# ---- design 1 ----
Figure 1. Met2 routing (design 1).
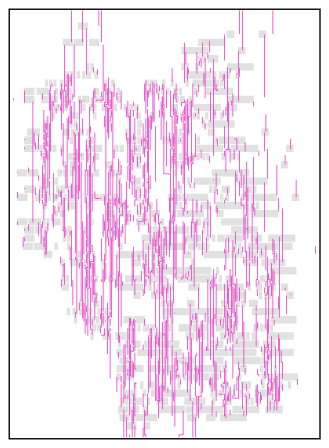

### src/rtl/kyber_encode_pkg.sv
// Shared constants, state encoding and helpers for the streaming ByteEncode datapath.
package kyber_encode_pkg;

    localparam int unsigned KYBER_N = 256;
    localparam int unsigned KYBER_Q = 3329;

    typedef enum logic [1:0] {
        IDLE,
        RUN,
        DRAIN
    } enc_state_e;

    // True when d is a supported bit width (1..dmax).
    function automatic logic legal_d(input logic [3:0] d, input int unsigned dmax);
        return (d != 4'd0) && (32'(d) <= dmax);
    endfunction

    // Encoded polynomial length in bytes for width d.
    function automatic int unsigned enc_bytes(input logic [3:0] d);
        return 32'd32 * 32'(d);
    endfunction

endpackage

### src/rtl/coeff_normalize.sv
// Maps a signed coefficient in (-Q, Q) onto [0, Q) by a conditional add of Q.
module coeff_normalize
    import kyber_encode_pkg::*;
#(
    parameter int unsigned Q = KYBER_Q
) (
    input  logic signed [15:0] coef,
    output logic [15:0]        v
);

    assign v = $unsigned(coef) + (coef[15] ? 16'(Q) : 16'd0);

endmodule

### src/rtl/encode_stream.sv
// Streaming ByteEncode_d: packs the low d bits of each normalised coefficient LSB-first
// and emits the 32*d-byte encoding one byte per valid/ready beat.
module encode_stream
    import kyber_encode_pkg::*;
#(
    parameter int unsigned DMAX = 12,
    parameter int unsigned N    = KYBER_N,
    parameter int unsigned Q    = KYBER_Q
) (
    input  logic               clk,
    input  logic               rst_n,
    input  logic [3:0]         d_sel,
    input  logic               coef_valid,
    output logic               coef_ready,
    input  logic signed [15:0] coef,
    output logic               out_valid,
    input  logic               out_ready,
    output logic [7:0]         out_byte,
    output logic               out_last,
    output logic               busy,
    output logic               err
);

    localparam int unsigned AW = DMAX + 7;
    localparam int unsigned FW = $clog2(AW + 1);
    localparam int unsigned CW = $clog2(N);
    localparam int unsigned BW = $clog2(32 * DMAX);

    enc_state_e    state_q, state_d;
    logic [AW-1:0] acc_q, acc_d;
    logic [FW-1:0] fill_q, fill_d, fill_eff;
    logic [3:0]    d_reg_q, d_reg_d, d_use;
    logic [CW-1:0] ccnt_q, ccnt_d;
    logic [BW-1:0] bcnt_q, bcnt_d;
    logic          err_q, err_d;
    logic          ready_en_q;
    logic          pop, accept, push, d_legal;
    logic [15:0]   v, v_mask;

    coeff_normalize #(
        .Q(Q)
    ) u_norm (
        .coef(coef),
        .v   (v)
    );

    assign out_valid = fill_q >= FW'(8);
    assign out_byte  = acc_q[7:0];
    assign out_last  = out_valid && (state_q == DRAIN) &&
                       (bcnt_q == BW'(enc_bytes(d_reg_q) - 1));
    assign busy      = state_q != IDLE;
    assign err       = err_q;

    // Accept only if the accumulator still has room after this cycle's pop.
    assign pop        = out_valid && out_ready;
    assign fill_eff   = pop ? fill_q - FW'(8) : fill_q;
    assign coef_ready = ready_en_q && (state_q != DRAIN) && (fill_eff < FW'(8));
    assign accept     = coef_valid && coef_ready;
    assign d_legal    = legal_d(d_sel, DMAX);
    assign d_use      = (state_q == IDLE) ? d_sel : d_reg_q;
    assign push       = accept && ((state_q != IDLE) || d_legal);
    assign v_mask     = v & ((16'd1 << d_use) - 16'd1);

    assign acc_d  = (pop ? acc_q >> 8 : acc_q) | (push ? AW'(v_mask) << fill_eff : '0);
    assign fill_d = fill_eff + (push ? FW'(d_use) : '0);

    always_comb begin
        state_d = state_q;
        d_reg_d = d_reg_q;
        ccnt_d  = ccnt_q;
        bcnt_d  = pop ? bcnt_q + BW'(1) : bcnt_q;
        err_d   = 1'b0;
        case (state_q)
            IDLE: begin
                if (accept) begin
                    if (d_legal) begin
                        d_reg_d = d_sel;
                        ccnt_d  = CW'(1);
                        state_d = RUN;
                    end else begin
                        err_d = 1'b1;
                    end
                end
            end
            RUN: begin
                if (accept) begin
                    if (ccnt_q == CW'(N - 1)) begin
                        ccnt_d  = '0;
                        state_d = DRAIN;
                    end else begin
                        ccnt_d = ccnt_q + CW'(1);
                    end
                end
            end
            DRAIN: begin
                if (pop && out_last) begin
                    bcnt_d  = '0;
                    state_d = IDLE;
                end
            end
            default: state_d = IDLE;
        endcase
    end

    always_ff @(posedge clk or negedge rst_n) begin
        if (!rst_n) begin
            state_q    <= IDLE;
            acc_q      <= '0;
            fill_q     <= '0;
            d_reg_q    <= '0;
            ccnt_q     <= '0;
            bcnt_q     <= '0;
            err_q      <= 1'b0;
            ready_en_q <= 1'b0;
        end else begin
            state_q    <= state_d;
            acc_q      <= acc_d;
            fill_q     <= fill_d;
            d_reg_q    <= d_reg_d;
            ccnt_q     <= ccnt_d;
            bcnt_q     <= bcnt_d;
            err_q      <= err_d;
            ready_en_q <= 1'b1;
        end
    end

endmodule

### config.mk
export PLATFORM = sky130hd
export DESIGN_NAME = encode_stream
export DESIGN_NICKNAME = d
export VERILOG_FILES = /design/src/rtl/kyber_encode_pkg.sv /design/src/rtl/coeff_normalize.sv /design/src/rtl/encode_stream.sv
export SDC_FILE = /design/constraint.sdc
export NUM_CORES = 1
export LEC_CHECK = 0
export ABC_AREA = 1
export CAP_MARGIN = 40
export CORE_ASPECT_RATIO = 1.4
export CORE_MARGIN = 2
export CORE_UTILIZATION = 30
export CTS_CLUSTER_DIAMETER = 120
export DETAILED_ROUTE_END_ITERATION = 10
export MAX_ROUTING_LAYER = met4
export PLACE_DENSITY = 0.57
export SLEW_MARGIN = 30
export SYNTH_ARGS = -nofsm -noshare
export SYNTH_HDL_FRONTEND = slang
export SYNTH_SLANG_ARGS = --single-unit
export TNS_END_PERCENT = 100
### constraint.sdc
create_clock -name clk -period 3.3 [get_ports clk]
set_clock_uncertainty 0.05 [all_clocks]
set_input_delay 0.66 -clock clk [delete_from_list [all_inputs] [get_ports clk]]
set_output_delay 0.66 -clock clk [all_outputs]
set_load 0.1 [all_outputs]
# ---- design 2 ----
`config.mk`:
```
export PLATFORM = sky130hd
export DESIGN_NAME = coin_classifier
export DESIGN_NICKNAME = d
export VERILOG_FILES = /design/src/rtl/coin_pkg.sv /design/src/rtl/coin_debouncer.sv /design/src/rtl/coin_classifier.sv
export SDC_FILE = /design/constraint.sdc
export NUM_CORES = 1
export LEC_CHECK = 0
export CAP_MARGIN = 20
export CORE_UTILIZATION = 35
export CTS_BUF_LIST = sky130_fd_sc_hd__clkbuf_4 sky130_fd_sc_hd__clkbuf_8
export DETAILED_ROUTE_END_ITERATION = 8
export GPL_ROUTABILITY_DRIVEN = 1
export PLACE_DENSITY = 0.58
export RECOVER_POWER = 50
export SLEW_MARGIN = 20
export SYNTH_ARGS = -nofsm -noshare
export SYNTH_HDL_FRONTEND = slang
export SYNTH_SLANG_ARGS = --single-unit
```
`constraint.sdc`:
```
create_clock -name clock -period 4.3 [get_ports clock]
set_input_delay 0.43 -clock clock [delete_from_list [all_inputs] [get_ports clock]]
set_output_delay 0.43 -clock clock [all_outputs]
set_load 0.005 [all_outputs]
```
`src/rtl/coin_pkg.sv`:
```
// Shared definitions for the coin-gate front end.
//   - FSM state encodings for coin_classifier
//   - coin type codes carried on sensor_2
//   - default timing windows, in clock cycles of blocked beam
//   - in_window(): inclusive range test used by the classifier
package coin_pkg;

  // FSM state encoding
  localparam logic [1:0] ST_IDLE     = 2'd0;
  localparam logic [1:0] ST_MEASURE  = 2'd1;
  localparam logic [1:0] ST_CLASSIFY = 2'd2;
  localparam logic [1:0] ST_JAM      = 2'd3;

  // Coin type codes as presented on sensor_2
  localparam logic COIN_5  = 1'b0;
  localparam logic COIN_10 = 1'b1;

  // Default conditioning and classification windows
  localparam int DEF_DEBOUNCE_CYCLES = 16;
  localparam int DEF_CNT_W           = 16;
  localparam int DEF_MIN_5           = 100;
  localparam int DEF_MAX_5           = 299;
  localparam int DEF_MIN_10          = 300;
  localparam int DEF_MAX_10          = 600;
  localparam int DEF_JAM_CYCLES      = 2000;

  // Inclusive window test: lo <= value <= hi
  function automatic logic in_window(input logic [31:0] value,
                                     input logic [31:0] lo,
                                     input logic [31:0] hi);
    return (value >= lo) && (value <= hi);
  endfunction

endpackage

```
`src/rtl/coin_debouncer.sv`:
```
// Synchroniser plus stable-count filter for the raw coin-gate level.
//   clock    in  system clock, rising edge
//   reset_n  in  asynchronous active-low reset
//   din      in  raw asynchronous level (bouncy)
//   dout     out debounced level; follows the synchronised input once it has
//                differed from dout for DEBOUNCE_CYCLES consecutive cycles
module coin_debouncer
  import coin_pkg::*;
#(
  parameter int DEBOUNCE_CYCLES = DEF_DEBOUNCE_CYCLES
) (
  input  logic clock,
  input  logic reset_n,
  input  logic din,
  output logic dout
);

  localparam int DB_W = $clog2(DEBOUNCE_CYCLES + 1);

  logic            meta;
  logic            synced;
  logic [DB_W-1:0] stable_cnt;

  // Two-flop synchroniser; meta may go metastable, synced is safe to use.
  // NOTE: clocked state uses non-blocking (<=) so every flop samples the
  // pre-edge value of its neighbours; blocking here would collapse the chain.
  always_ff @(posedge clock or negedge reset_n) begin
    if (!reset_n) begin
      meta   <= 1'b0;
      synced <= 1'b0;
    end else begin
      meta   <= din;
      synced <= meta;
    end
  end

  // Count consecutive cycles in which synced disagrees with dout. Any cycle
  // of agreement restarts the count; the last disagreeing cycle flips dout.
  always_ff @(posedge clock or negedge reset_n) begin
    if (!reset_n) begin
      stable_cnt <= '0;
      dout       <= 1'b0;
    end else if (synced == dout) begin
      stable_cnt <= '0;
    end else if (stable_cnt == DB_W'(DEBOUNCE_CYCLES - 1)) begin
      stable_cnt <= '0;
      dout       <= synced;
    end else begin
      stable_cnt <= stable_cnt + DB_W'(1);
    end
  end

endmodule

```
`src/rtl/coin_classifier.sv`:
```
// Coin-gate front end for the vending FSM: conditions the optical gate line,
// times how long the beam stays blocked and classifies the coin.
//   clock      in  system clock, rising edge
//   reset_n    in  asynchronous active-low reset
//   coin_raw   in  raw gate level, 1 = beam blocked (asynchronous, bouncy)
//   accept_en  in  1 = credits accepted, 0 = downstream busy
//   sensor_1   out one-cycle strobe: valid coin credited
//   sensor_2   out coin type while sensor_1=1 (1 = 10, 0 = 5), else 0
//   reject     out one-cycle strobe: out-of-window or refused coin
//   jam        out level: beam blocked >= JAM_CYCLES, held until gate clears
module coin_classifier
  import coin_pkg::*;
#(
  parameter int DEBOUNCE_CYCLES = DEF_DEBOUNCE_CYCLES,
  parameter int CNT_W           = DEF_CNT_W,
  parameter int MIN_5           = DEF_MIN_5,
  parameter int MAX_5           = DEF_MAX_5,
  parameter int MIN_10          = DEF_MIN_10,
  parameter int MAX_10          = DEF_MAX_10,
  parameter int JAM_CYCLES      = DEF_JAM_CYCLES
) (
  input  logic clock,
  input  logic reset_n,
  input  logic coin_raw,
  input  logic accept_en,
  output logic sensor_1,
  output logic sensor_2,
  output logic reject,
  output logic jam
);

  logic             coin_db;
  logic [1:0]       state;
  logic [CNT_W-1:0] cnt;
  logic             hit_5;
  logic             hit_10;

  coin_debouncer #(
    .DEBOUNCE_CYCLES (DEBOUNCE_CYCLES)
  ) u_debouncer (
    .clock   (clock),
    .reset_n (reset_n),
    .din     (coin_raw),
    .dout    (coin_db)
  );

  // Windows are disjoint, so at most one of these is set.
  assign hit_5  = in_window(32'(cnt), 32'(MIN_5),  32'(MAX_5));
  assign hit_10 = in_window(32'(cnt), 32'(MIN_10), 32'(MAX_10));

  // cnt holds the number of cycles coin_db has been high. It saturates at
  // JAM_CYCLES by leaving MEASURE, so it can never wrap.
  always_ff @(posedge clock or negedge reset_n) begin
    if (!reset_n) begin
      state    <= ST_IDLE;
      cnt      <= '0;
      sensor_1 <= 1'b0;
      sensor_2 <= 1'b0;
      reject   <= 1'b0;
      jam      <= 1'b0;
    end else begin
      // Strobes are one cycle wide unless CLASSIFY sets them below.
      sensor_1 <= 1'b0;
      sensor_2 <= 1'b0;
      reject   <= 1'b0;

      case (state)
        ST_IDLE: begin
          // coin_db is always low on entry to IDLE, so a high level here is
          // a fresh rising edge. The first blocked cycle is already elapsed.
          if (coin_db) begin
            state <= ST_MEASURE;
            cnt   <= CNT_W'(1);
          end else begin
            cnt <= '0;
          end
        end

        ST_MEASURE: begin
          if (!coin_db) begin
            state <= ST_CLASSIFY;
          end else begin
            cnt <= cnt + CNT_W'(1);
            if (cnt == CNT_W'(JAM_CYCLES - 1)) begin
              state <= ST_JAM;
            end
          end
        end

        ST_CLASSIFY: begin
          state <= ST_IDLE;
          if ((hit_5 || hit_10) && accept_en) begin
            sensor_1 <= 1'b1;
            sensor_2 <= hit_10 ? COIN_10 : COIN_5;
          end else begin
            // Out-of-window coins and refused coins are both rejected.
            reject <= 1'b1;
          end
        end

        ST_JAM: begin
          // A jammed coin is never credited or rejected, only flagged.
          if (!coin_db) begin
            state <= ST_IDLE;
            jam   <= 1'b0;
          end else begin
            jam <= 1'b1;
          end
        end

        default: begin
          state <= ST_IDLE;
        end
      endcase
    end
  end

endmodule

```
Figure 2. M1 wires (design 2).
Supply wires on this layer in grey.
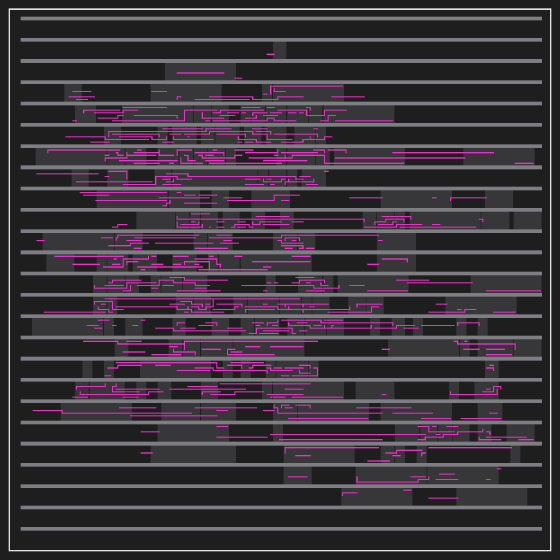
The longest straight run is 24.8 microns. 155 nets have wire on it. The layer holds 48% of the routed length. The layer carries 1,540 microns of wire. The wires run mostly horizontal.

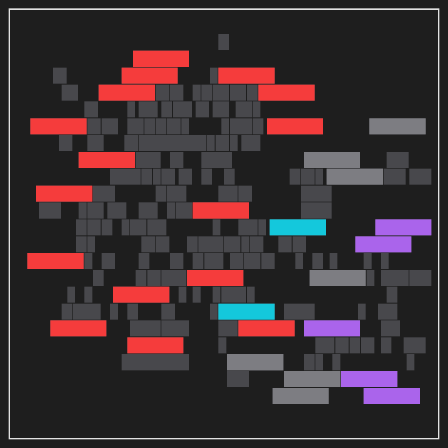
Figure 3: design 2, register map, names as in the netlist.
Other sequential cells in the stronger grey, the rest of the logic in the fainter grey.
state: shown in cyan, flops 2. u_debouncer.stable_cnt: shown in purple, flops 5. cnt: shown in red, flops 16.
Another 7 sequential cells are not coloured.

==> results.sh, design 2 <==
# source this file to load flow results
export IMPL_synth_top_cell_by_area="dfrtp_1"
export IMPL_slew_headroom_pct=-7.99
export IMPL_rr_endpoint="cnt[15]"
export IMPL_path_cells="dlygate4sd3_1 > clkbuf_1"
export IMPL_crit_buf_inv=2
export IMPL_top_cells_by_count="dfrtp_1 (30), nand2_1 (17), o21ai_0 (14), nor2_1 (12), nand3_1 (8)"
export IMPL_fin_crit_sh_pct=47.3
export IMPL_critPathLaunchType="input port"
export IMPL_crit_end="cnt[12]"
export IMPL_min_delay_start="u_debouncer.meta"
export IMPL_clock_latency_ns=0.28
export IMPL_cts_tree="built"
export IMPL_lay_top_count="dfrtp_1"
export IMPL_power_mw=0.658
export IMPL_clk_pin_slew_ns=0.07
export IMPL_clk_path_buf_depth=2
export IMPL_buffers=8
export IMPL_drv_slew=31
export IMPL_finalHoldViolations=0
export IMPL_cpPeakStageDelay_ns=1.17
export IMPL_final_core_util_pct=41.4
export IMPL_status="complete, but fails checks"
export IMPL_grtUsageTotal_pct=15.3
export IMPL_overflow=0
export IMPL_ys_ff=30
export IMPL_final_setup_skew_ns=0.00449
export IMPL_mi_logic_area_sq_um=748
export IMPL_io_pins=8
export IMPL_nNonClkInverters=6
export IMPL_die_h_microns=69.1
export IMPL_hold_depth=0
export IMPL_sh_seq_area_pct=41.6
export IMPL_fmax_mhz=492
export IMPL_gp_congestion=0.807
export IMPL_cts_sinks=30
export IMPL_maxCapViolCount=1
export IMPL_violations="capacitance limit, slew limit"
-- design 2: sequential cells by signal, summed over array words and instances (netlist names) --
signal / count
state: 2
reject: 1
u_debouncer.dout: 1
sensor_2: 1
jam: 1
u_debouncer.synced: 1
sensor_1: 1
u_debouncer.stable_cnt: 5
cnt: 16
u_debouncer.meta: 1
-- design 2: cell families (layout without fill, tap and decap cells) --
family / Yosys count / count (layout) / share of synthesized area (%)
buffers and inverters: 16 / 22 / 4.84
and+or+nand+nor: 70 / 70 / 23.9
muxes: 2 / 2 / 1.43
DFF: 30 / 30 / 47.7
adders and majority gates: 3 / 3 / 2.38
xor gates and xnor gates: 3 / 3 / 1.67
AOI/OAI and AO/OA: 43 / 43 / 18.1
-- design 2: metal layers --
| metal | global-route usage, % | up-vias | wire [microns] |
|---|---|---|---|
| met1 | 21.0 | 605 | 1540 |
| met4 | 4.54 | 0 | 40 |
| met5 | 0 | - | 0 |
| met3 | 5.41 | 5 | 168 |
| li1 | - | 617 | - |
| met2 | 22.9 | 33 | 1430 |
-- design 2: report_power, final --
group	switching (mW)	leakage, nW	internal [mW]
logic	0.00842	0.310	0.00481
registers	0.00221	0.412	0.286
clock network	0.110	0.0714	0.247
total	0.121	0.793	0.537
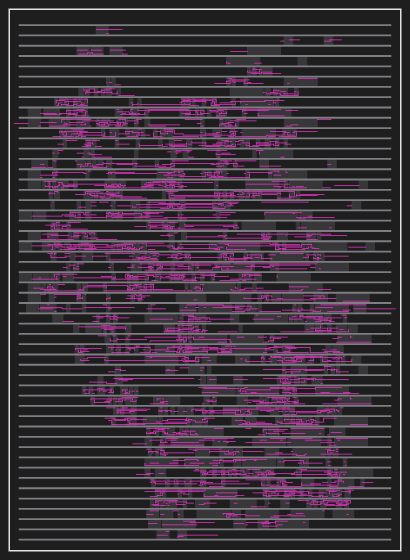
Figure 4: design 1, M1 wires.
Supply wires on this layer in grey.
The longest straight run is 23.9 microns. The layer carries 4,690 microns of wire. The wires run mostly horizontal.

## Picture notes: Figure 1
The longest straight run is 61.5 microns. 528 nets have wire on it. The wires run mostly vertical. The layer carries 5,380 microns of wire. The layer holds 50% of the routed length.

==> results.sh, design 1 <==
# source this file to load flow results
export IMPL_status="complete, no violations"
export IMPL_coreArea_sq_mm=0.0134
export IMPL_largestRegisters="acc_q x19, bcnt_q x9, ccnt_q x8"
export IMPL_grt_pass1_wl_microns=18400
export IMPL_drc=0
export IMPL_comb_power_share_pct=48.9
export IMPL_cp_end_kind="flip-flop"
export IMPL_gp_congestion=0.932
export IMPL_cts_root_buf="clkbuf_16"
export IMPL_drv_slew=0
export IMPL_crit_path_max_fanout=8
export IMPL_worstRegToRegCells=16
export IMPL_leakage_nw=2.39
export IMPL_largestClassByArea="multi-input combinational cells"
export IMPL_top_register="acc_q"
export IMPL_sh_seq_area_pct=25.6
export IMPL_comb_area_share_pct=51.7
export IMPL_rsz0062_at_grt="no"
export IMPL_path_depth=17
export IMPL_yosys_area_sq_mm=0.00412
export IMPL_vias_per_cell=4.68
export IMPL_post_cts_buffers=0
export IMPL_clk_path_buf_depth=2
export IMPL_cts_tree="built"
export IMPL_buf_share_pct=8.57
export IMPL_synthArstFlopShare_pct=100
export IMPL_finalCriticalPeriod_ns=2.91
export IMPL_synth_top_cell_by_area="dfrtp_1"
export IMPL_startpoint="d_sel[2]"
export IMPL_rows=50
export IMPL_maxPowerGroup="combinational cells"
export IMPL_seqPwrFrac_pct=33.0
export IMPL_warnings=27
export IMPL_nNonClkInverters=77
export IMPL_dp_final_hpwl_microns=8650
export IMPL_final_core_util_pct=35.8
==> design 1: Yosys cell counts, types with 2 or more instances <==
cell,instances
o211ai_1,7
inv_1,73
mux2i_1,3
o21ai_0,15
nand2_4,5
buf_4,8
ha_1,14
clkbuf_1,8
nand2_1,173
o21ai_2,5
nor2_4,5
dfrtp_1,49
xor2_1,12
nand3_1,78
o21bai_1,3
nor2_1,50
nand4_1,15
buf_2,6
or2_2,2
o21ai_1,5
inv_2,3
nand3b_1,3
o21a_1,2
a21oi_1,10
nand3_2,2
nor2_2,4
xnor2_1,7
nand2_2,13
nor3b_1,2
nor3_1,9
==> design 1: cells by family (layout without fill, tap and decap cells) <==
| kind of cell | count (synthesis) | in the layout | synth area share [%] |
|---|---|---|---|
| mux | 3 | 3 | 0.728 |
| simple gates | 367 | 367 | 41.8 |
| compound gates | 52 | 52 | 7.80 |
| other cells | 1 | 1 | 0.0909 |
| flops | 49 | 49 | 29.7 |
| fa+ha+maj | 15 | 15 | 4.73 |
| buf+inv | 102 | 131 | 10.6 |
| xor+xnor | 20 | 20 | 4.43 |
==> design 1: metal layers <==
layer	global-route usage (%)	part of all wire [%]
met3	1.13	2.4
met4	7.20	3.2
met5	-	0
met1	19.3	44
met2	27.4	50

## Gallery

Wires at chosen ports, followed through buffers.
Scale bar: 20 microns.
picture 1
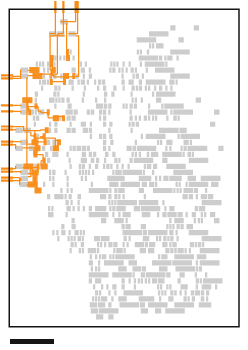
picture 2
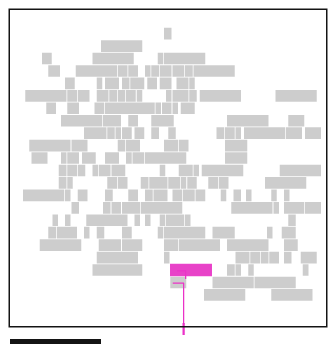
- most cells: picture 1
- largest die: picture 1
For design 1, see picture 1.
For design 2, see picture 2.

Key to picture 2:
coin_raw: shown in magenta, bits 1, direction input, edge bottom, end cells 1, buffers 1, wire 14.9 microns.


# ---- design 3 ----
Figure 5. M1 wires (design 3).
Supply wires on this layer in grey.
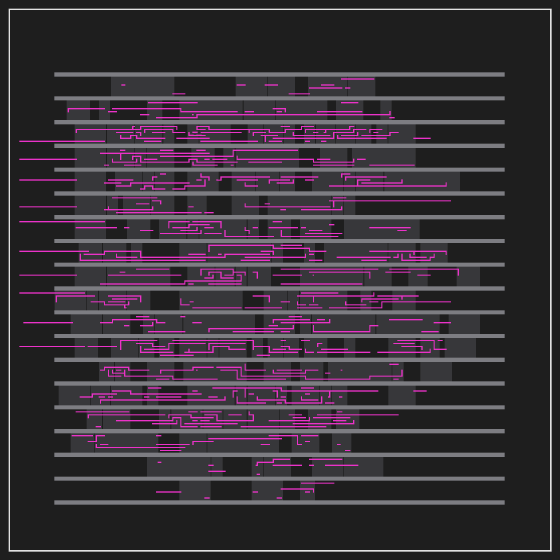

<file path="src/rtl/hdlc_fcs_checker_pkg.sv">
// Shared definitions for the HDLC FCS path: CCITT constants, checker FSM
// encoding and the byte-wide CRC update used by both framer and checker.
package hdlc_fcs_checker_pkg;

   localparam logic [15:0] CRC_POLY    = 16'h1021;
   localparam logic [15:0] CRC_INIT    = 16'hFFFF;
   localparam logic [15:0] CRC_RESIDUE = 16'h0000;

   typedef enum logic [1:0] {
      IDLE   = 2'd0,
      FILL1  = 2'd1,
      FILL2  = 2'd2,
      STREAM = 2'd3
   } fcs_state_t;

   // MSB-first CCITT update of the running CRC with one byte; no
   // reflection and no final XOR, so a frame followed by its own FCS
   // leaves a zero remainder.
   function automatic logic [15:0] crc16_ccitt_update(input logic [15:0] crc,
                                                      input logic [7:0]  data);
      logic [15:0] c;
      c = crc ^ {data, 8'h00};
      for (int i = 0; i < 8; i++) begin
         c = c[15] ? ((c << 1) ^ CRC_POLY) : (c << 1);
      end
      return c;
   endfunction

endpackage

</file>
<file path="src/rtl/hdlc_fcs_checker_crc16_ccitt_byte.sv">
// CRC register with byte-wide update; crc_next shows the value after
// folding in the current byte so the caller can judge the frame in the
// same cycle its last byte arrives.
module crc16_ccitt_byte
   import hdlc_fcs_checker_pkg::*;
(
   input  logic        clk,
   input  logic        rst,
   input  logic        en,
   input  logic        load,
   input  logic [7:0]  data,
   output logic [15:0] crc_next
);

   logic [15:0] crc;

   // A load restarts from the init value and still consumes this byte
   assign crc_next = crc16_ccitt_update(load ? CRC_INIT : crc, data);

   // Hold the running CRC, advancing once per accepted byte
   always_ff @(posedge clk) begin
      if (!rst) begin
         crc <= CRC_INIT;
      end else if (en) begin
         crc <= crc_next;
      end
   end

endmodule

</file>
<file path="config.mk">
export PLATFORM = sky130hd
export DESIGN_NAME = crc16_ccitt_byte
export DESIGN_NICKNAME = d
export VERILOG_FILES = /design/src/rtl/hdlc_fcs_checker_pkg.sv /design/src/rtl/hdlc_fcs_checker_crc16_ccitt_byte.sv
export SDC_FILE = /design/constraint.sdc
export NUM_CORES = 1
export LEC_CHECK = 0
export CAP_MARGIN = 20
export CORE_MARGIN = 5
export CORE_UTILIZATION = 44
export CTS_CLUSTER_SIZE = 24
export DETAILED_ROUTE_END_ITERATION = 7
export PLACE_DENSITY = 0.81
export SYNTH_ARGS = -nofsm -noshare
export SYNTH_HDL_FRONTEND = slang
export SYNTH_SLANG_ARGS = --single-unit
export TNS_END_PERCENT = 100
</file>
<file path="constraint.sdc">
create_clock -name clk -period 2.5 [get_ports clk]
set_input_delay 0.25 -clock clk [delete_from_list [all_inputs] [get_ports clk]]
set_output_delay 0.25 -clock clk [all_outputs]
set_load 0.03 [all_outputs]
</file>
# ---- design 4 ----
<file path="src/rtl/lagd_spi_host_master.sv">
// SPI host master: serialises one word access per frame (cmd, address, dummy, data).
// Define LAGD_SPI_QUAD_EN to run the DATA phase four bits per SCK on sd[3:0].
module lagd_spi_host_master #(
  parameter int unsigned ClkDiv       = 2,
  parameter int unsigned AddrWidth    = 32,
  parameter int unsigned DataWidth    = 32,
  parameter int unsigned DummyCycles  = 8,
  parameter int unsigned CsIdleCycles = 2,
  parameter logic [7:0]  CmdWrite     = 8'h02,
  parameter logic [7:0]  CmdRead      = 8'h0B
) (
  input  logic                 clk_i,
  input  logic                 rst_i,
  input  logic                 req_valid_i,
  output logic                 req_ready_o,
  input  logic                 req_write_i,
  input  logic [AddrWidth-1:0] req_addr_i,
  input  logic [DataWidth-1:0] req_wdata_i,
  output logic                 rsp_valid_o,
  input  logic                 rsp_ready_i,
  output logic [DataWidth-1:0] rsp_rdata_o,
  output logic                 busy_o,
  output logic                 spi_sck_o,
  output logic                 spi_csb_o,
  output logic [3:0]           spi_sd_o,
  output logic [3:0]           spi_sd_oe_o,
  input  logic [3:0]           spi_sd_i
);

`ifdef LAGD_SPI_QUAD_EN
  localparam bit QuadEn = 1'b1;
`else
  localparam bit QuadEn = 1'b0;
`endif

  localparam int unsigned DataBeats = QuadEn ? DataWidth / 4 : DataWidth;
  localparam int unsigned MaxAD     = (AddrWidth > DataWidth) ? AddrWidth : DataWidth;
  localparam int unsigned MaxAD8    = (MaxAD > 8) ? MaxAD : 8;
  localparam int unsigned MaxLen    = (MaxAD8 > DummyCycles) ? MaxAD8 : DummyCycles;
  localparam int unsigned CntW      = $clog2(MaxLen + 1);
  localparam int unsigned DivW      = (ClkDiv > 1) ? $clog2(ClkDiv) : 1;
  localparam logic [DivW-1:0] DivLast = DivW'(ClkDiv - 1);
  // The RSP and IDLE cycles already keep csb high for two clocks, so GAP
  // only has to cover whatever idle time is required beyond that.
  localparam int unsigned GapCycles = (CsIdleCycles > 2) ? CsIdleCycles - 2 : 0;
  localparam int unsigned GapW      = $clog2(CsIdleCycles + 1);
  localparam int unsigned TxW       = 8 + AddrWidth + DataWidth;

  typedef enum logic [2:0] {
    S_IDLE  = 3'd0,
    S_CMD   = 3'd1,
    S_ADDR  = 3'd2,
    S_DUMMY = 3'd3,
    S_DATA  = 3'd4,
    S_GAP   = 3'd5,
    S_RSP   = 3'd6
  } state_t;

  state_t              r_state;
  state_t              w_state_nxt;
  logic [DivW-1:0]     r_div;
  logic                r_sck;
  logic [CntW-1:0]     r_bit_cnt;
  logic [GapW-1:0]     r_gap_cnt;
  logic                r_write;
  logic [TxW-1:0]      r_tx;
  logic [DataWidth-1:0] r_rx;

  logic w_shifting;
  logic w_tick;
  logic w_rise;
  logic w_fall;
  logic w_phase_done;
  logic w_accept;

  function automatic logic [CntW-1:0] phase_len(input state_t s);
    case (s)
      S_CMD:   return CntW'(8);
      S_ADDR:  return CntW'(AddrWidth);
      S_DUMMY: return CntW'(DummyCycles);
      S_DATA:  return CntW'(DataBeats);
      default: return '0;
    endcase
  endfunction

  assign w_shifting   = (r_state == S_CMD) || (r_state == S_ADDR) ||
                        (r_state == S_DUMMY) || (r_state == S_DATA);
  assign w_tick       = w_shifting && (r_div == DivLast);
  assign w_rise       = w_tick && !r_sck;
  assign w_fall       = w_tick && r_sck;
  assign w_phase_done = w_fall && (r_bit_cnt == CntW'(1));
  assign w_accept     = (r_state == S_IDLE) && req_valid_i;

  always_ff @(posedge clk_i or posedge rst_i) begin
    if (rst_i) begin
      r_state <= S_IDLE;
    end else begin
      r_state <= w_state_nxt;
    end
  end

  always_comb begin
    w_state_nxt = r_state;
    case (r_state)
      S_IDLE:  if (req_valid_i) w_state_nxt = S_CMD;
      S_CMD:   if (w_phase_done) w_state_nxt = S_ADDR;
      S_ADDR:  if (w_phase_done) w_state_nxt = (r_write || (DummyCycles == 0)) ? S_DATA : S_DUMMY;
      S_DUMMY: if (w_phase_done) w_state_nxt = S_DATA;
      S_DATA:  if (w_phase_done) w_state_nxt = (GapCycles == 0) ? S_RSP : S_GAP;
      S_GAP:   if (r_gap_cnt == GapW'(1)) w_state_nxt = S_RSP;
      S_RSP:   if (rsp_ready_i) w_state_nxt = S_IDLE;
      default: w_state_nxt = S_IDLE;
    endcase
  end

  // SCK divider, per-phase bit counter and gap counter
  always_ff @(posedge clk_i or posedge rst_i) begin
    if (rst_i) begin
      r_div     <= '0;
      r_sck     <= 1'b0;
      r_bit_cnt <= '0;
      r_gap_cnt <= '0;
      r_write   <= 1'b0;
    end else begin
      if (w_accept) begin
        r_write <= req_write_i;
      end
      if (!w_shifting) begin
        r_div <= '0;
        r_sck <= 1'b0;
      end else if (w_tick) begin
        r_div <= '0;
        r_sck <= ~r_sck;
      end else begin
        r_div <= r_div + DivW'(1);
      end
      if (w_state_nxt != r_state) begin
        r_bit_cnt <= phase_len(w_state_nxt);
      end else if (w_fall) begin
        r_bit_cnt <= r_bit_cnt - CntW'(1);
      end
      if ((w_state_nxt == S_GAP) && (r_state != S_GAP)) begin
        r_gap_cnt <= GapW'(GapCycles);
      end else if (r_state == S_GAP) begin
        r_gap_cnt <= r_gap_cnt - GapW'(1);
      end
    end
  end

  // Whole frame sits in one shift register; DUMMY just holds it in place.
  always_ff @(posedge clk_i) begin
    if (w_accept) begin
      r_tx <= {(req_write_i ? CmdWrite : CmdRead), req_addr_i, req_wdata_i};
    end else if (w_fall && (r_state != S_DUMMY)) begin
      r_tx <= (QuadEn && (r_state == S_DATA)) ? (r_tx << 4) : (r_tx << 1);
    end
    if (w_rise && (r_state == S_DATA) && !r_write) begin
      r_rx <= QuadEn ? {r_rx[DataWidth-5:0], spi_sd_i} : {r_rx[DataWidth-2:0], spi_sd_i[1]};
    end
  end

  always_comb begin
    req_ready_o = 1'b0;
    rsp_valid_o = 1'b0;
    rsp_rdata_o = '0;
    busy_o      = (r_state != S_IDLE);
    spi_csb_o   = 1'b1;
    spi_sd_o    = 4'b0000;
    spi_sd_oe_o = 4'b0000;
    case (r_state)
      S_IDLE: req_ready_o = 1'b1;
      S_CMD, S_ADDR: begin
        spi_csb_o   = 1'b0;
        spi_sd_oe_o = 4'b0001;
        spi_sd_o    = {3'b000, r_tx[TxW-1]};
      end
      S_DUMMY: spi_csb_o = 1'b0;
      S_DATA: begin
        spi_csb_o = 1'b0;
        if (r_write) begin
          if (QuadEn) begin
            spi_sd_oe_o = 4'b1111;
            spi_sd_o    = r_tx[TxW-1 -: 4];
          end else begin
            spi_sd_oe_o = 4'b0001;
            spi_sd_o    = {3'b000, r_tx[TxW-1]};
          end
        end
      end
      S_RSP: begin
        rsp_valid_o = 1'b1;
        rsp_rdata_o = r_write ? '0 : r_rx;
      end
      default: ;
    endcase
  end

  assign spi_sck_o = r_sck;

endmodule

</file>
<file path="config.mk">
export PLATFORM = sky130hd
export DESIGN_NAME = lagd_spi_host_master
export DESIGN_NICKNAME = d
export VERILOG_FILES = /design/src/rtl/lagd_spi_host_master.sv
export SDC_FILE = /design/constraint.sdc
export NUM_CORES = 1
export LEC_CHECK = 0
export ABC_AREA = 0
export ABC_CLOCK_PERIOD_IN_PS = 6500
export CORE_UTILIZATION = 46
export DETAILED_ROUTE_END_ITERATION = 12
export PLACE_DENSITY = 0.76
export SYNTH_ARGS = -nofsm -noshare
export SYNTH_HDL_FRONTEND = slang
export SYNTH_SLANG_ARGS = --single-unit
</file>
<file path="constraint.sdc">
create_clock -name clk_i -period 6.5 [get_ports clk_i]
set_input_delay 0.65 -clock clk_i [delete_from_list [all_inputs] [get_ports clk_i]]
set_output_delay 0.65 -clock clk_i [all_outputs]
set_load 0.05 [all_outputs]
</file>
# ---- design 5 ----
## src/rtl/gate_motor_sequencer.sv

```systemverilog
// Gate motor sequencer: one-button open/close with auto-close, obstacle reversal, dead time and
// travel-timeout fault. Optional auto-close enabled by defining GATE_AUTO_CLOSE_EN.
module gate_motor_sequencer #(
    parameter int unsigned HOLD_CYCLES = 50,
    parameter int unsigned TRAVEL_MAX  = 200,
    parameter int unsigned REV_DELAY   = 4
) (
    input  logic       clk_i,
    input  logic       rst_i,
    input  logic       btn_i,
    input  logic       fcc_i,
    input  logic       fca_i,
    input  logic       obst_i,
    output logic       abrir_o,
    output logic       fechar_o,
    output logic [2:0] state_o,
    output logic       fault_o
);

    localparam int unsigned TravelW = $clog2(TRAVEL_MAX + 1);
    localparam int unsigned RevW    = (REV_DELAY < 1) ? 1 : $clog2(REV_DELAY + 1);

    typedef enum logic [2:0] {
        StInit     = 3'd0,
        StFechado  = 3'd1,
        StAbrindo  = 3'd2,
        StAberto   = 3'd3,
        StFechando = 3'd4,
        StParado   = 3'd5,
        StPausa    = 3'd6,
        StFalha    = 3'd7
    } state_e;

    state_e               state_q, state_d;
    logic                 btn_q;
    logic                 btn_rise;
    logic [TravelW-1:0]   travel_q, travel_d;
    logic [RevW-1:0]      rev_q, rev_d;
    logic                 travel_done;
    logic                 rev_done;

`ifdef GATE_AUTO_CLOSE_EN
    localparam int unsigned HoldW = $clog2(HOLD_CYCLES + 1);
    logic [HoldW-1:0]     hold_q, hold_d;
    logic                 hold_done;
`endif

    always_comb begin
        btn_rise    = btn_i & ~btn_q;
        // The edge that sees the last-allowed count is the TRAVEL_MAX-th motor-on cycle.
        travel_done = (travel_q == TravelW'(TRAVEL_MAX - 1));
        rev_done    = (rev_q == RevW'(REV_DELAY - 1));
`ifdef GATE_AUTO_CLOSE_EN
        hold_done   = (hold_q == HoldW'(HOLD_CYCLES - 1));
`endif
        state_d = state_q;
        if (fca_i && fcc_i && (state_q != StFalha)) begin
            state_d = StFalha;
        end else begin
            unique case (state_q)
                StInit: begin
                    if (fcc_i)      state_d = StFechado;
                    else if (fca_i) state_d = StAberto;
                    else            state_d = StParado;
                end
                StFechado: begin
                    if (btn_rise) state_d = StAbrindo;
                end
                StAbrindo: begin
                    if (fca_i)            state_d = StAberto;
                    else if (btn_rise)    state_d = StParado;
                    else if (travel_done) state_d = StFalha;
                end
                StAberto: begin
`ifdef GATE_AUTO_CLOSE_EN
                    if (btn_rise || (!obst_i && hold_done)) state_d = StFechando;
`else
                    if (btn_rise) state_d = StFechando;
`endif
                end
                StFechando: begin
                    if (fcc_i)                  state_d = StFechado;
                    else if (obst_i || btn_rise) state_d = StPausa;
                    else if (travel_done)       state_d = StFalha;
                end
                StParado: begin
                    if (btn_rise) state_d = StFechando;
                end
                StPausa: begin
                    if (rev_done) state_d = StAbrindo;
                end
                StFalha: state_d = StFalha;
                default: state_d = StFalha;
            endcase
        end

        // Counters run only while the state holds; any transition clears them.
        travel_d = '0;
        if ((state_d == state_q) && ((state_q == StAbrindo) || (state_q == StFechando))) begin
            travel_d = travel_q + TravelW'(1);
        end
        rev_d = '0;
        if ((state_d == state_q) && (state_q == StPausa)) begin
            rev_d = rev_q + RevW'(1);
        end
`ifdef GATE_AUTO_CLOSE_EN
        hold_d = '0;
        if ((state_d == state_q) && (state_q == StAberto) && !obst_i) begin
            hold_d = hold_q + HoldW'(1);
        end
`endif
    end

    always_ff @(posedge clk_i) begin
        if (rst_i) begin
            state_q  <= StInit;
            btn_q    <= 1'b0;
            travel_q <= '0;
            rev_q    <= '0;
`ifdef GATE_AUTO_CLOSE_EN
            hold_q   <= '0;
`endif
            abrir_o  <= 1'b0;
            fechar_o <= 1'b0;
            fault_o  <= 1'b0;
        end else begin
            state_q  <= state_d;
            btn_q    <= btn_i;
            travel_q <= travel_d;
            rev_q    <= rev_d;
`ifdef GATE_AUTO_CLOSE_EN
            hold_q   <= hold_d;
`endif
            abrir_o  <= (state_d == StAbrindo);
            fechar_o <= (state_d == StFechando);
            fault_o  <= (state_d == StFalha);
        end
    end

    assign state_o = state_q;

endmodule

```

## config.mk

```make
export PLATFORM = sky130hd
export DESIGN_NAME = gate_motor_sequencer
export DESIGN_NICKNAME = d
export VERILOG_FILES = /design/src/rtl/gate_motor_sequencer.sv
export SDC_FILE = /design/constraint.sdc
export NUM_CORES = 1
export LEC_CHECK = 0
export CAP_MARGIN = 20
export CORE_MARGIN = 2
export CORE_UTILIZATION = 30
export DETAILED_ROUTE_END_ITERATION = 8
export PLACE_DENSITY = 0.51
export SLEW_MARGIN = 5
export SYNTH_ARGS = -nofsm -noshare
export SYNTH_HDL_FRONTEND = slang
export SYNTH_SLANG_ARGS = --single-unit
```

## constraint.sdc

```tcl
create_clock -name clk_i -period 4.62 [get_ports clk_i]
set_input_delay 0.924 -clock clk_i [delete_from_list [all_inputs] [get_ports clk_i]]
set_output_delay 0.924 -clock clk_i [all_outputs]
set_load 0.01 [all_outputs]
```

# ---- design 6 ----
$ cat src/rtl/conv_pkg.sv
// Shared definitions for the conv result sink: FSM encoding, error-bit
// positions and the frame-size helper.
package conv_pkg;

   typedef enum logic [1:0] {
      ST_IDLE    = 2'd0,
      ST_CAPTURE = 2'd1,
      ST_DONE    = 2'd2
   } sink_state_t;

   // Bit positions inside the sticky error vector.
   localparam int ERR_OVF   = 0;
   localparam int ERR_SHORT = 1;

   // Default feature-map side and the matching frame length.
   localparam int M_DEFAULT = 4;
   localparam int FRAME     = M_DEFAULT * M_DEFAULT;

   // Number of samples in one M x M output frame.
   function automatic int frame_size(input int m);
      return m * m;
   endfunction

endpackage

$ cat src/rtl/conv_sink_ram.sv
// Simple dual-port frame store: one write port, one registered read port.
// The read register can be forced to zero for indices outside the frame.
module conv_sink_ram #(
   parameter int DATA_WIDTH = 16,
   parameter int ADDR_WIDTH = 4
) (
   input  logic                  clk,
   input  logic                  rst_n,
   input  logic                  wr_en_i,
   input  logic [ADDR_WIDTH-1:0] wr_addr_i,
   input  logic [DATA_WIDTH-1:0] wr_data_i,
   input  logic                  rd_en_i,
   input  logic                  rd_clr_i,
   input  logic [ADDR_WIDTH-1:0] rd_addr_i,
   output logic [DATA_WIDTH-1:0] rd_data_o
);

   localparam int DEPTH = 1 << ADDR_WIDTH;

   logic [DATA_WIDTH-1:0] mem_q [DEPTH];
   logic [DATA_WIDTH-1:0] rd_data_q;

   // Storage is never cleared; only written samples are meaningful.
   always_ff @(posedge clk) begin
      if (wr_en_i) begin
         mem_q[wr_addr_i] <= wr_data_i;
      end
   end

   // Registered read; sees the pre-write contents on a same-address collision
   // and holds its value when no read is requested.
   always_ff @(posedge clk or negedge rst_n) begin
      if (!rst_n) begin
         rd_data_q <= '0;
      end else if (rd_en_i) begin
         rd_data_q <= rd_clr_i ? '0 : mem_q[rd_addr_i];
      end
   end

   assign rd_data_o = rd_data_q;

endmodule

$ cat src/rtl/conv_result_sink.sv
// Receiving end of the conv output stream: captures one M x M frame in
// raster order, flags completion / framing errors and offers a random-access
// read port for draining the frame.
module conv_result_sink
   import conv_pkg::*;
#(
   parameter int M          = 4,
   parameter int DATA_WIDTH = 16,
   parameter int ADDR_WIDTH = 4
) (
   input  logic                  clk,
   input  logic                  rst,
   input  logic                  start,
   input  logic [DATA_WIDTH-1:0] data_i,
   input  logic                  valid_i,
   input  logic                  running_i,
   input  logic                  rd_en,
   input  logic [ADDR_WIDTH-1:0] rd_addr,
   output logic [DATA_WIDTH-1:0] rd_data,
   output logic                  rd_valid,
   output logic [ADDR_WIDTH:0]   count_o,
   output logic                  busy_o,
   output logic                  done_o,
   output logic [1:0]            err_o
);

   localparam int                FRAME_LEN = frame_size(M);
   localparam logic [ADDR_WIDTH:0] FRAME_CNT = (ADDR_WIDTH+1)'(FRAME_LEN);
   localparam logic [ADDR_WIDTH:0] LAST_IDX  = (ADDR_WIDTH+1)'(FRAME_LEN - 1);

   sink_state_t           state_q, state_d;
   logic [ADDR_WIDTH:0]   count_q, count_d;
   logic [1:0]            err_q, err_d;
   logic                  run_q;
   logic                  rd_valid_q;
   logic                  wr_en;
   logic                  rd_clr;
   logic                  run_fall;

   // Upstream running dropped since last cycle.
   assign run_fall = run_q & ~running_i;
   // Indices past the end of the frame read back as zero.
   assign rd_clr   = ({1'b0, rd_addr} >= FRAME_CNT);

   // State, counter, error flags, running history and read-valid pipeline.
   always_ff @(posedge clk or negedge rst) begin
      if (!rst) begin
         state_q    <= ST_IDLE;
         count_q    <= '0;
         err_q      <= '0;
         run_q      <= 1'b0;
         rd_valid_q <= 1'b0;
      end else begin
         state_q    <= state_d;
         count_q    <= count_d;
         err_q      <= err_d;
         run_q      <= running_i;
         rd_valid_q <= rd_en;
      end
   end

   // Next-state, counter and error logic; start always wins over a sample
   // arriving in the same cycle.
   always_comb begin
      state_d = state_q;
      count_d = count_q;
      err_d   = err_q;
      wr_en   = 1'b0;
      case (state_q)
         ST_IDLE: begin
            if (start) begin
               state_d = ST_CAPTURE;
               count_d = '0;
               err_d   = '0;
            end
         end
         ST_CAPTURE: begin
            if (start) begin
               count_d = '0;
               err_d   = '0;
            end else begin
               if (valid_i) begin
                  wr_en   = 1'b1;
                  count_d = count_q + 1'b1;
                  if (count_q == LAST_IDX) begin
                     state_d = ST_DONE;
                  end
               end
               // A sample coinciding with the falling edge is already counted.
               if (run_fall && (count_d < FRAME_CNT)) begin
                  err_d[ERR_SHORT] = 1'b1;
                  state_d          = ST_DONE;
               end
            end
         end
         ST_DONE: begin
            if (start) begin
               state_d = ST_CAPTURE;
               count_d = '0;
               err_d   = '0;
            end else if (valid_i) begin
               err_d[ERR_OVF] = 1'b1;
            end
         end
         default: begin
            state_d = ST_IDLE;
         end
      endcase
   end

   conv_sink_ram #(
      .DATA_WIDTH (DATA_WIDTH),
      .ADDR_WIDTH (ADDR_WIDTH)
   ) u_ram (
      .clk       (clk),
      .rst_n     (rst),
      .wr_en_i   (wr_en),
      .wr_addr_i (count_q[ADDR_WIDTH-1:0]),
      .wr_data_i (data_i),
      .rd_en_i   (rd_en),
      .rd_clr_i  (rd_clr),
      .rd_addr_i (rd_addr),
      .rd_data_o (rd_data)
   );

   assign rd_valid = rd_valid_q;
   assign count_o  = count_q;
   assign busy_o   = (state_q == ST_CAPTURE);
   assign done_o   = (state_q == ST_DONE);
   assign err_o    = err_q;

endmodule
$ cat config.mk
export PLATFORM = sky130hd
export DESIGN_NAME = conv_result_sink
export DESIGN_NICKNAME = d
export VERILOG_FILES = /design/src/rtl/conv_pkg.sv /design/src/rtl/conv_sink_ram.sv /design/src/rtl/conv_result_sink.sv
export SDC_FILE = /design/constraint.sdc
export NUM_CORES = 1
export LEC_CHECK = 0
export CAP_MARGIN = 20
export CORE_ASPECT_RATIO = 1.4
export CORE_MARGIN = 2
export CORE_UTILIZATION = 35
export CTS_CLUSTER_SIZE = 8
export DETAILED_ROUTE_END_ITERATION = 12
export PLACE_DENSITY = 0.62
export SLEW_MARGIN = 20
export SYNTH_ARGS = -nofsm -noshare
export SYNTH_HDL_FRONTEND = slang
export SYNTH_HIERARCHICAL = 1
export SYNTH_SLANG_ARGS = --single-unit
$ cat constraint.sdc
create_clock -name clk -period 4.47 [get_ports clk]
set_input_delay 0.894 -clock clk [delete_from_list [all_inputs] [get_ports clk]]
set_output_delay 0.894 -clock clk [all_outputs]
set_load 0.05 [all_outputs]
Figure 6. Congestion heat map (design 6).
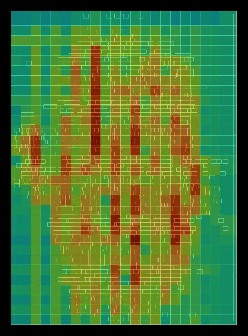
Core Util, Final: 41.8%
drt wl/cell: 20.7 microns
Most Crowded Layer GR: met2
met3 Usage GRT: 2.91%
met2 Usage GRT: 27.0%

==> results.sh, design 6 <==
# source this file to load flow results
export IMPL_placedCellCount=1110
export IMPL_finalInstanceArea_sq_mm=0.0135
export IMPL_chipArea_sq_mm=0.0339
export IMPL_final_layout_size_suffix_gt1_share_pct=10.3
export IMPL_n_tap_cell=400
export IMPL_vias=6015
export IMPL_area_growth_syn_to_layout_pct=18.4
export IMPL_grt_max_degree=57
export IMPL_cts_tree="built"
export IMPL_syn_inst=680
export IMPL_comb_cells=357
export IMPL_stdcell_count=1186
export IMPL_warnings=30
export IMPL_synthFlopType="edfxtp_1"
export IMPL_clk_pin_slew_ns=0.05
export IMPL_status="complete, no violations"
export IMPL_grtUsageTotal_pct=14.8
export IMPL_crit_family="simple AND/OR/NAND/NOR gates"
export IMPL_ff2ff_setup_slack_ns=1.25
export IMPL_rr_endpoint="u_ram/mem_q[1][10]"
export IMPL_yosys_area_sq_mm=0.0114
export IMPL_crit_buf_inv=1
export IMPL_die_h_microns=217
export IMPL_buffers=63
export IMPL_top_cell_area_share_pct=67.7
export IMPL_first_iter_violations=423
export IMPL_syn_mean_instance_area_sq_um=16.7
export IMPL_cts_buffers=41
export IMPL_syn_area_sq_mm=0.0114
export IMPL_vias_per_cell=5.07
export IMPL_startpoint="start"
export IMPL_path_depth=4
## design 6: per-layer routing
| metal | vias to the layer above | share of wire [%] |
|---|---|---|
| li1 | 2803 | - |
| met1 | 3025 | 39 |
| met2 | 139 | 54 |
| met3 | 48 | 3.6 |
| met4 | 0 | 3.1 |
| met5 | - | 0 |
## design 6: power breakdown
part           switching [mW]  internal, mW  total, mW
Sequential             0.0548          2.94       3.00
Clock                    1.05          1.78       2.83
Combinational           0.406         0.218      0.624
Total                    1.51          4.94       6.45
## design 6: placed cells by master (no fill, tap or decap), drive strengths merged, types with 3 or more instances in the layout
master         count
nand3             51
clkbuf            73
clkdlybuf4s50     50
edfxtp           256
nand3b             3
o21ai              9
nor2b              3
dfrtp             27
a22oi             48
a21oi             20
buf               13
nor3               5
nand2             22
nor2              17
nand2b            19
ha                 7
inv                8
mux2i            129
## design 6: cells by family (layout without fill, tap and decap cells)
family / after synthesis / after routing / share of synthesized area [%]
flops: 283 / 283 / 73.6
simple gates: 132 / 132 / 5.99
mux: 130 / 130 / 11.5
compound gates: 86 / 86 / 5.20
buf+inv: 41 / 145 / 2.89
fa+ha+maj: 7 / 7 / 0.771
other cells: 1 / 3 / 0.0330
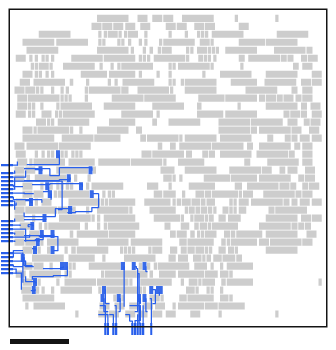
Figure 7: design 4, wires at chosen ports, followed through buffers.
Scale bar: 20 microns.
req_wdata_i: shown in blue, bits 32, direction input, edge 22 left, 10 bottom, end cells 32, buffers 32, wire 507 microns.

==> results.sh, design 4 <==
# source this file to load flow results
export IMPL_ys_ff=118
export IMPL_ys_warn_count=0
export IMPL_grtUsageTotal_pct=17.6
export IMPL_crit_slowest_cell="clkdlybuf4s50_1"
export IMPL_topCombFamilyByArea="simple AND/OR/NAND/NOR gates"
export IMPL_warnings=30
export IMPL_ff2ff_setup_slack_ns=3.98
export IMPL_clockBufferCount=21
export IMPL_h_tree_depth=4
export IMPL_overflow=0
export IMPL_status="complete, no violations"
export IMPL_ys_top_cells_by_area="edfxtp_1 (61%), nand2_1 (15%), dfrtp_1 (6.8%)"
export IMPL_synthFlopType="edfxtp_1"
export IMPL_rr_endpoint="r_bit_cnt[1]"
export IMPL_die_w_microns=108
export IMPL_layout_setup_ws_ns=3.13
export IMPL_edf_count=104
export IMPL_largestClassByArea="registers"
export IMPL_comb_cells=319
export IMPL_grt_max_degree=76
export IMPL_crit_type="reg2out"
export IMPL_worstMarginPinSlew_ns=1.11
export IMPL_crit_family="buffers and inverters"
export IMPL_post_cts_buffers=0
-- design 4: flip-flops by register name, summed over array words and instances (netlist names) --
| register | cells |
|---|---|
| r_write | 1 |
| spi_sck_o | 1 |
| r_bit_cnt | 6 |
| r_div | 1 |
| r_gap_cnt | 2 |
| r_rx | 32 |
| r_state | 3 |
| r_tx | 72 |
-- design 4: worst max-delay path by stage --
stage / endpoint / slack, ns / cells past startpoint
floorplan: r_tx[0] / 1.84 / 5
global placement: rsp_rdata_o[20] / 3.68 / 5
detailed placement: rsp_rdata_o[20] / 3.63 / 5
CTS: rsp_rdata_o[20] / 3.09 / 5
global route: rsp_rdata_o[24] / 2.94 / 5
finish: rsp_rdata_o[20] / 3.13 / 5
-- design 4: layer usage --
metal  routed length [microns]  GRT usage [%]  up-vias
li1                          -              -     1759
met1                      4400           24.0     1686
met2                      4390           26.6      132
met3                       564           4.84       10
met4                       122           7.34        0
met5                         0              0        -
-- design 4: where the power goes --
group	switching, mW	internal [mW]	leakage (nW)
clock network	0.308	0.577	0.271
registers	0.106	1.14	1.13
logic	0.554	0.299	1.31
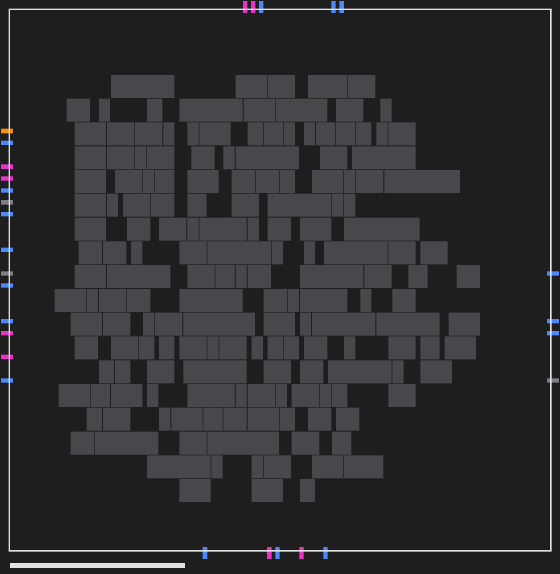
Figure 8: design 3, pin map.
Scale bar: 20 microns. Pins as bars across the die edge, other pins in grey.
data: shown in magenta, pins 8, direction input, edge 4 left, 2 bottom, 2 top. clk: shown in orange, pins 1, direction input, edge left. crc_next: shown in blue, pins 16, direction output, edge 7 left, 3 top, 3 bottom, 3 right.

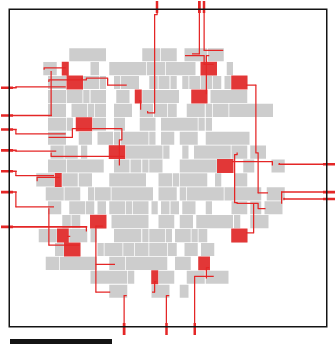
Figure 9: design 3, wires at chosen ports, followed through buffers.
Scale bar: 20 microns.
crc_next: shown in red, bits 16, direction output, edge 7 left, 3 top, 3 bottom, 3 right, end cells 16, buffers 16, wire 357 microns.

Notes on Figure 5 above:
The layer holds 47% of the routed length. 170 nets have wire on it. The longest straight run is 22.1 microns. The wires run mostly horizontal. The layer carries 1,290 microns of wire.

==> results.sh, design 3 <==
# source this file to load flow results
export IMPL_die_h_microns=61.8
export IMPL_crit_family="buffers and inverters"
export IMPL_flop_area_sq_um=320
export IMPL_holdWs_ns=0.513
export IMPL_drtAntennaViolNets=0
export IMPL_status="complete, no violations"
export IMPL_finalHoldViolations=0
export IMPL_ys_ff=16
export IMPL_syn_mean_instance_area_sq_um=8.68
export IMPL_nNonClkInverters=6
export IMPL_hold_buffers=0
export IMPL_required_ns=2.25
export IMPL_fin_crit_sh_pct=96.1
export IMPL_synthFlopType="dfxtp_1"
export IMPL_top_usage_layer="met2"
export IMPL_largestRegisters="crc x16"
export IMPL_flops=16
export IMPL_crit_path_max_fanout=5
export IMPL_rsz0062_at_grt="no"
export IMPL_top_register="crc"
export IMPL_slew_headroom_pct=75.5
export IMPL_finalInstanceArea_sq_mm=0.00153
export IMPL_vdd_drop_max_uv=426
export IMPL_worstMarginPinSlew_ns=0.364
export IMPL_lay_top_count="xnor2_1"
export IMPL_post_cts_buffers=0
export IMPL_power_density_mw_per_mm2=640
export IMPL_path_cells="xnor3_1 > a21oi_1 > nand2b_1 > clkdlybuf4s50_1"
export IMPL_grt_pass1_wl_microns=4690
export IMPL_largest_reg_flops=16
export IMPL_min_delay_start="crc[4]"
export IMPL_comb_cells=109
==> design 3: routing by layer <==
metal / routed length (microns) / share of wire, % / vias up
met5: 0 / 0 / -
met4: 16 / 0.58 / 0
met3: 128 / 4.7 / 2
met2: 1310 / 48 / 24
met1: 1290 / 47 / 479
li1: - / - / 526
==> design 3: where the power goes <==
part	internal (mW)	total, mW	switching [mW]
Sequential	0.283	0.312	0.0292
Clock	0.0558	0.135	0.0789
Combinational	0.244	0.529	0.285
==> design 3: worst reg2reg max path, stage by stage, from the launching register on <==
cell and delay [ns]:
dfxtp_1 0.50, xnor2_1 0.12, or3_1 0.35, a211oi_1 0.35, o311ai_1 0.12
==> design 3: cells by family (layout without fill, tap and decap cells) <==
kind of cell	Yosys count	count (layout)	share of synthesized area [%]
and+or+nand+nor	50	50	20.8
AOI/OAI and AO/OA	23	23	15.2
DFF	16	16	27.1
muxes	3	3	2.55
xor gates and xnor gates	33	33	30.0
buffers and inverters	11	43	4.35
==> design 3: final timing paths <==
check | to | slack (ns) | cells after the start
worst max-delay path | crc_next[13] | 0.1 | 4
worst min-delay path | crc[4] | 0.51 | 2
worst max register to register | crc[12] | 0.93 | 4
worst min register to register | crc[4] | 0.51 | 2
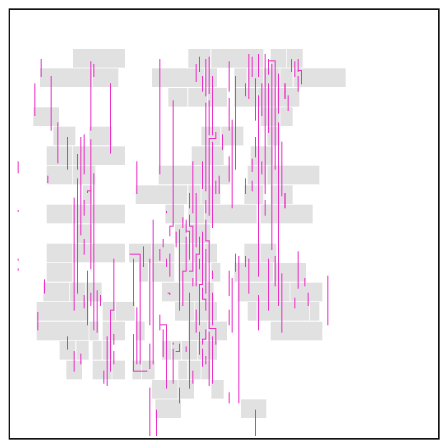
Figure 10: design 5, met2 routing.
The layer holds 45% of the routed length. 103 nets have wire on it. The layer carries 897 microns of wire. The wires run mostly vertical.

==> results.sh, design 5 <==
# source this file to load flow results
export IMPL_status="complete, no violations"
export IMPL_ys_warn_count=0
export IMPL_worstHoldEndpoint="rev_q[0]"
export IMPL_crit_end="travel_q[2]"
export IMPL_path_depth=6
export IMPL_rr_endpoint="travel_q[2]"
export IMPL_maxCapViolCount=0
export IMPL_simple_gate_share_pct=30.4
export IMPL_rsz0062_at_grt="no"
export IMPL_comb_power_share_pct=19.5
export IMPL_grtUsageTotal_pct=12.3
export IMPL_slew_headroom_pct=61.9
export IMPL_hold_depth=1
export IMPL_regToRegStartpoint="travel_q[0]"
export IMPL_yosys_area_sq_um=933
export IMPL_fin_crit_sh_pct=59.8
export IMPL_pg_seq_mw=0.169
==> design 5: metal layers <==
| layer | track usage [%] | vias to the layer above | share of wire [%] | wire (microns) |
|---|---|---|---|---|
| met5 | 0 | - | 0 | 0 |
| met1 | 16.2 | 360 | 50 | 992 |
| met2 | 19.4 | 15 | 45 | 896 |
| met3 | 2.38 | 4 | 3.1 | 62 |
| met4 | 5.71 | 0 | 1.1 | 21 |
| li1 | - | 409 | - | - |
==> design 5: registers in the layout, indices dropped and copies added (netlist names) <==
signal	flops
travel_q	8
rev_q	3
state_o	3
abrir_o	1
btn_q	1
fault_o	1
fechar_o	1
==> design 5: final cells by class <==
| class | instances | area (sq um) | area share [%] |
|---|---|---|---|
| tap | 33 | 41.3 | 3.84 |
| timing repair buffer | 11 | 110 | 10.2 |
| sequential | 18 | 360 | 33.5 |
| multi-input combinational | 78 | 526 | 48.9 |
| clock buffer | 3 | 22.5 | 2.10 |
| inverter | 4 | 15.0 | 1.40 |

# ---- design 7 ----
### src/rtl/ap_ctrl_sequencer.sv
// ap_ctrl_sequencer
// Initiator side of the ap_ctrl_chain handshake. Launches up to NUM_STAGES
// HLS kernels one after another in index order, skipping stages whose mask
// bit is clear. All outputs are decoded from registered state (Moore).
// Optional per-stage cycle counters are compiled in when the macro
// SEQ_PERF_CNT_EN is defined.
module ap_ctrl_sequencer #(
    parameter int NUM_STAGES = 4,
    parameter int IDX_W      = 2,
    parameter int CNT_W      = 32
) (
    input  logic                        clock,
    input  logic                        reset,
    input  logic                        start,
    input  logic [NUM_STAGES-1:0]       stage_mask,
    output logic                        busy,
    output logic                        done,
    output logic [IDX_W-1:0]            cur_stage,
    output logic [NUM_STAGES-1:0]       stage_ap_start,
    input  logic [NUM_STAGES-1:0]       stage_ap_ready,
    input  logic [NUM_STAGES-1:0]       stage_ap_done,
    output logic [NUM_STAGES-1:0]       stage_ap_continue
`ifdef SEQ_PERF_CNT_EN
    ,
    output logic [NUM_STAGES*CNT_W-1:0] perf_cycles
`endif
);

    typedef enum logic [2:0] {
        IDLE,
        SELECT,
        LAUNCH,
        WAIT_DONE,
        FINISH
    } state_t;

    state_t                state, stateNext;
    logic [IDX_W-1:0]      idx, idxNext;
    logic [NUM_STAGES-1:0] mask, maskNext;
    logic                  found;
    logic [IDX_W-1:0]      foundIdx;

    // Catch parameter combinations that cannot index every stage
    if (NUM_STAGES < 1 || NUM_STAGES > 16 || IDX_W < 1 || CNT_W < 1 ||
        (1 << IDX_W) < NUM_STAGES) begin : g_bad_params
        $error("ap_ctrl_sequencer: illegal parameter combination");
    end

    // Lowest pending stage at or above the current index, found in zero cycles
    always_comb begin
        found    = 1'b0;
        foundIdx = '0;
        for (int i = NUM_STAGES - 1; i >= 0; i--) begin
            if (mask[i] && (i >= int'(idx))) begin
                found    = 1'b1;
                foundIdx = IDX_W'(i);
            end
        end
    end

    // Next-state, next-index and pending-mask update
    always_comb begin
        stateNext = state;
        idxNext   = idx;
        maskNext  = mask;
        case (state)
            IDLE: begin
                if (start) begin
                    maskNext  = stage_mask;
                    idxNext   = '0;
                    stateNext = SELECT;
                end
            end
            SELECT: begin
                if (found) begin
                    idxNext   = foundIdx;
                    stateNext = LAUNCH;
                end else begin
                    stateNext = FINISH;
                end
            end
            LAUNCH: begin
                if (stage_ap_ready[idx]) begin
                    stateNext = WAIT_DONE;
                end
            end
            WAIT_DONE: begin
                if (stage_ap_done[idx]) begin
                    maskNext[idx] = 1'b0;
                    stateNext     = SELECT;
                end
            end
            FINISH: begin
                idxNext   = '0;
                stateNext = IDLE;
            end
            default: begin
                stateNext = IDLE;
            end
        endcase
    end

    // State, index and pending-mask registers; reset aborts any run at once
    always_ff @(posedge clock) begin
        if (reset) begin
            state <= IDLE;
            idx   <= '0;
            mask  <= '0;
        end else begin
            state <= stateNext;
            idx   <= idxNext;
            mask  <= maskNext;
        end
    end

    // Moore output decode: one-hot start/continue toward the current kernel
    always_comb begin
        busy              = (state == SELECT) || (state == LAUNCH) || (state == WAIT_DONE);
        done              = (state == FINISH);
        cur_stage         = busy ? idx : '0;
        stage_ap_start    = '0;
        stage_ap_continue = '0;
        if (state == LAUNCH) begin
            stage_ap_start[idx] = 1'b1;
        end
        if (state == WAIT_DONE) begin
            stage_ap_continue[idx] = 1'b1;
        end
    end

`ifdef SEQ_PERF_CNT_EN
    logic [CNT_W-1:0] curCount;

    assign curCount = perf_cycles[int'(idx)*CNT_W +: CNT_W];

    // Per-stage saturating cycle counters, cleared when a run is accepted
    always_ff @(posedge clock) begin
        if (reset) begin
            perf_cycles <= '0;
        end else if (state == IDLE && start) begin
            perf_cycles <= '0;
        end else if ((state == LAUNCH || state == WAIT_DONE) && curCount != '1) begin
            perf_cycles[int'(idx)*CNT_W +: CNT_W] <= curCount + CNT_W'(1);
        end
    end
`endif

endmodule

### config.mk
export PLATFORM = sky130hd
export DESIGN_NAME = ap_ctrl_sequencer
export DESIGN_NICKNAME = d
export VERILOG_FILES = /design/src/rtl/ap_ctrl_sequencer.sv
export SDC_FILE = /design/constraint.sdc
export NUM_CORES = 1
export LEC_CHECK = 0
export CORE_UTILIZATION = 44
export CTS_CLUSTER_DIAMETER = 60
export DETAILED_ROUTE_END_ITERATION = 16
export MAX_ROUTING_LAYER = met4
export PLACE_DENSITY = 0.79
export SKIP_CTS_REPAIR_TIMING = 1
export SLEW_MARGIN = 25
export SYNTH_ARGS = -nofsm -noshare
export SYNTH_HDL_FRONTEND = slang
export SYNTH_SLANG_ARGS = --single-unit
### constraint.sdc
create_clock -name clock -period 3 [get_ports clock]
set_clock_uncertainty 0.05 [all_clocks]
set_input_delay 0.45 -clock clock [delete_from_list [all_inputs] [get_ports clock]]
set_output_delay 0.45 -clock clock [all_outputs]
set_load 0.005 [all_outputs]
# ---- design 8 ----
**config.mk**
```make
export PLATFORM = sky130hd
export DESIGN_NAME = gpu_draw_engine
export DESIGN_NICKNAME = d
export VERILOG_FILES = /design/src/rtl/gpu_pkg.sv /design/src/rtl/gpu_cmd_fifo.sv /design/src/rtl/gpu_draw_engine.sv
export SDC_FILE = /design/constraint.sdc
export NUM_CORES = 1
export LEC_CHECK = 0
export ABC_AREA = 1
export CAP_MARGIN = 20
export CORE_AREA = 4 4 159 161
export CTS_BUF_LIST = sky130_fd_sc_hd__clkbuf_4
export DETAILED_ROUTE_END_ITERATION = 12
export DIE_AREA = 0 0 163 165
export PLACE_DENSITY = 0.77
export SETUP_SLACK_MARGIN = 0.05
export SLEW_MARGIN = 10
export SYNTH_ARGS = -nofsm -noshare
export SYNTH_HDL_FRONTEND = slang
export SYNTH_SLANG_ARGS = --single-unit
export TNS_END_PERCENT = 30
```
**constraint.sdc**
```tcl
create_clock -name SYS_CLOCK -period 4 [get_ports SYS_CLOCK]
set_clock_uncertainty 0.15 [all_clocks]
set_input_delay 0.8 -clock SYS_CLOCK [delete_from_list [all_inputs] [get_ports SYS_CLOCK]]
set_output_delay 0.8 -clock SYS_CLOCK [all_outputs]
set_load 0.01 [all_outputs]
```
**src/rtl/gpu_pkg.sv**
```systemverilog
// Shared constants for the draw engine: register map, opcodes, STATUS bits
// and the engine state encoding.
package gpu_pkg;

  localparam logic [2:0] REG_COLOR      = 3'd0;
  localparam logic [2:0] REG_X0         = 3'd1;
  localparam logic [2:0] REG_Y0         = 3'd2;
  localparam logic [2:0] REG_X1         = 3'd3;
  localparam logic [2:0] REG_Y1         = 3'd4;
  localparam logic [2:0] REG_CMD        = 3'd5;
  localparam logic [2:0] REG_STATUS     = 3'd6;
  localparam logic [2:0] REG_FIFO_COUNT = 3'd7;

  localparam logic [7:0] OP_PLOT     = 8'h00;
  localparam logic [7:0] OP_FILL     = 8'h01;
  localparam logic [7:0] OP_CLEAR    = 8'h02;
  localparam logic [7:0] OP_CLRFLAGS = 8'hFF;

  localparam int ST_BUSY_BIT  = 0;
  localparam int ST_FULL_BIT  = 1;
  localparam int ST_EMPTY_BIT = 2;
  localparam int ST_OVF_BIT   = 3;
  localparam int ST_BADOP_BIT = 4;

  typedef enum logic [1:0] {
    S_IDLE = 2'd0,
    S_LOAD = 2'd1,
    S_DRAW = 2'd2
  } eng_state_e;

endpackage

```
**src/rtl/gpu_cmd_fifo.sv**
```systemverilog
// Command FIFO: power-of-two depth, show-ahead read port. A push while full
// is dropped even if a pop happens in the same cycle.
module gpu_cmd_fifo #(
  parameter int W     = 8,
  parameter int DEPTH = 4
) (
  input  logic                     clk_i,
  input  logic                     rst_ni,
  input  logic                     push_i,
  input  logic                     pop_i,
  input  logic [W-1:0]             din_i,
  output logic [W-1:0]             dout_o,
  output logic                     full_o,
  output logic                     empty_o,
  output logic [$clog2(DEPTH):0]   count_o
);

  localparam int AW = $clog2(DEPTH);

  logic [W-1:0]  mem_q [DEPTH];
  logic [AW-1:0] wr_ptr_q, rd_ptr_q;
  logic [AW:0]   count_q;
  logic          do_push, do_pop;

  assign full_o  = (count_q == (AW+1)'(DEPTH));
  assign empty_o = (count_q == '0);
  assign count_o = count_q;
  assign dout_o  = mem_q[rd_ptr_q];

  assign do_push = push_i && !full_o;
  assign do_pop  = pop_i && !empty_o;

  always_ff @(posedge clk_i or negedge rst_ni) begin
    if (!rst_ni) begin
      wr_ptr_q <= '0;
      rd_ptr_q <= '0;
      count_q  <= '0;
    end else begin
      if (do_push) wr_ptr_q <= wr_ptr_q + AW'(1);
      if (do_pop)  rd_ptr_q <= rd_ptr_q + AW'(1);
      case ({do_push, do_pop})
        2'b10:   count_q <= count_q + (AW+1)'(1);
        2'b01:   count_q <= count_q - (AW+1)'(1);
        default: count_q <= count_q;
      endcase
    end
  end

  // Storage carries no reset; emptiness is defined by the pointers alone.
  always_ff @(posedge clk_i) begin
    if (do_push) mem_q[wr_ptr_q] <= din_i;
  end

endmodule

```
**src/rtl/gpu_draw_engine.sv**
```systemverilog
// CPU-programmable rectangle engine: register file, command FIFO and a
// clipping pixel walker that streams row-major pixels to a framebuffer.
module gpu_draw_engine
  import gpu_pkg::*;
#(
  parameter int X_W        = 8,
  parameter int Y_W        = 8,
  parameter int COLOR_W    = 3,
  parameter int FIFO_DEPTH = 4,
  parameter int X_MAX      = 159,
  parameter int Y_MAX      = 119
) (
  input  logic               SYS_CLOCK,
  input  logic               RESETB,
  input  logic [2:0]         RS,
  input  logic [7:0]         DATA_IN,
  output logic [7:0]         DATA_OUT,
  input  logic               CE,
  input  logic               RWB,
  input  logic               BUS_STB,
  output logic [X_W-1:0]     FB_X,
  output logic [Y_W-1:0]     FB_Y,
  output logic [COLOR_W-1:0] FB_COLOR,
  output logic               FB_WE,
  input  logic               FB_READY,
  output logic               BUSY
);

  localparam int ENTRY_W = 8 + COLOR_W + 2*X_W + 2*Y_W;
  localparam int CNT_W   = $clog2(FIFO_DEPTH) + 1;
  localparam logic [X_W:0] XLIM = (X_W+1)'(X_MAX);
  localparam logic [Y_W:0] YLIM = (Y_W+1)'(Y_MAX);

  logic [COLOR_W-1:0] color_q;
  logic [X_W-1:0]     x0_q, x1_q;
  logic [Y_W-1:0]     y0_q, y1_q;
  logic               ovf_q, bad_q;
  logic [7:0]         dout_q;

  logic access, wr_en, rd_en, cmd_wr, clr_flags, push, pop, bad_set;
  logic [ENTRY_W-1:0] fifo_din, fifo_dout;
  logic               fifo_full, fifo_empty;
  logic [CNT_W-1:0]   fifo_count;
  logic [7:0]         status, rd_data;

  eng_state_e         state_q;
  logic [ENTRY_W-1:0] entry_q;
  logic [X_W:0]       x_q, xs_q, xe_q;
  logic [Y_W:0]       y_q, ye_q;
  logic               fb_we_q;
  logic [COLOR_W-1:0] fb_col_q;

  assign access    = BUS_STB && !CE;
  assign wr_en     = access && !RWB;
  assign rd_en     = access && RWB;
  assign cmd_wr    = wr_en && (RS == REG_CMD);
  assign clr_flags = cmd_wr && (DATA_IN == OP_CLRFLAGS);
  assign push      = cmd_wr && !clr_flags;
  assign fifo_din  = {DATA_IN, color_q, x0_q, y0_q, x1_q, y1_q};
  assign pop       = (state_q == S_IDLE) && !fifo_empty;
  assign BUSY      = (state_q != S_IDLE) || !fifo_empty;

  gpu_cmd_fifo #(.W(ENTRY_W), .DEPTH(FIFO_DEPTH)) u_fifo (
    .clk_i   (SYS_CLOCK),
    .rst_ni  (RESETB),
    .push_i  (push),
    .pop_i   (pop),
    .din_i   (fifo_din),
    .dout_o  (fifo_dout),
    .full_o  (fifo_full),
    .empty_o (fifo_empty),
    .count_o (fifo_count)
  );

  always_comb begin
    status               = '0;
    status[ST_BUSY_BIT]  = BUSY;
    status[ST_FULL_BIT]  = fifo_full;
    status[ST_EMPTY_BIT] = fifo_empty;
    status[ST_OVF_BIT]   = ovf_q;
    status[ST_BADOP_BIT] = bad_q;
  end

  always_comb begin
    rd_data = '0;
    case (RS)
      REG_COLOR:      rd_data[COLOR_W-1:0] = color_q;
      REG_X0:         rd_data[X_W-1:0]     = x0_q;
      REG_Y0:         rd_data[Y_W-1:0]     = y0_q;
      REG_X1:         rd_data[X_W-1:0]     = x1_q;
      REG_Y1:         rd_data[Y_W-1:0]     = y1_q;
      REG_STATUS:     rd_data              = status;
      REG_FIFO_COUNT: rd_data[CNT_W-1:0]   = fifo_count;
      default:        rd_data              = '0;
    endcase
  end

  always_ff @(posedge SYS_CLOCK or negedge RESETB) begin
    if (!RESETB) begin
      color_q <= '0;
      x0_q    <= '0;
      y0_q    <= '0;
      x1_q    <= '0;
      y1_q    <= '0;
      ovf_q   <= 1'b0;
      bad_q   <= 1'b0;
      dout_q  <= '0;
    end else begin
      if (wr_en) begin
        case (RS)
          REG_COLOR: color_q <= DATA_IN[COLOR_W-1:0];
          REG_X0:    x0_q    <= DATA_IN[X_W-1:0];
          REG_Y0:    y0_q    <= DATA_IN[Y_W-1:0];
          REG_X1:    x1_q    <= DATA_IN[X_W-1:0];
          REG_Y1:    y1_q    <= DATA_IN[Y_W-1:0];
          default:   ;
        endcase
      end
      if (push && fifo_full) ovf_q <= 1'b1;
      else if (clr_flags)    ovf_q <= 1'b0;
      // A bad opcode retiring in the same cycle as a clear is not lost.
      if (bad_set)        bad_q <= 1'b1;
      else if (clr_flags) bad_q <= 1'b0;
      if (rd_en) dout_q <= rd_data;
    end
  end

  assign DATA_OUT = dout_q;

  logic [7:0]         e_op;
  logic [COLOR_W-1:0] e_color;
  logic [X_W-1:0]     e_x0, e_x1;
  logic [Y_W-1:0]     e_y0, e_y1;

  assign e_y1    = entry_q[Y_W-1:0];
  assign e_x1    = entry_q[Y_W +: X_W];
  assign e_y0    = entry_q[Y_W+X_W +: Y_W];
  assign e_x0    = entry_q[2*Y_W+X_W +: X_W];
  assign e_color = entry_q[2*Y_W+2*X_W +: COLOR_W];
  assign e_op    = entry_q[ENTRY_W-1 -: 8];

  logic [X_W:0] cx_s, cx_e;
  logic [Y_W:0] cy_s, cy_e;
  logic         op_ok, region_ok;

  // Bounds are one bit wider than the coordinates so a clamp to 2^W-1 is safe.
  always_comb begin
    cx_s  = {1'b0, e_x0};
    cx_e  = {1'b0, e_x0};
    cy_s  = {1'b0, e_y0};
    cy_e  = {1'b0, e_y0};
    op_ok = 1'b1;
    case (e_op)
      OP_PLOT: ;
      OP_FILL: begin
        cx_e = ({1'b0, e_x1} > XLIM) ? XLIM : {1'b0, e_x1};
        cy_e = ({1'b0, e_y1} > YLIM) ? YLIM : {1'b0, e_y1};
      end
      OP_CLEAR: begin
        cx_s = '0;
        cx_e = XLIM;
        cy_s = '0;
        cy_e = YLIM;
      end
      default: op_ok = 1'b0;
    endcase
    region_ok = op_ok && (cx_s <= cx_e) && (cy_s <= cy_e) &&
                (cx_s <= XLIM) && (cy_s <= YLIM);
  end

  assign bad_set = (state_q == S_LOAD) && !op_ok;

  always_ff @(posedge SYS_CLOCK or negedge RESETB) begin
    if (!RESETB) begin
      state_q  <= S_IDLE;
      entry_q  <= '0;
      x_q      <= '0;
      y_q      <= '0;
      xs_q     <= '0;
      xe_q     <= '0;
      ye_q     <= '0;
      fb_we_q  <= 1'b0;
      fb_col_q <= '0;
    end else begin
      case (state_q)
        S_IDLE: begin
          if (!fifo_empty) begin
            entry_q <= fifo_dout;
            state_q <= S_LOAD;
          end
        end
        S_LOAD: begin
          if (region_ok) begin
            x_q      <= cx_s;
            y_q      <= cy_s;
            xs_q     <= cx_s;
            xe_q     <= cx_e;
            ye_q     <= cy_e;
            fb_col_q <= e_color;
            fb_we_q  <= 1'b1;
            state_q  <= S_DRAW;
          end else begin
            state_q  <= S_IDLE;
          end
        end
        S_DRAW: begin
          if (FB_READY) begin
            if (x_q == xe_q) begin
              if (y_q == ye_q) begin
                fb_we_q <= 1'b0;
                state_q <= S_IDLE;
              end else begin
                x_q <= xs_q;
                y_q <= y_q + (Y_W+1)'(1);
              end
            end else begin
              x_q <= x_q + (X_W+1)'(1);
            end
          end
        end
        default: state_q <= S_IDLE;
      endcase
    end
  end

  assign FB_X     = x_q[X_W-1:0];
  assign FB_Y     = y_q[Y_W-1:0];
  assign FB_COLOR = fb_col_q;
  assign FB_WE    = fb_we_q;

endmodule

```

## Gallery

Register map, names as in the netlist.
(a)
Other cells in grey.
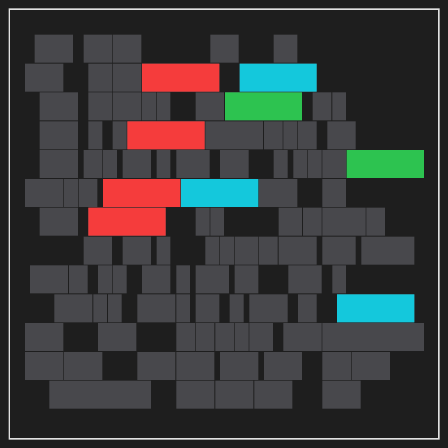
(b)
Other sequential cells in the stronger grey, the rest of the logic in the fainter grey.
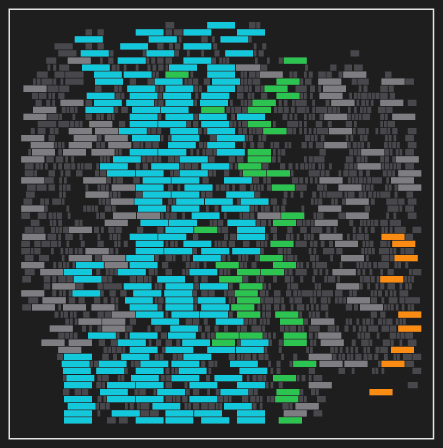
| from | picture |
|---|---|
| design 8 | (b) |
| design 7 | (a) |
Of these, most sequential cells: (b)
Of these, most cells: (b)

Key to (a):
mask: shown in red, flops 4. idx: shown in green, flops 2. state: shown in cyan, flops 3.

Figure 11. Wires at chosen ports, followed through buffers (design 8).
Scale bar: 50 microns.
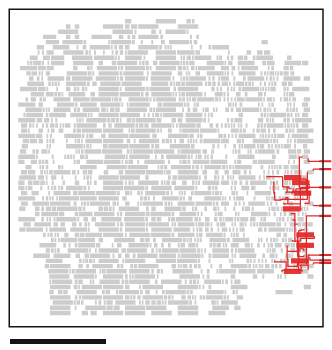
FB_X: shown in red, bits 8, direction output, edge right, end cells 8, buffers 8, wire 391 microns.

==> results.sh, design 8 <==
# source this file to load flow results
export IMPL_leakage_nw=6.61
export IMPL_cts_root_buf="clkbuf_4"
export IMPL_rsz0062_at_grt="no"
export IMPL_vdd_drop_max_uv=345
export IMPL_antennaDiodeCount=1
export IMPL_dp_final_hpwl_microns=20700
export IMPL_syn_area_sq_mm=0.0141
export IMPL_nNonClkInverters=136
export IMPL_ys_seq_share_pct=62.1
export IMPL_setup_tns_ns=0
export IMPL_comb_area_share_pct=28.2
export IMPL_grt_met1_usage_pct=32.5
export IMPL_comb_cells=873
export IMPL_wirelength_microns=31700
export IMPL_finalNetCount=1519
export IMPL_buf_share_pct=4.31
export IMPL_regToRegStartpoint="entry_q[38]"
export IMPL_globalRouteMet2Util_pct=40.2
export IMPL_die_w_microns=163
export IMPL_initial_core_util_pct=58.7
export IMPL_status="complete, no violations"
export IMPL_h_tree_depth=3
export IMPL_top_cell="nand2_1"
export IMPL_drc=0
export IMPL_yosys_cells=1398
export IMPL_grt_use_met3_pct=5.37
export IMPL_clock_area_share_pct=6.35
export IMPL_chipArea_sq_mm=0.0269
export IMPL_io_pins=46
export IMPL_synthArstFlopShare_pct=45.4
export IMPL_syn_mean_instance_area_sq_um=10.1
export IMPL_fa_ha_area_share_pct=2.54
export IMPL_setup_violations=0
export IMPL_cp_end_kind="output pin"
export IMPL_placed_cell_area_sq_mm=0.0148
export IMPL_min_delay_start="xs_q[1]"
export IMPL_vias=10200
export IMPL_fp_nets=1443
export IMPL_clockBufferCount=123
export IMPL_yosys_area_sq_mm=0.0141
export IMPL_gp_congestion=0.896
export IMPL_crit_arrival_ns=2.65
design 8: worst paths after layout:
path | end | cells after the start
setup / recovery | BUSY | 3
hold / removal | xs_q[1] | 2
max in group asynchronous | xe_q[0] | 3
min in group asynchronous | entry_q[32] | 2
setup reg to reg | FB_WE | 21
hold reg to reg | xs_q[1] | 2
design 8: flip-flops by register name (all words and copies together) (netlist names), 9 cells and up:
signal and count:
u_fifo.mem_q 172, x_q 9, y_q 9, entry_q 43
design 8: power by group:
part	switching (mW)	total (mW)	internal (mW)
registers	0.473	4.52	4.05
logic	2.54	3.91	1.37
clock network	1.24	2.64	1.40
design 8: per-stage QoR:
| stage | total power [mW] | cells | util (%) |
|---|---|---|---|
| floorplan | 7.30 | 1398 | - |
| global placement | 8.33 | 1714 | 61.7 |
| detailed placement | 8.47 | 1714 | 61.7 |
| CTS | 11.2 | 1855 | 66.0 |
| global route | 12.0 | 1856 | 66.0 |
| finish | 11.1 | 1856 | 66.0 |
design 8: what timing repair did:
action,CTS,global route
setup buffers,0,0
endpoints found under the setup margin,0,5
hold endpoints to repair,27,0
hold buffers,1,0
resized,0,2
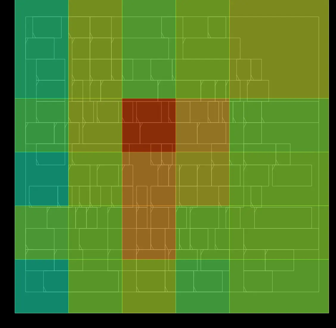
Figure 12: design 7, congestion heat map.
GRT Util Overall: 24.0%
met2 Usage GRT: 40.1%
GRT met1 Usage: 27.4%

==> results.sh, design 7 <==
# source this file to load flow results
export IMPL_status="complete, no violations"
export IMPL_area_growth_syn_to_layout_pct=41.9
export IMPL_fin_crit_sh_pct=82.4
export IMPL_p_clk_share_pct=24.5
export IMPL_edf_count=0
export IMPL_grt_use_met3_pct=8.33
export IMPL_clk_path_buf_depth=2
export IMPL_antennaDiodeCount=0
export IMPL_path_cells="inv_1 > or3_1 > nor3b_1 > clkdlybuf4s50_1"
export IMPL_ys_ff=9
export IMPL_drc=0
export IMPL_worstRegToRegCells=4
export IMPL_vias=702
export IMPL_rows=13
export IMPL_routed_wl_met2_microns=883
export IMPL_switchingPower_mw=0.130
design 7: sequential cells by signal (all words and copies together), names as in the netlist:
signal  count
mask        4
state       3
idx         2
design 7: cell usage after synthesis, types with 2 or more instances:
| library cell | n | area share, % |
|---|---|---|
| nor2_1 | 12 | 6.9 |
| nor3_1 | 4 | 3.1 |
| nand2_1 | 7 | 4.1 |
| dfxtp_1 | 9 | 28 |
| inv_1 | 6 | 3.5 |
| and2_1 | 2 | 1.9 |
| o21ai_0 | 6 | 4.6 |
| nor2b_1 | 2 | 1.9 |
| mux4_1 | 2 | 8.1 |
| a31oi_1 | 2 | 1.9 |
| buf_1 | 2 | 1.2 |
| clkbuf_1 | 4 | 2.3 |
| a211oi_1 | 6 | 6.9 |
design 7: layout make-up:
| cell class | count | area, sq um | area share, % |
|---|---|---|---|
| Multi-Input combinational cell | 62 | 412 | 44.8 |
| Clock buffer | 4 | 26.3 | 2.86 |
| Timing Repair Buffer | 26 | 260 | 28.3 |
| Inverter | 6 | 22.5 | 2.45 |
| Tap cell | 15 | 18.8 | 2.04 |
| Sequential cell | 9 | 180 | 19.6 |

# ---- design 9 ----
Figure 13. Congestion heat map (design 9).
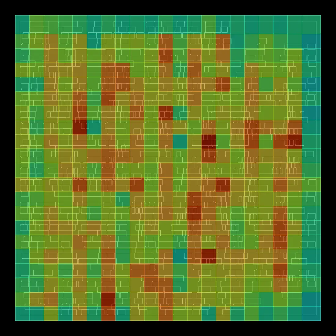

`src/rtl/riscv_lsu_byteseq.sv`:
```
// riscv_lsu_byteseq
//   Load/store sequencer between the core memory stage and a byte-wide,
//   single-write-port data BRAM. Each RV32I load or store (B/H/W) becomes
//   1, 2 or 4 sequential byte accesses, little-endian. Loads are sign- or
//   zero-extended and returned as one 32-bit response.
//
//   Optional feature macro: RISCV_LSU_MISALIGN_CHECK_EN
//     defined   : misaligned halfword/word requests are rejected with resp_err
//     undefined : misaligned requests are performed byte-wise (address wraps)
//
// Ports
//   clk, rst            clock, asynchronous active-high reset
//   req_valid/req_ready request handshake (ready only in IDLE)
//   req_we              1 = store, 0 = load
//   req_funct3          RV32I funct3 (size / sign)
//   req_addr            byte address of lowest byte
//   req_wdata           store data, LSB-aligned
//   resp_valid          one-cycle completion pulse
//   resp_rdata          extended load data (0 for stores and errors)
//   resp_err            request rejected, no memory access made
//   mem_write_en        BRAM byte write strobe
//   mem_waddr/mem_wdata BRAM write address / byte
//   mem_raddr           BRAM read address
//   mem_dout            BRAM read byte (combinational from mem_raddr)
module riscv_lsu_byteseq #(
  parameter int ADDR_LENGTH = 32
) (
  input  logic                   clk,
  input  logic                   rst,
  input  logic                   req_valid,
  output logic                   req_ready,
  input  logic                   req_we,
  input  logic [2:0]             req_funct3,
  input  logic [ADDR_LENGTH-1:0] req_addr,
  input  logic [31:0]            req_wdata,
  output logic                   resp_valid,
  output logic [31:0]            resp_rdata,
  output logic                   resp_err,
  output logic                   mem_write_en,
  output logic [ADDR_LENGTH-1:0] mem_waddr,
  output logic [7:0]             mem_wdata,
  output logic [ADDR_LENGTH-1:0] mem_raddr,
  input  logic [7:0]             mem_dout
);

  typedef enum logic [1:0] {IDLE, ACCESS, DONE} state_e;

  state_e                 state_q, state_d;
  logic [ADDR_LENGTH-1:0] base_q, base_d;
  logic [ADDR_LENGTH-1:0] addr_hold_q, addr_hold_d;
  logic [1:0]             idx_q, idx_d;
  logic                   we_q, we_d;
  logic [2:0]             funct3_q, funct3_d;
  logic [31:0]            wdata_q, wdata_d;
  logic [31:0]            rdata_q, rdata_d;
  logic [31:0]            resp_rdata_q, resp_rdata_d;
  logic                   resp_err_q, resp_err_d;
  logic [7:0]             wbyte_q, wbyte_d;

  logic                   in_access;
  logic [ADDR_LENGTH-1:0] cur_addr;
  logic [7:0]             cur_wbyte;
  logic [1:0]             last_idx;
  logic                   req_ok;
  logic [31:0]            rdata_next;

  function automatic logic [31:0] extend(input logic [2:0] f3, input logic [31:0] d);
    case (f3)
      3'b000:  extend = {{24{d[7]}}, d[7:0]};
      3'b001:  extend = {{16{d[15]}}, d[15:0]};
      3'b100:  extend = {24'h0, d[7:0]};
      3'b101:  extend = {16'h0, d[15:0]};
      default: extend = d;
    endcase
  endfunction

  // Legality of the incoming request, including the optional alignment rule.
  always_comb begin
    req_ok = 1'b0;
    if (req_we) begin
      req_ok = (req_funct3 == 3'b000) || (req_funct3 == 3'b001) || (req_funct3 == 3'b010);
    end else begin
      req_ok = (req_funct3 == 3'b000) || (req_funct3 == 3'b001) || (req_funct3 == 3'b010) ||
               (req_funct3 == 3'b100) || (req_funct3 == 3'b101);
    end
`ifdef RISCV_LSU_MISALIGN_CHECK_EN
    if ((req_funct3[1:0] == 2'b01) && req_addr[0]) req_ok = 1'b0;
    if ((req_funct3[1:0] == 2'b10) && (req_addr[1:0] != 2'b00)) req_ok = 1'b0;
`endif
  end

  always_comb begin
    case (funct3_q[1:0])
      2'b00:   last_idx = 2'd0;
      2'b01:   last_idx = 2'd1;
      default: last_idx = 2'd3;
    endcase
  end

  assign in_access = (state_q == ACCESS);
  assign cur_addr  = base_q + ADDR_LENGTH'(idx_q);
  assign cur_wbyte = wdata_q[{idx_q, 3'b000} +: 8];

  always_comb begin
    rdata_next = rdata_q;
    rdata_next[{idx_q, 3'b000} +: 8] = mem_dout;
  end

  always_comb begin
    state_d      = state_q;
    base_d       = base_q;
    addr_hold_d  = addr_hold_q;
    idx_d        = idx_q;
    we_d         = we_q;
    funct3_d     = funct3_q;
    wdata_d      = wdata_q;
    rdata_d      = rdata_q;
    resp_rdata_d = resp_rdata_q;
    resp_err_d   = resp_err_q;
    wbyte_d      = wbyte_q;
    case (state_q)
      IDLE: begin
        if (req_valid) begin
          base_d   = req_addr;
          idx_d    = 2'd0;
          we_d     = req_we;
          funct3_d = req_funct3;
          wdata_d  = req_wdata;
          rdata_d  = '0;
          if (req_ok) begin
            state_d = ACCESS;
          end else begin
            // Error responses are fully decided here; a valid request leaves
            // the previous response values in place until it completes.
            state_d      = DONE;
            resp_err_d   = 1'b1;
            resp_rdata_d = '0;
          end
        end
      end
      ACCESS: begin
        addr_hold_d = cur_addr;
        if (we_q) wbyte_d = cur_wbyte;
        else      rdata_d = rdata_next;
        idx_d = idx_q + 2'd1;
        if (idx_q == last_idx) begin
          state_d      = DONE;
          resp_err_d   = 1'b0;
          resp_rdata_d = we_q ? 32'h0 : extend(funct3_q, rdata_next);
        end
      end
      DONE:    state_d = IDLE;
      default: state_d = IDLE;
    endcase
  end

  always_ff @(posedge clk or posedge rst) begin
    if (rst) begin
      state_q      <= IDLE;
      base_q       <= '0;
      addr_hold_q  <= '0;
      idx_q        <= '0;
      we_q         <= 1'b0;
      funct3_q     <= '0;
      wdata_q      <= '0;
      rdata_q      <= '0;
      resp_rdata_q <= '0;
      resp_err_q   <= 1'b0;
      wbyte_q      <= '0;
    end else begin
      state_q      <= state_d;
      base_q       <= base_d;
      addr_hold_q  <= addr_hold_d;
      idx_q        <= idx_d;
      we_q         <= we_d;
      funct3_q     <= funct3_d;
      wdata_q      <= wdata_d;
      rdata_q      <= rdata_d;
      resp_rdata_q <= resp_rdata_d;
      resp_err_q   <= resp_err_d;
      wbyte_q      <= wbyte_d;
    end
  end

  // Memory-side outputs are decoded from state so an asynchronous reset
  // drops the write strobe immediately; addresses/data hold when not accessing.
  assign req_ready    = (state_q == IDLE);
  assign resp_valid   = (state_q == DONE);
  assign resp_rdata   = resp_rdata_q;
  assign resp_err     = resp_err_q;
  assign mem_write_en = in_access && we_q;
  assign mem_raddr    = in_access ? cur_addr : addr_hold_q;
  assign mem_waddr    = in_access ? cur_addr : addr_hold_q;
  assign mem_wdata    = (in_access && we_q) ? cur_wbyte : wbyte_q;

endmodule

```
`config.mk`:
```
export PLATFORM = sky130hd
export DESIGN_NAME = riscv_lsu_byteseq
export DESIGN_NICKNAME = d
export VERILOG_FILES = /design/src/rtl/riscv_lsu_byteseq.sv
export SDC_FILE = /design/constraint.sdc
export NUM_CORES = 1
export LEC_CHECK = 0
export ABC_AREA = 0
export CELL_PAD_IN_SITES_DETAIL_PLACEMENT = 0
export CELL_PAD_IN_SITES_GLOBAL_PLACEMENT = 1
export CORE_MARGIN = 2
export CORE_UTILIZATION = 40
export CTS_CLUSTER_SIZE = 28
export DETAILED_ROUTE_END_ITERATION = 6
export GPL_TIMING_DRIVEN = 0
export PLACE_DENSITY_LB_ADDON = 0.05
export SLEW_MARGIN = 25
export SYNTH_ARGS = -nofsm -noshare
export SYNTH_HDL_FRONTEND = slang
export SYNTH_SLANG_ARGS = --single-unit
```
`constraint.sdc`:
```
create_clock -name clk -period 6.8 [get_ports clk]
set_clock_uncertainty 0.15 [all_clocks]
set_input_delay 1.36 -clock clk [delete_from_list [all_inputs] [get_ports clk]]
set_output_delay 1.36 -clock clk [all_outputs]
set_load 0.02 [all_outputs]
```
# ---- design 10 ----
**config.mk**
```make
export PLATFORM = sky130hd
export DESIGN_NAME = sdm_stream_ctrl
export DESIGN_NICKNAME = d
export VERILOG_FILES = /design/src/rtl/sdm_stream_ctrl.sv
export SDC_FILE = /design/constraint.sdc
export NUM_CORES = 1
export LEC_CHECK = 0
export ABC_AREA = 1
export CAP_MARGIN = 20
export CORE_UTILIZATION = 55
export CTS_BUF_LIST = sky130_fd_sc_hd__clkbuf_8
export CTS_CLUSTER_SIZE = 30
export DETAILED_ROUTE_END_ITERATION = 6
export PLACE_DENSITY = 0.83
export SLEW_MARGIN = 20
export SYNTH_ARGS = -nofsm -noshare
export SYNTH_HDL_FRONTEND = slang
export SYNTH_SLANG_ARGS = --single-unit
```
**constraint.sdc**
```tcl
create_clock -name clk -period 1.9 [get_ports clk]
set_input_delay 0.475 -clock clk [delete_from_list [all_inputs] [get_ports clk]]
set_output_delay 0.475 -clock clk [all_outputs]
set_load 0.01 [all_outputs]
```
**src/rtl/sdm_stream_ctrl.sv**
```systemverilog
// Sigma-delta rate scheduler: PCM FIFO, modulator/ADC tick generation, per-sample advance.
// Build option SDM_UNDERRUN_HOLD_EN: on underrun hold the last sample instead of forcing silence.
module sdm_stream_ctrl #(
  parameter int CLK_DIV     = 4,
  parameter int OSR         = 64,
  parameter int FIFO_DEPTH  = 8,
  parameter int PRIME_LEVEL = 4
) (
  input  logic                          clk,
  input  logic                          rst,
  input  logic                          enable,
  input  logic                          s_valid,
  output logic                          s_ready,
  input  logic signed [15:0]            s_data,
  output logic                          mod_tick,
  output logic                          adc_tick,
  output logic signed [15:0]            mod_sample,
  output logic                          sample_tick,
  output logic                          underrun,
  output logic [$clog2(FIFO_DEPTH):0]   fifo_level,
  output logic [1:0]                    state
);

  localparam int AW = $clog2(FIFO_DEPTH);
  localparam int LW = AW + 1;
  localparam int DW = $clog2(CLK_DIV);
  localparam int OW = $clog2(OSR);

  localparam logic [LW-1:0] DEPTH_L = LW'(FIFO_DEPTH);
  localparam logic [LW-1:0] PRIME_L = LW'(PRIME_LEVEL);
  localparam logic [DW-1:0] DIV_MAX = DW'(CLK_DIV - 1);
  localparam logic [OW-1:0] OSR_MAX = OW'(OSR - 1);

  typedef enum logic [1:0] {
    IDLE     = 2'd0,
    PRIME    = 2'd1,
    RUN      = 2'd2,
    UNDERRUN = 2'd3
  } state_t;

  state_t             st;
  logic signed [15:0] mem [FIFO_DEPTH];
  logic [AW-1:0]      wr_ptr;
  logic [AW-1:0]      rd_ptr;
  logic [DW-1:0]      div_cnt;
  logic [OW-1:0]      osr_cnt;

  logic               run_like;
  logic               push;
  logic               pop;
  logic               tick_now;
  logic               bnd_now;
  logic [LW-1:0]      level_n;

  assign state = st;

  // The boundary decision (pop vs underrun) is taken on the tick-generating edge using the
  // registered level; the resulting pop lands one cycle later, while sample_tick is high.
  always_comb begin
    run_like = (st == RUN) || (st == UNDERRUN);
    push     = s_valid && s_ready;
    pop      = ((st == PRIME) && (fifo_level >= PRIME_L)) ||
               (run_like && sample_tick && !underrun);
    level_n  = fifo_level + LW'(push) - LW'(pop);
    tick_now = run_like && (div_cnt == DIV_MAX);
    bnd_now  = tick_now && (osr_cnt == OSR_MAX);
  end

  always_ff @(posedge clk) begin
    if (push) mem[wr_ptr] <= s_data;
  end

  always_ff @(posedge clk) begin
    if (rst || !enable) begin
      st          <= IDLE;
      wr_ptr      <= '0;
      rd_ptr      <= '0;
      fifo_level  <= '0;
      div_cnt     <= '0;
      osr_cnt     <= '0;
      mod_sample  <= '0;
      s_ready     <= 1'b0;
      mod_tick    <= 1'b0;
      adc_tick    <= 1'b0;
      sample_tick <= 1'b0;
      underrun    <= 1'b0;
    end else begin
      mod_tick    <= 1'b0;
      adc_tick    <= 1'b0;
      sample_tick <= 1'b0;
      underrun    <= 1'b0;
      fifo_level  <= level_n;
      s_ready     <= (level_n < DEPTH_L);

      if (push) wr_ptr <= wr_ptr + AW'(1);
      if (pop) begin
        rd_ptr     <= rd_ptr + AW'(1);
        mod_sample <= mem[rd_ptr];
      end

      case (st)
        IDLE: st <= PRIME;

        PRIME: begin
          if (pop) begin
            st      <= RUN;
            div_cnt <= '0;
            osr_cnt <= '0;
          end
        end

        RUN, UNDERRUN: begin
          div_cnt  <= tick_now ? '0 : div_cnt + DW'(1);
          mod_tick <= tick_now;
          adc_tick <= tick_now;
          if (tick_now) osr_cnt <= bnd_now ? '0 : osr_cnt + OW'(1);
          sample_tick <= bnd_now;
          underrun    <= bnd_now && (fifo_level == '0);

          if (sample_tick) begin
            if (underrun) begin
              st <= UNDERRUN;
`ifdef SDM_UNDERRUN_HOLD_EN
              mod_sample <= mod_sample;
`else
              mod_sample <= '0;
`endif
            end else begin
              st <= RUN;
            end
          end
        end

        default: st <= IDLE;
      endcase
    end
  end

endmodule
```
# ---- design 11 ----
### config.mk
export PLATFORM = sky130hd
export DESIGN_NAME = reg_bus_mux
export DESIGN_NICKNAME = d
export VERILOG_FILES = /design/src/rtl/reg_bus_mux.sv
export SDC_FILE = /design/constraint.sdc
export NUM_CORES = 1
export LEC_CHECK = 0
export ABC_AREA = 0
export CAP_MARGIN = 20
export CORE_ASPECT_RATIO = 0.8
export CORE_MARGIN = 1
export CORE_UTILIZATION = 36
export DETAILED_ROUTE_END_ITERATION = 6
export PLACE_DENSITY = 0.66
export SLEW_MARGIN = 20
export SYNTH_ARGS = -nofsm -noshare
export SYNTH_HDL_FRONTEND = slang
export SYNTH_SLANG_ARGS = --single-unit
export TNS_END_PERCENT = 20
### constraint.sdc
create_clock -name clk -period 1.95 [get_ports clk]
set_input_delay 0.39 -clock clk [delete_from_list [all_inputs] [get_ports clk]]
set_output_delay 0.39 -clock clk [all_outputs]
set_load 0.05 [all_outputs]
### src/rtl/reg_bus_mux.sv
// reg_bus_mux: N-input registered bus mux with valid/ready flow control and a skid buffer.
// Define MUX_PARITY_EN to add the registered out_parity output.
module reg_bus_mux #(
  parameter int WIDTH = 8,
  parameter int N_IN  = 4,
  parameter int SEL_W = 2
) (
  input  logic                  clk,
  input  logic                  rst_n,
  input  logic [N_IN*WIDTH-1:0] in_data,
  input  logic [SEL_W-1:0]      in_select,
  input  logic                  in_valid,
  output logic                  in_ready,
  output logic [WIDTH-1:0]      out_data,
  output logic [SEL_W-1:0]      out_sel,
  output logic                  out_err,
`ifdef MUX_PARITY_EN
  output logic                  out_parity,
`endif
  output logic                  out_valid,
  input  logic                  out_ready
);
  localparam int BW = WIDTH + SEL_W + 1;
  typedef enum logic [1:0] {EMPTY, ONE, FULL} state_t;
  state_t state_q, state_d;
  logic [BW-1:0] beat, out_q, out_d, skid_q, skid_d;
  logic [WIDTH-1:0] mux_data;
  logic mux_err, in_ready_q, in_ready_d, push, pop, load_out, load_skid;
  always_comb begin
    mux_data = '0;
    mux_err = 1'b1;
    for (int k = 0; k < N_IN; k++)
      if (in_select == SEL_W'(k)) begin
        mux_data = in_data[k*WIDTH +: WIDTH];
        mux_err = 1'b0;
      end
  end
  assign beat = {mux_err, in_select, mux_data};
  assign push = in_valid & in_ready_q;
  assign pop = out_valid & out_ready;
  // Output reg takes a new beat when empty or draining; the skid catches a beat arriving under backpressure.
  always_comb begin
    load_out = (push & ((state_q == EMPTY) | ((state_q == ONE) & pop))) | ((state_q == FULL) & pop);
    load_skid = push & ~pop & (state_q == ONE);
    state_d = load_skid ? FULL :
              (((state_q == EMPTY) & push) | ((state_q == FULL) & pop)) ? ONE :
              ((state_q == ONE) & pop & ~push) ? EMPTY : state_q;
    out_d = load_out ? ((state_q == FULL) ? skid_q : beat) : out_q;
    skid_d = load_skid ? beat : skid_q;
    in_ready_d = state_d != FULL;
  end
  always_ff @(posedge clk or negedge rst_n)
    if (!rst_n) begin
      state_q <= EMPTY;
      out_q <= '0;
      skid_q <= '0;
      in_ready_q <= 1'b1;
    end else begin
      state_q <= state_d;
      out_q <= out_d;
      skid_q <= skid_d;
      in_ready_q <= in_ready_d;
    end
`ifdef MUX_PARITY_EN
  logic out_par_q, out_par_d, skid_par_q, skid_par_d;
  always_comb begin
    out_par_d = load_out ? ((state_q == FULL) ? skid_par_q : ^mux_data) : out_par_q;
    skid_par_d = load_skid ? ^mux_data : skid_par_q;
  end
  always_ff @(posedge clk or negedge rst_n)
    if (!rst_n) begin
      out_par_q <= 1'b0;
      skid_par_q <= 1'b0;
    end else begin
      out_par_q <= out_par_d;
      skid_par_q <= skid_par_d;
    end
  assign out_parity = out_par_q;
`endif
  assign {out_err, out_sel, out_data} = out_q;
  assign out_valid = state_q != EMPTY;
  assign in_ready = in_ready_q;
endmodule

# ---- design 12 ----
`src/rtl/messbauer_pkg.sv`:
```
// ---------------------------------------------------------------------------
// messbauer_pkg
// Shared definitions for the Messbauer start/channel link: channel-strobe
// timing mode constants, the receiver FSM state encoding and the default
// number of velocity channels (shared with the generator side).
// ---------------------------------------------------------------------------
`timescale 1ns/1ps
package messbauer_pkg;

    // Channel strobes independent of start: first channel after start is ch 0
    localparam int CHANNEL_TYPE_ASYNC = 0;
    // Start and channel synchronous: a channel coincident with start is ch 0
    localparam int CHANNEL_TYPE_SYNC  = 1;

    localparam int DEFAULT_NCHANNELS  = 512;

    typedef enum logic [1:0] {
        ST_IDLE = 2'd0,
        ST_SYNC = 2'd1,
        ST_RUN  = 2'd2
    } rx_state_t;

    // True when the channel strobe coincident with start counts as channel 0
    function automatic bit isSyncMode(input int channelType);
        return channelType == CHANNEL_TYPE_SYNC;
    endfunction

endpackage

```
`src/rtl/messbauer_channel_receiver_if.sv`:
```
// ---------------------------------------------------------------------------
// messbauer_channel_receiver_if
// Bundles the start/channel strobe inputs, the control inputs and the
// reconstructed-channel outputs of the Messbauer channel receiver.
//   master : drives start, channel, enable, err_clear; observes results
//   slave  : the receiver itself
// ---------------------------------------------------------------------------
`timescale 1ns/1ps
interface messbauer_channel_receiver_if #(
    parameter int CHANNEL_WIDTH = 9,
    parameter int CYCLE_WIDTH   = 16
);

    logic                     start;
    logic                     channel;
    logic                     enable;
    logic                     err_clear;
    logic                     channel_valid;
    logic [CHANNEL_WIDTH-1:0] channel_index;
    logic                     cycle_done;
    logic [CYCLE_WIDTH-1:0]   cycle_count;
    logic                     err_short;
    logic                     err_overrun;

    modport master (
        output start, channel, enable, err_clear,
        input  channel_valid, channel_index, cycle_done, cycle_count,
               err_short, err_overrun
    );

    modport slave (
        input  start, channel, enable, err_clear,
        output channel_valid, channel_index, cycle_done, cycle_count,
               err_short, err_overrun
    );

endinterface

```
`src/rtl/messbauer_strobe_sync.sv`:
```
// ---------------------------------------------------------------------------
// messbauer_strobe_sync
// Brings one asynchronous strobe into the aclk domain through a two-flop
// synchronizer, then turns its rising edge into a single-cycle pulse.
//   aclk     : system clock
//   areset   : asynchronous active-high reset
//   strobe_i : asynchronous strobe level (held high for >= 2 aclk)
//   pulse_o  : one-cycle pulse, 3 aclk after the strobe is first sampled
// ---------------------------------------------------------------------------
`timescale 1ns/1ps
module messbauer_strobe_sync (
    input  logic aclk,
    input  logic areset,
    input  logic strobe_i,
    output logic pulse_o
);

    logic meta_q;
    logic sync_q;
    logic delay_q;
    logic pulse_q;
    logic pulse_d;

    // Rising edge of the synchronized level: high now, low one cycle ago.
    // A level held for many cycles therefore yields exactly one pulse.
    always_comb begin
        pulse_d = sync_q & ~delay_q;
    end

    // Synchronizer chain plus delay stage; the edge pulse is registered so
    // downstream logic sees a clean single-cycle strobe.
    always_ff @(posedge aclk or posedge areset) begin
        if (areset) begin
            meta_q  <= 1'b0;
            sync_q  <= 1'b0;
            delay_q <= 1'b0;
            pulse_q <= 1'b0;
        end else begin
            meta_q  <= strobe_i;
            sync_q  <= meta_q;
            delay_q <= sync_q;
            pulse_q <= pulse_d;
        end
    end

    assign pulse_o = pulse_q;

endmodule

```
`src/rtl/messbauer_channel_receiver.sv`:
```
// ---------------------------------------------------------------------------
// messbauer_channel_receiver
// Acquisition-side end of the Messbauer start/channel link. Reconstructs the
// velocity channel index from start/channel strobes, pulses channel_valid
// once per accepted channel, pulses cycle_done when a start closes a cycle
// of exactly NCHANNELS channels, and keeps sticky framing-error flags.
//   aclk, areset : clock and asynchronous active-high reset
//   bus (slave)  : start, channel, enable, err_clear in;
//                  channel_valid, channel_index, cycle_done, cycle_count,
//                  err_short, err_overrun out
// ---------------------------------------------------------------------------
`timescale 1ns/1ps
module messbauer_channel_receiver
    import messbauer_pkg::*;
#(
    parameter int CHANNEL_TYPE  = CHANNEL_TYPE_ASYNC,
    parameter int NCHANNELS     = DEFAULT_NCHANNELS,
    parameter int CHANNEL_WIDTH = 9,
    parameter int CYCLE_WIDTH   = 16
) (
    input logic                          aclk,
    input logic                          areset,
    messbauer_channel_receiver_if.slave  bus
);

    localparam bit                   SYNC_MODE = isSyncMode(CHANNEL_TYPE);
    localparam logic [CHANNEL_WIDTH:0] NCH     = (CHANNEL_WIDTH+1)'(NCHANNELS);
    localparam logic [CHANNEL_WIDTH:0] CNT_ONE = (CHANNEL_WIDTH+1)'(1);
    localparam logic [CYCLE_WIDTH-1:0] CYC_ONE = CYCLE_WIDTH'(1);

    logic startStb;
    logic chanStb;

    rx_state_t                state_q,        state_d;
    logic [CHANNEL_WIDTH:0]   chanCnt_q,      chanCnt_d;
    logic                     channelValid_q, channelValid_d;
    logic [CHANNEL_WIDTH-1:0] channelIndex_q, channelIndex_d;
    logic                     cycleDone_q,    cycleDone_d;
    logic [CYCLE_WIDTH-1:0]   cycleCount_q,   cycleCount_d;
    logic                     errShort_q,     errShort_d;
    logic                     errOverrun_q,   errOverrun_d;

    messbauer_strobe_sync uStartSync (
        .aclk     (aclk),
        .areset   (areset),
        .strobe_i (bus.start),
        .pulse_o  (startStb)
    );

    messbauer_strobe_sync uChanSync (
        .aclk     (aclk),
        .areset   (areset),
        .strobe_i (bus.channel),
        .pulse_o  (chanStb)
    );

    // Next-state and output decode. A start in RUN closes the current cycle
    // (complete or short) and re-arms; in synchronous mode a channel strobe
    // coincident with that start is ch 0 of the new cycle, otherwise it is
    // dropped. Error clears are applied first so a same-cycle set wins.
    always_comb begin
        state_d        = state_q;
        chanCnt_d      = chanCnt_q;
        channelValid_d = 1'b0;
        channelIndex_d = channelIndex_q;
        cycleDone_d    = 1'b0;
        cycleCount_d   = cycleCount_q;
        errShort_d     = errShort_q & ~bus.err_clear;
        errOverrun_d   = errOverrun_q & ~bus.err_clear;

        if (!bus.enable) begin
            state_d   = ST_IDLE;
            chanCnt_d = '0;
        end else begin
            case (state_q)
                ST_IDLE: begin
                    if (startStb) begin
                        state_d   = ST_SYNC;
                        chanCnt_d = '0;
                        if (SYNC_MODE && chanStb) begin
                            state_d        = ST_RUN;
                            channelValid_d = 1'b1;
                            channelIndex_d = '0;
                            chanCnt_d      = CNT_ONE;
                        end
                    end
                end

                ST_SYNC: begin
                    if (startStb) begin
                        chanCnt_d = '0;
                        if (SYNC_MODE && chanStb) begin
                            state_d        = ST_RUN;
                            channelValid_d = 1'b1;
                            channelIndex_d = '0;
                            chanCnt_d      = CNT_ONE;
                        end
                    end else if (chanStb) begin
                        state_d        = ST_RUN;
                        channelValid_d = 1'b1;
                        channelIndex_d = '0;
                        chanCnt_d      = CNT_ONE;
                    end
                end

                ST_RUN: begin
                    if (startStb) begin
                        if (chanCnt_q == NCH) begin
                            cycleDone_d  = 1'b1;
                            cycleCount_d = cycleCount_q + CYC_ONE;
                        end else begin
                            errShort_d = 1'b1;
                        end
                        state_d   = ST_SYNC;
                        chanCnt_d = '0;
                        if (SYNC_MODE && chanStb) begin
                            state_d        = ST_RUN;
                            channelValid_d = 1'b1;
                            channelIndex_d = '0;
                            chanCnt_d      = CNT_ONE;
                        end
                    end else if (chanStb) begin
                        if (chanCnt_q < NCH) begin
                            channelValid_d = 1'b1;
                            channelIndex_d = chanCnt_q[CHANNEL_WIDTH-1:0];
                            chanCnt_d      = chanCnt_q + CNT_ONE;
                        end else begin
                            errOverrun_d = 1'b1;
                        end
                    end
                end

                default: begin
                    state_d   = ST_IDLE;
                    chanCnt_d = '0;
                end
            endcase
        end
    end

    // State, counters and registered outputs.
    always_ff @(posedge aclk or posedge areset) begin
        if (areset) begin
            state_q        <= ST_IDLE;
            chanCnt_q      <= '0;
            channelValid_q <= 1'b0;
            channelIndex_q <= '0;
            cycleDone_q    <= 1'b0;
            cycleCount_q   <= '0;
            errShort_q     <= 1'b0;
            errOverrun_q   <= 1'b0;
        end else begin
            state_q        <= state_d;
            chanCnt_q      <= chanCnt_d;
            channelValid_q <= channelValid_d;
            channelIndex_q <= channelIndex_d;
            cycleDone_q    <= cycleDone_d;
            cycleCount_q   <= cycleCount_d;
            errShort_q     <= errShort_d;
            errOverrun_q   <= errOverrun_d;
        end
    end

    assign bus.channel_valid = channelValid_q;
    assign bus.channel_index = channelIndex_q;
    assign bus.cycle_done    = cycleDone_q;
    assign bus.cycle_count   = cycleCount_q;
    assign bus.err_short     = errShort_q;
    assign bus.err_overrun   = errOverrun_q;

endmodule
```
`src/flat_wrapper.sv`:
```
// flat-port wrapper written by rule: the top's interface ports become plain ports
module messbauer_channel_receiver_flat import messbauer_pkg::*;
#(
    parameter int CHANNEL_TYPE  = CHANNEL_TYPE_ASYNC,
    parameter int NCHANNELS     = DEFAULT_NCHANNELS,
    parameter int CHANNEL_WIDTH = 9,
    parameter int CYCLE_WIDTH   = 16
)
  (aclk, areset, bus_start, bus_channel, bus_enable, bus_err_clear, bus_channel_valid, bus_channel_index, bus_cycle_done, bus_cycle_count, bus_err_short, bus_err_overrun);
  messbauer_channel_receiver_if #(.CHANNEL_WIDTH(CHANNEL_WIDTH), .CYCLE_WIDTH(CYCLE_WIDTH)) bus_i ();
  input logic aclk;
  input logic areset;
  input wire logic [$bits(bus_i.start)-1:0] bus_start;
  input wire logic [$bits(bus_i.channel)-1:0] bus_channel;
  input wire logic [$bits(bus_i.enable)-1:0] bus_enable;
  input wire logic [$bits(bus_i.err_clear)-1:0] bus_err_clear;
  output wire logic [$bits(bus_i.channel_valid)-1:0] bus_channel_valid;
  output wire logic [$bits(bus_i.channel_index)-1:0] bus_channel_index;
  output wire logic [$bits(bus_i.cycle_done)-1:0] bus_cycle_done;
  output wire logic [$bits(bus_i.cycle_count)-1:0] bus_cycle_count;
  output wire logic [$bits(bus_i.err_short)-1:0] bus_err_short;
  output wire logic [$bits(bus_i.err_overrun)-1:0] bus_err_overrun;
  assign bus_i.start = bus_start;
  assign bus_i.channel = bus_channel;
  assign bus_i.enable = bus_enable;
  assign bus_i.err_clear = bus_err_clear;
  assign bus_channel_valid = bus_i.channel_valid;
  assign bus_channel_index = bus_i.channel_index;
  assign bus_cycle_done = bus_i.cycle_done;
  assign bus_cycle_count = bus_i.cycle_count;
  assign bus_err_short = bus_i.err_short;
  assign bus_err_overrun = bus_i.err_overrun;
  messbauer_channel_receiver #(.CHANNEL_TYPE(CHANNEL_TYPE), .NCHANNELS(NCHANNELS), .CHANNEL_WIDTH(CHANNEL_WIDTH), .CYCLE_WIDTH(CYCLE_WIDTH)) u_core (.aclk(aclk), .areset(areset), .bus(bus_i));
endmodule
```
`config.mk`:
```
export PLATFORM = sky130hd
export DESIGN_NAME = messbauer_channel_receiver_flat
export DESIGN_NICKNAME = d
export VERILOG_FILES = /design/src/rtl/messbauer_pkg.sv /design/src/rtl/messbauer_channel_receiver_if.sv /design/src/rtl/messbauer_strobe_sync.sv /design/src/rtl/messbauer_channel_receiver.sv /design/src/flat_wrapper.sv
export SDC_FILE = /design/constraint.sdc
export NUM_CORES = 1
export LEC_CHECK = 0
export ABC_AREA = 1
export CAP_MARGIN = 30
export CORE_ASPECT_RATIO = 1.5
export CORE_MARGIN = 4
export CORE_UTILIZATION = 50
export DETAILED_ROUTE_END_ITERATION = 16
export GPL_TIMING_DRIVEN = 0
export PLACE_DENSITY = 0.78
export SLEW_MARGIN = 40
export SYNTH_ARGS = -nofsm -noshare
export SYNTH_HDL_FRONTEND = slang
export SYNTH_SLANG_ARGS = --single-unit
```
`constraint.sdc`:
```
create_clock -name aclk -period 3.1 [get_ports aclk]
set_input_delay 0.31 -clock aclk [delete_from_list [all_inputs] [get_ports aclk]]
set_output_delay 0.31 -clock aclk [all_outputs]
set_load 0.005 [all_outputs]
```
Figure 14. M1 wires (design 11).
Supply wires on this layer in grey.
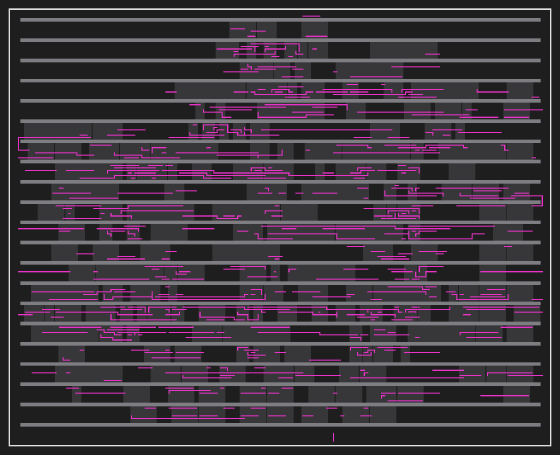
The longest straight run is 18.4 microns. The layer carries 1,510 microns of wire. 210 nets have wire on it. The layer holds 44% of the routed length. The wires run mostly horizontal.

==> results.sh, design 11 <==
# source this file to load flow results
export IMPL_syn_area_sq_mm=0.00143
export IMPL_io_pins=51
export IMPL_clk_path_buf_depth=2
export IMPL_finalHoldViolations=0
export IMPL_crit_slowest_cell="clkdlybuf4s50_1"
export IMPL_wirelength_microns=3390
export IMPL_largestRegisters="out_q x11, skid_q x11, state_q x2"
export IMPL_synth_distinct_cells=26
export IMPL_final_core_util_pct=55.3
export IMPL_finalNetCount=233
export IMPL_fmax_mhz=538
export IMPL_crit_arrival_ns=1.47
export IMPL_ys_seq_share_pct=43.7
export IMPL_wire_per_inst_microns=13.6
export IMPL_fp_nets=173
export IMPL_globalRouteMet2Util_pct=31.5
export IMPL_grt_max_degree=26
export IMPL_die_w_microns=72.6
export IMPL_holdWs_ns=0.491
export IMPL_warnings=26
export IMPL_cts_root_buf="clkbuf_8"
export IMPL_ff2ff_setup_slack_ns=0.31
export IMPL_status="complete, no violations"
export IMPL_synthFlopType="dfrtp_1"
export IMPL_lay_top_count="clkdlybuf4s50_1"
export IMPL_regToRegStartpoint="state_q[1]"
export IMPL_aoi_share_pct=10.9
==> design 11: report_power, final <==
group / internal (mW) / switching (mW)
clock: 0.146 / 0.151
sequential: 0.764 / 0.150
combinational: 0.639 / 0.843
total: 1.55 / 1.14
==> design 11: per-layer routing <==
metal / share of wire, % / routed length (microns)
met2: 50 / 1680
met5: 0 / 0
met3: 5.1 / 173
met1: 44 / 1510
met4: 0.80 / 27
==> design 11: kinds of logic after synthesis <==
kind of cell,after synthesis
and+or+nand+nor,30
muxes,38
buffers and inverters,20
DFF,25
AOI/OAI and AO/OA,22
==> design 11: layout make-up <==
class                           count  area (sq um)
Multi-Input combinational cell     90           718
Fill cell                         363          1700
Timing Repair Buffer               65           606
Clock buffer                        4          45.0
Tap cell                           55          68.8
Inverter                           10          37.5
Sequential cell                    25           627
==> design 11: worst max path at each step <==
| stage | to | slack [ns] | cells past startpoint |
|---|---|---|---|
| floorplan | skid_q[2] | 0.26 | 4 |
| global placement | out_q[6] | 0.005 | 6 |
| detailed placement | skid_q[0] | -0.02 | 6 |
| CTS | out_sel[1] | 0.09 | 1 |
| global route | out_sel[1] | 0.06 | 1 |
| finish | out_sel[1] | 0.09 | 1 |
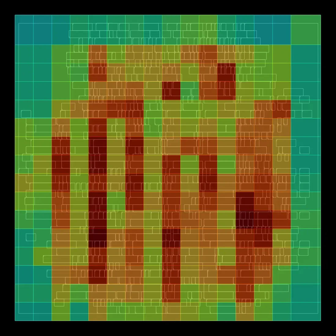
Figure 15: design 10, congestion heat map.
drt wl/cell: 17.0 microns
met2 Usage GRT: 42.7%
met3 Usage GRT: 5.08%
Most Crowded Layer GR: met2
GRT Util Overall: 24.8%

==> results.sh, design 10 <==
# source this file to load flow results
export IMPL_maxPowerGroup="registers"
export IMPL_die_w_microns=115
export IMPL_clock_area_share_pct=4.53
export IMPL_status="complete, no violations"
export IMPL_finalHoldViolations=0
export IMPL_maxCapViolCount=0
export IMPL_grt_pass1_vias=4937
export IMPL_final_fill_count=890
export IMPL_first_pass_iters=5
export IMPL_antenna_found_initial=0
export IMPL_syn_inst=649
export IMPL_regToRegStartpoint="fifo_level[2]"
export IMPL_die_h_microns=115
export IMPL_h_tree_depth=4
export IMPL_seqPwrFrac_pct=60.7
export IMPL_top_layer_used="met4"
export IMPL_crit_arrival_ns=1.40
export IMPL_power_internal_mw=5.25
export IMPL_slew_headroom_pct=61.1
export IMPL_hold_depth=1
export IMPL_switchingPower_mw=1.40
export IMPL_required_ns=1.42
export IMPL_finalNetCount=745
export IMPL_final_core_util_pct=66.9
export IMPL_path_cells="clkdlybuf4s50_1"
export IMPL_antennaDiodeCount=0
export IMPL_layout_setup_ws_ns=0.0292
design 10: Yosys cell counts:
library cell	n
nor4_1	1
buf_6	3
o21ai_2	16
nand2_2	1
inv_2	8
nor2_4	1
ha_1	9
nand3b_1	1
buf_2	20
a21oi_1	16
nor2_1	23
clkbuf_1	4
inv_1	53
nand3_2	1
nand3b_4	1
dfxtp_1	43
nand2_1	177
edfxtp_1	128
nand2_4	1
fa_1	1
buf_4	3
or2_2	2
o21ai_0	4
nand4_1	1
nor3_1	3
o21ai_1	3
nand3_1	124
xor2_1	1
design 10: registers in the layout (all words and copies together), names as in the netlist, 2 cells and up, named ones only:
name / flops
mem: 128
wr_ptr: 3
mod_sample: 16
state: 2
div_cnt: 2
osr_cnt: 6
fifo_level: 4
rd_ptr: 3
design 10: logic make-up (layout without fill, tap and decap cells):
kind of cell	after synthesis	count (layout)	synth area share (%)
buf+inv	91	170	5.74
compound gates	39	39	3.66
simple gates	337	337	21.2
xor+xnor	1	1	0.126
fa+ha+maj	10	10	1.90
flops	171	171	67.4
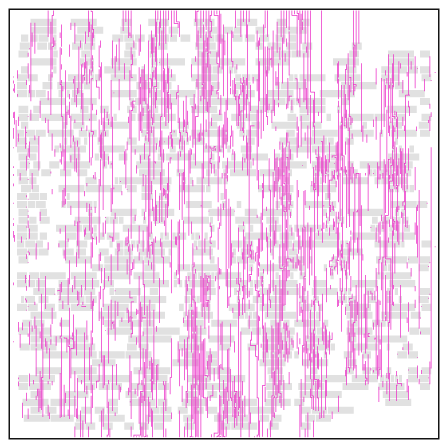
Figure 16: design 9, met2 routing.
The layer holds 50% of the routed length. The layer carries 10,800 microns of wire. The longest straight run is 75.8 microns. 886 nets have wire on it.

Notes on Figure 13 above:
met3 Usage GRT: 4.35%
GRT Util Overall: 20.3%
Most Crowded Layer GR: met2
Core Util, Final: 54.5%

==> results.sh, design 9 <==
# source this file to load flow results
export IMPL_vias_per_cell=5.08
export IMPL_wirelength_microns=21500
export IMPL_crit_slowest_cell="clkdlybuf4s50_1"
export IMPL_edf_count=0
export IMPL_drc=0
export IMPL_crit_top_cell="buf_2"
export IMPL_clock_latency_ns=0.43
export IMPL_largestClassByArea="registers"
export IMPL_path_depth=11
export IMPL_ys_seq_share_pct=54.1
export IMPL_status="complete, no violations"
export IMPL_slew_headroom_pct=26.4
export IMPL_setup_violations=0
export IMPL_grt_pass1_wl_microns=34200
export IMPL_rsz0062_at_grt="no"
export IMPL_grt_pass1_vias=6458
export IMPL_clk_path_buf_depth=2
export IMPL_drv_slew=0
export IMPL_p_comb_mw=2.92
export IMPL_yosys_area_sq_mm=0.00818
export IMPL_top_cell_area_share_pct=54.1
export IMPL_buf_share_pct=20.8
export IMPL_warnings=30
design 9: layout by cell type (no fill, tap or decap), types with 26 or more instances in the layout:
cell and instances:
clkdlybuf4s50_1 186, nor2_1 26, buf_4 32, mux2_2 72, dfrtp_1 177, a21oi_1 27
nand2_1 93, nor2b_1 26, o21ai_0 64
design 9: tightest hold or removal path, stage by stage, from the launching register on:
cell and delay (ns):
dfrtp_1 0.34, nand2_1 0.05, o21ai_0 0.06
design 9: through the flow:
step | total power [mW] | hold slack (ns) | setup TNS [ns] | instance area (sq um) | std cells
detailed placement | 4.70 | 0.313 | 0 | 10400 | 1173
global placement | 4.63 | 0.300 | -303.78 | 10400 | 1172
finish | 5.63 | 0.324 | 0 | 11000 | 1203
CTS | 5.69 | 0.328 | 0 | 11000 | 1203
floorplan | 3.49 | 0.292 | 0 | 8180 | 716
global route | 5.97 | 0.344 | 0 | 11000 | 1203
design 9: layer usage:
metal | global-route usage, % | up-vias | routed length (microns)
met5 | 0 | - | 9
met4 | 6.35 | 2 | 328
met3 | 4.35 | 24 | 998
met2 | 34.9 | 139 | 10800
met1 | 25.6 | 3056 | 9360
li1 | - | 2889 | -
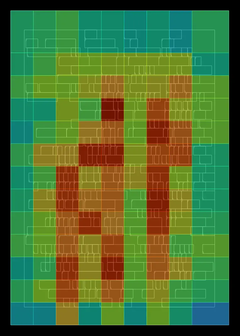
Figure 17: design 12, congestion heat map.
GRT Util Overall: 20.1%
drt wl/cell: 13.0 microns
GRT met1 Usage: 20.6%

==> results.sh, design 12 <==
# source this file to load flow results
export IMPL_chipArea_sq_mm=0.00635
export IMPL_comb_cells=231
export IMPL_crit_family="buffers and inverters"
export IMPL_clock_area_share_pct=3.73
export IMPL_cts_resized=0
export IMPL_finalHoldViolations=0
export IMPL_lay_top_count="nand2_1"
export IMPL_crit_path_max_fanout=10
export IMPL_comb_area_share_pct=35.4
export IMPL_ys_top_cells_by_area="dfrtp_1 (48%), nand2_1 (15%), o21ai_0 (6.5%)"
export IMPL_power_density_mw_per_mm2=449
export IMPL_ys_warn_count=0
export IMPL_fin_crit_sh_pct=55.1
export IMPL_drtAntennaViolNets=0
export IMPL_layout_top_cells="nand2_1 (105), dfrtp_1 (49), inv_1 (37), clkdlybuf4s50_1 (34)"
export IMPL_wirelength_microns=5670
export IMPL_nNonClkInverters=40
export IMPL_maxCapViolCount=0
export IMPL_status="complete, no violations"
export IMPL_initial_core_util_pct=52.4
[design 12: worst reg2reg max path, cell delays in order, from the launching register on]
cell,delay [ns]
dfrtp_1,0.40
inv_1,0.09
ha_1,0.21
clkbuf_8,0.15
inv_1,0.05
nand2_1,0.08
nand2_1,0.08
nand2_2,0.08
nand2_4,0.10
buf_6,0.14
nand3_1,0.07
a21oi_1,0.18
[design 12: layer usage]
metal  vias up  track usage (%)  wire length (microns)
met5         -                0                      0
met4         0             9.83                    145
met3        14             2.83                    228
met2        55             38.7                   3190
met1      1055             20.6                   2110
li1       1113                -                      -
[design 12: cell families after synthesis]
| kind of cell | Yosys count | share of synthesized area, % |
|---|---|---|
| AND-OR/OR-AND | 43 | 8.80 |
| flip-flops | 49 | 47.9 |
| adder cells (fa/ha/maj) | 7 | 3.42 |
| buffers and inverters | 46 | 8.95 |
| AND/OR/NAND/NOR | 174 | 28.5 |
| XOR/XNOR | 7 | 2.40 |
[design 12: power breakdown]
group | internal [mW] | switching [mW]
Clock | 0.263 | 0.201
Combinational | 0.0881 | 0.172
Sequential | 0.658 | 0.0174
Total | 1.01 | 0.391


==> layout pictures side by side <==
M1 wires.
Supply wires on this layer in grey.
shot_01.png
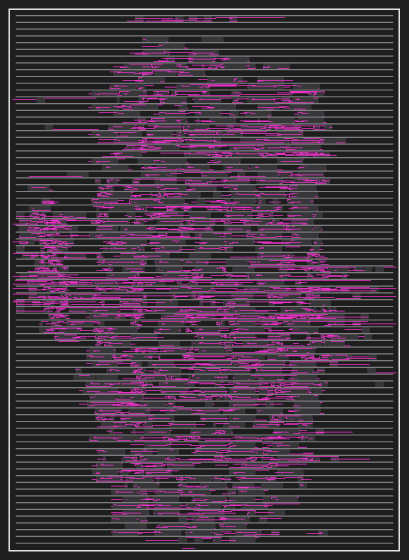
shot_02.png
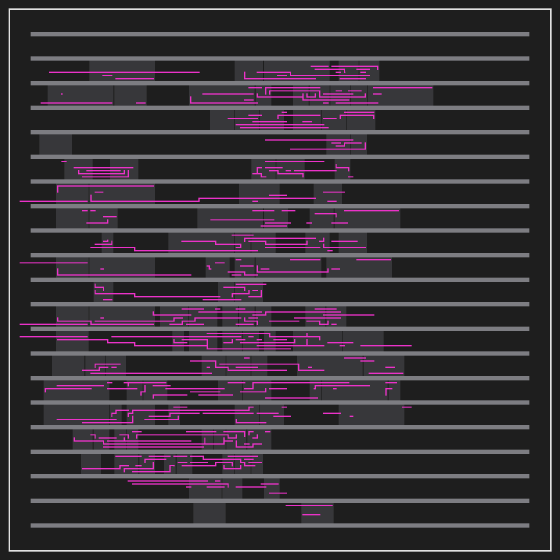
shot_03.png
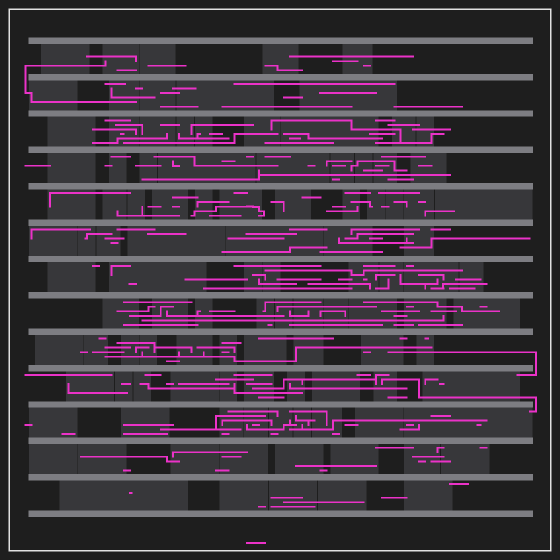
shot_04.png
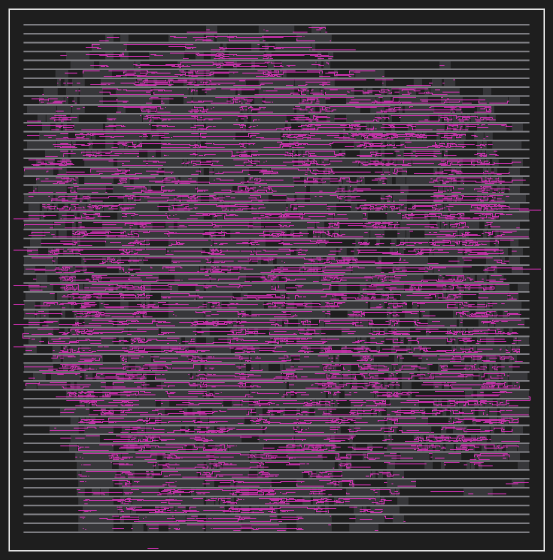
shot_05.png
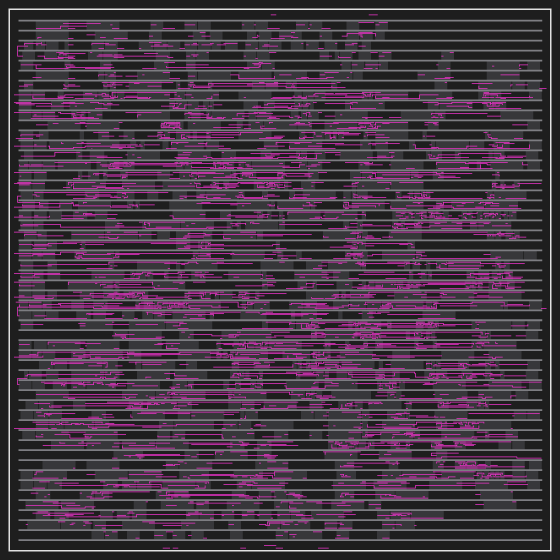
shot_06.png
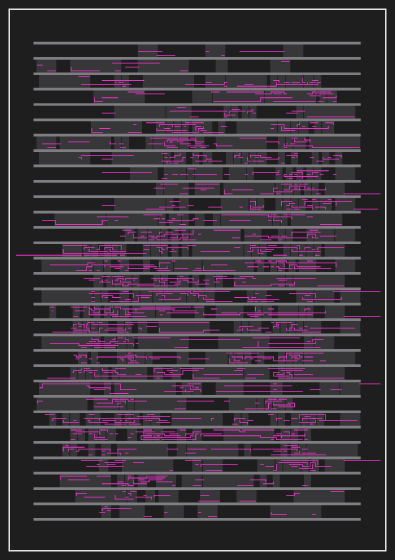
shot_01.png: design 6
shot_04.png: design 8
shot_06.png: design 12
shot_05.png: design 9
shot_02.png: design 5
shot_03.png: design 7

Key to shot_04.png:
1,415 nets have wire on it. The layer carries 13,400 microns of wire. The wires run mostly horizontal. The layer holds 42% of the routed length. The longest straight run is 63.5 microns.


==> gallery <==
Congestion heat map.
panel A
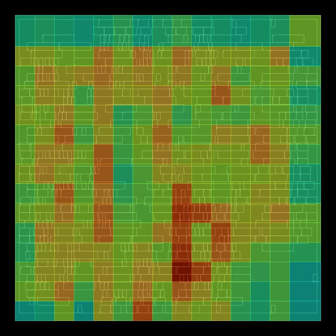
panel B
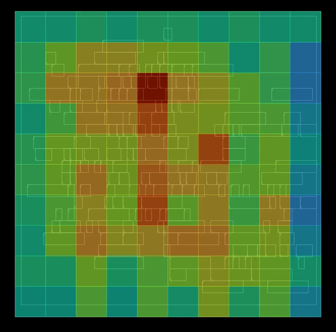
panel C
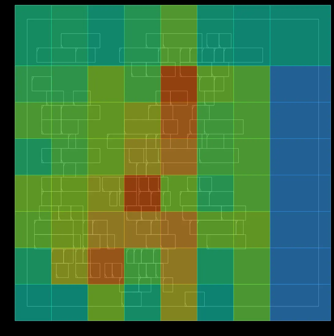
panel D
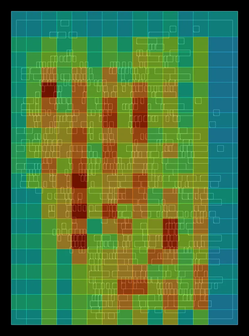
panel E
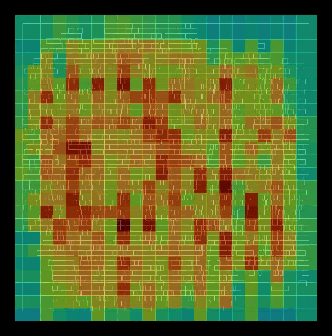
panel F
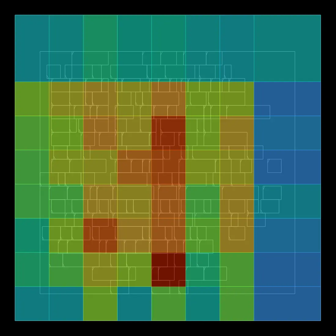
| from | picture |
|---|---|
| design 3 | panel F |
| design 4 | panel A |
| design 1 | panel D |
| design 8 | panel E |
| design 2 | panel B |
| design 5 | panel C |

Power figures rest on the tool's default switching activity, not on a simulated workload.
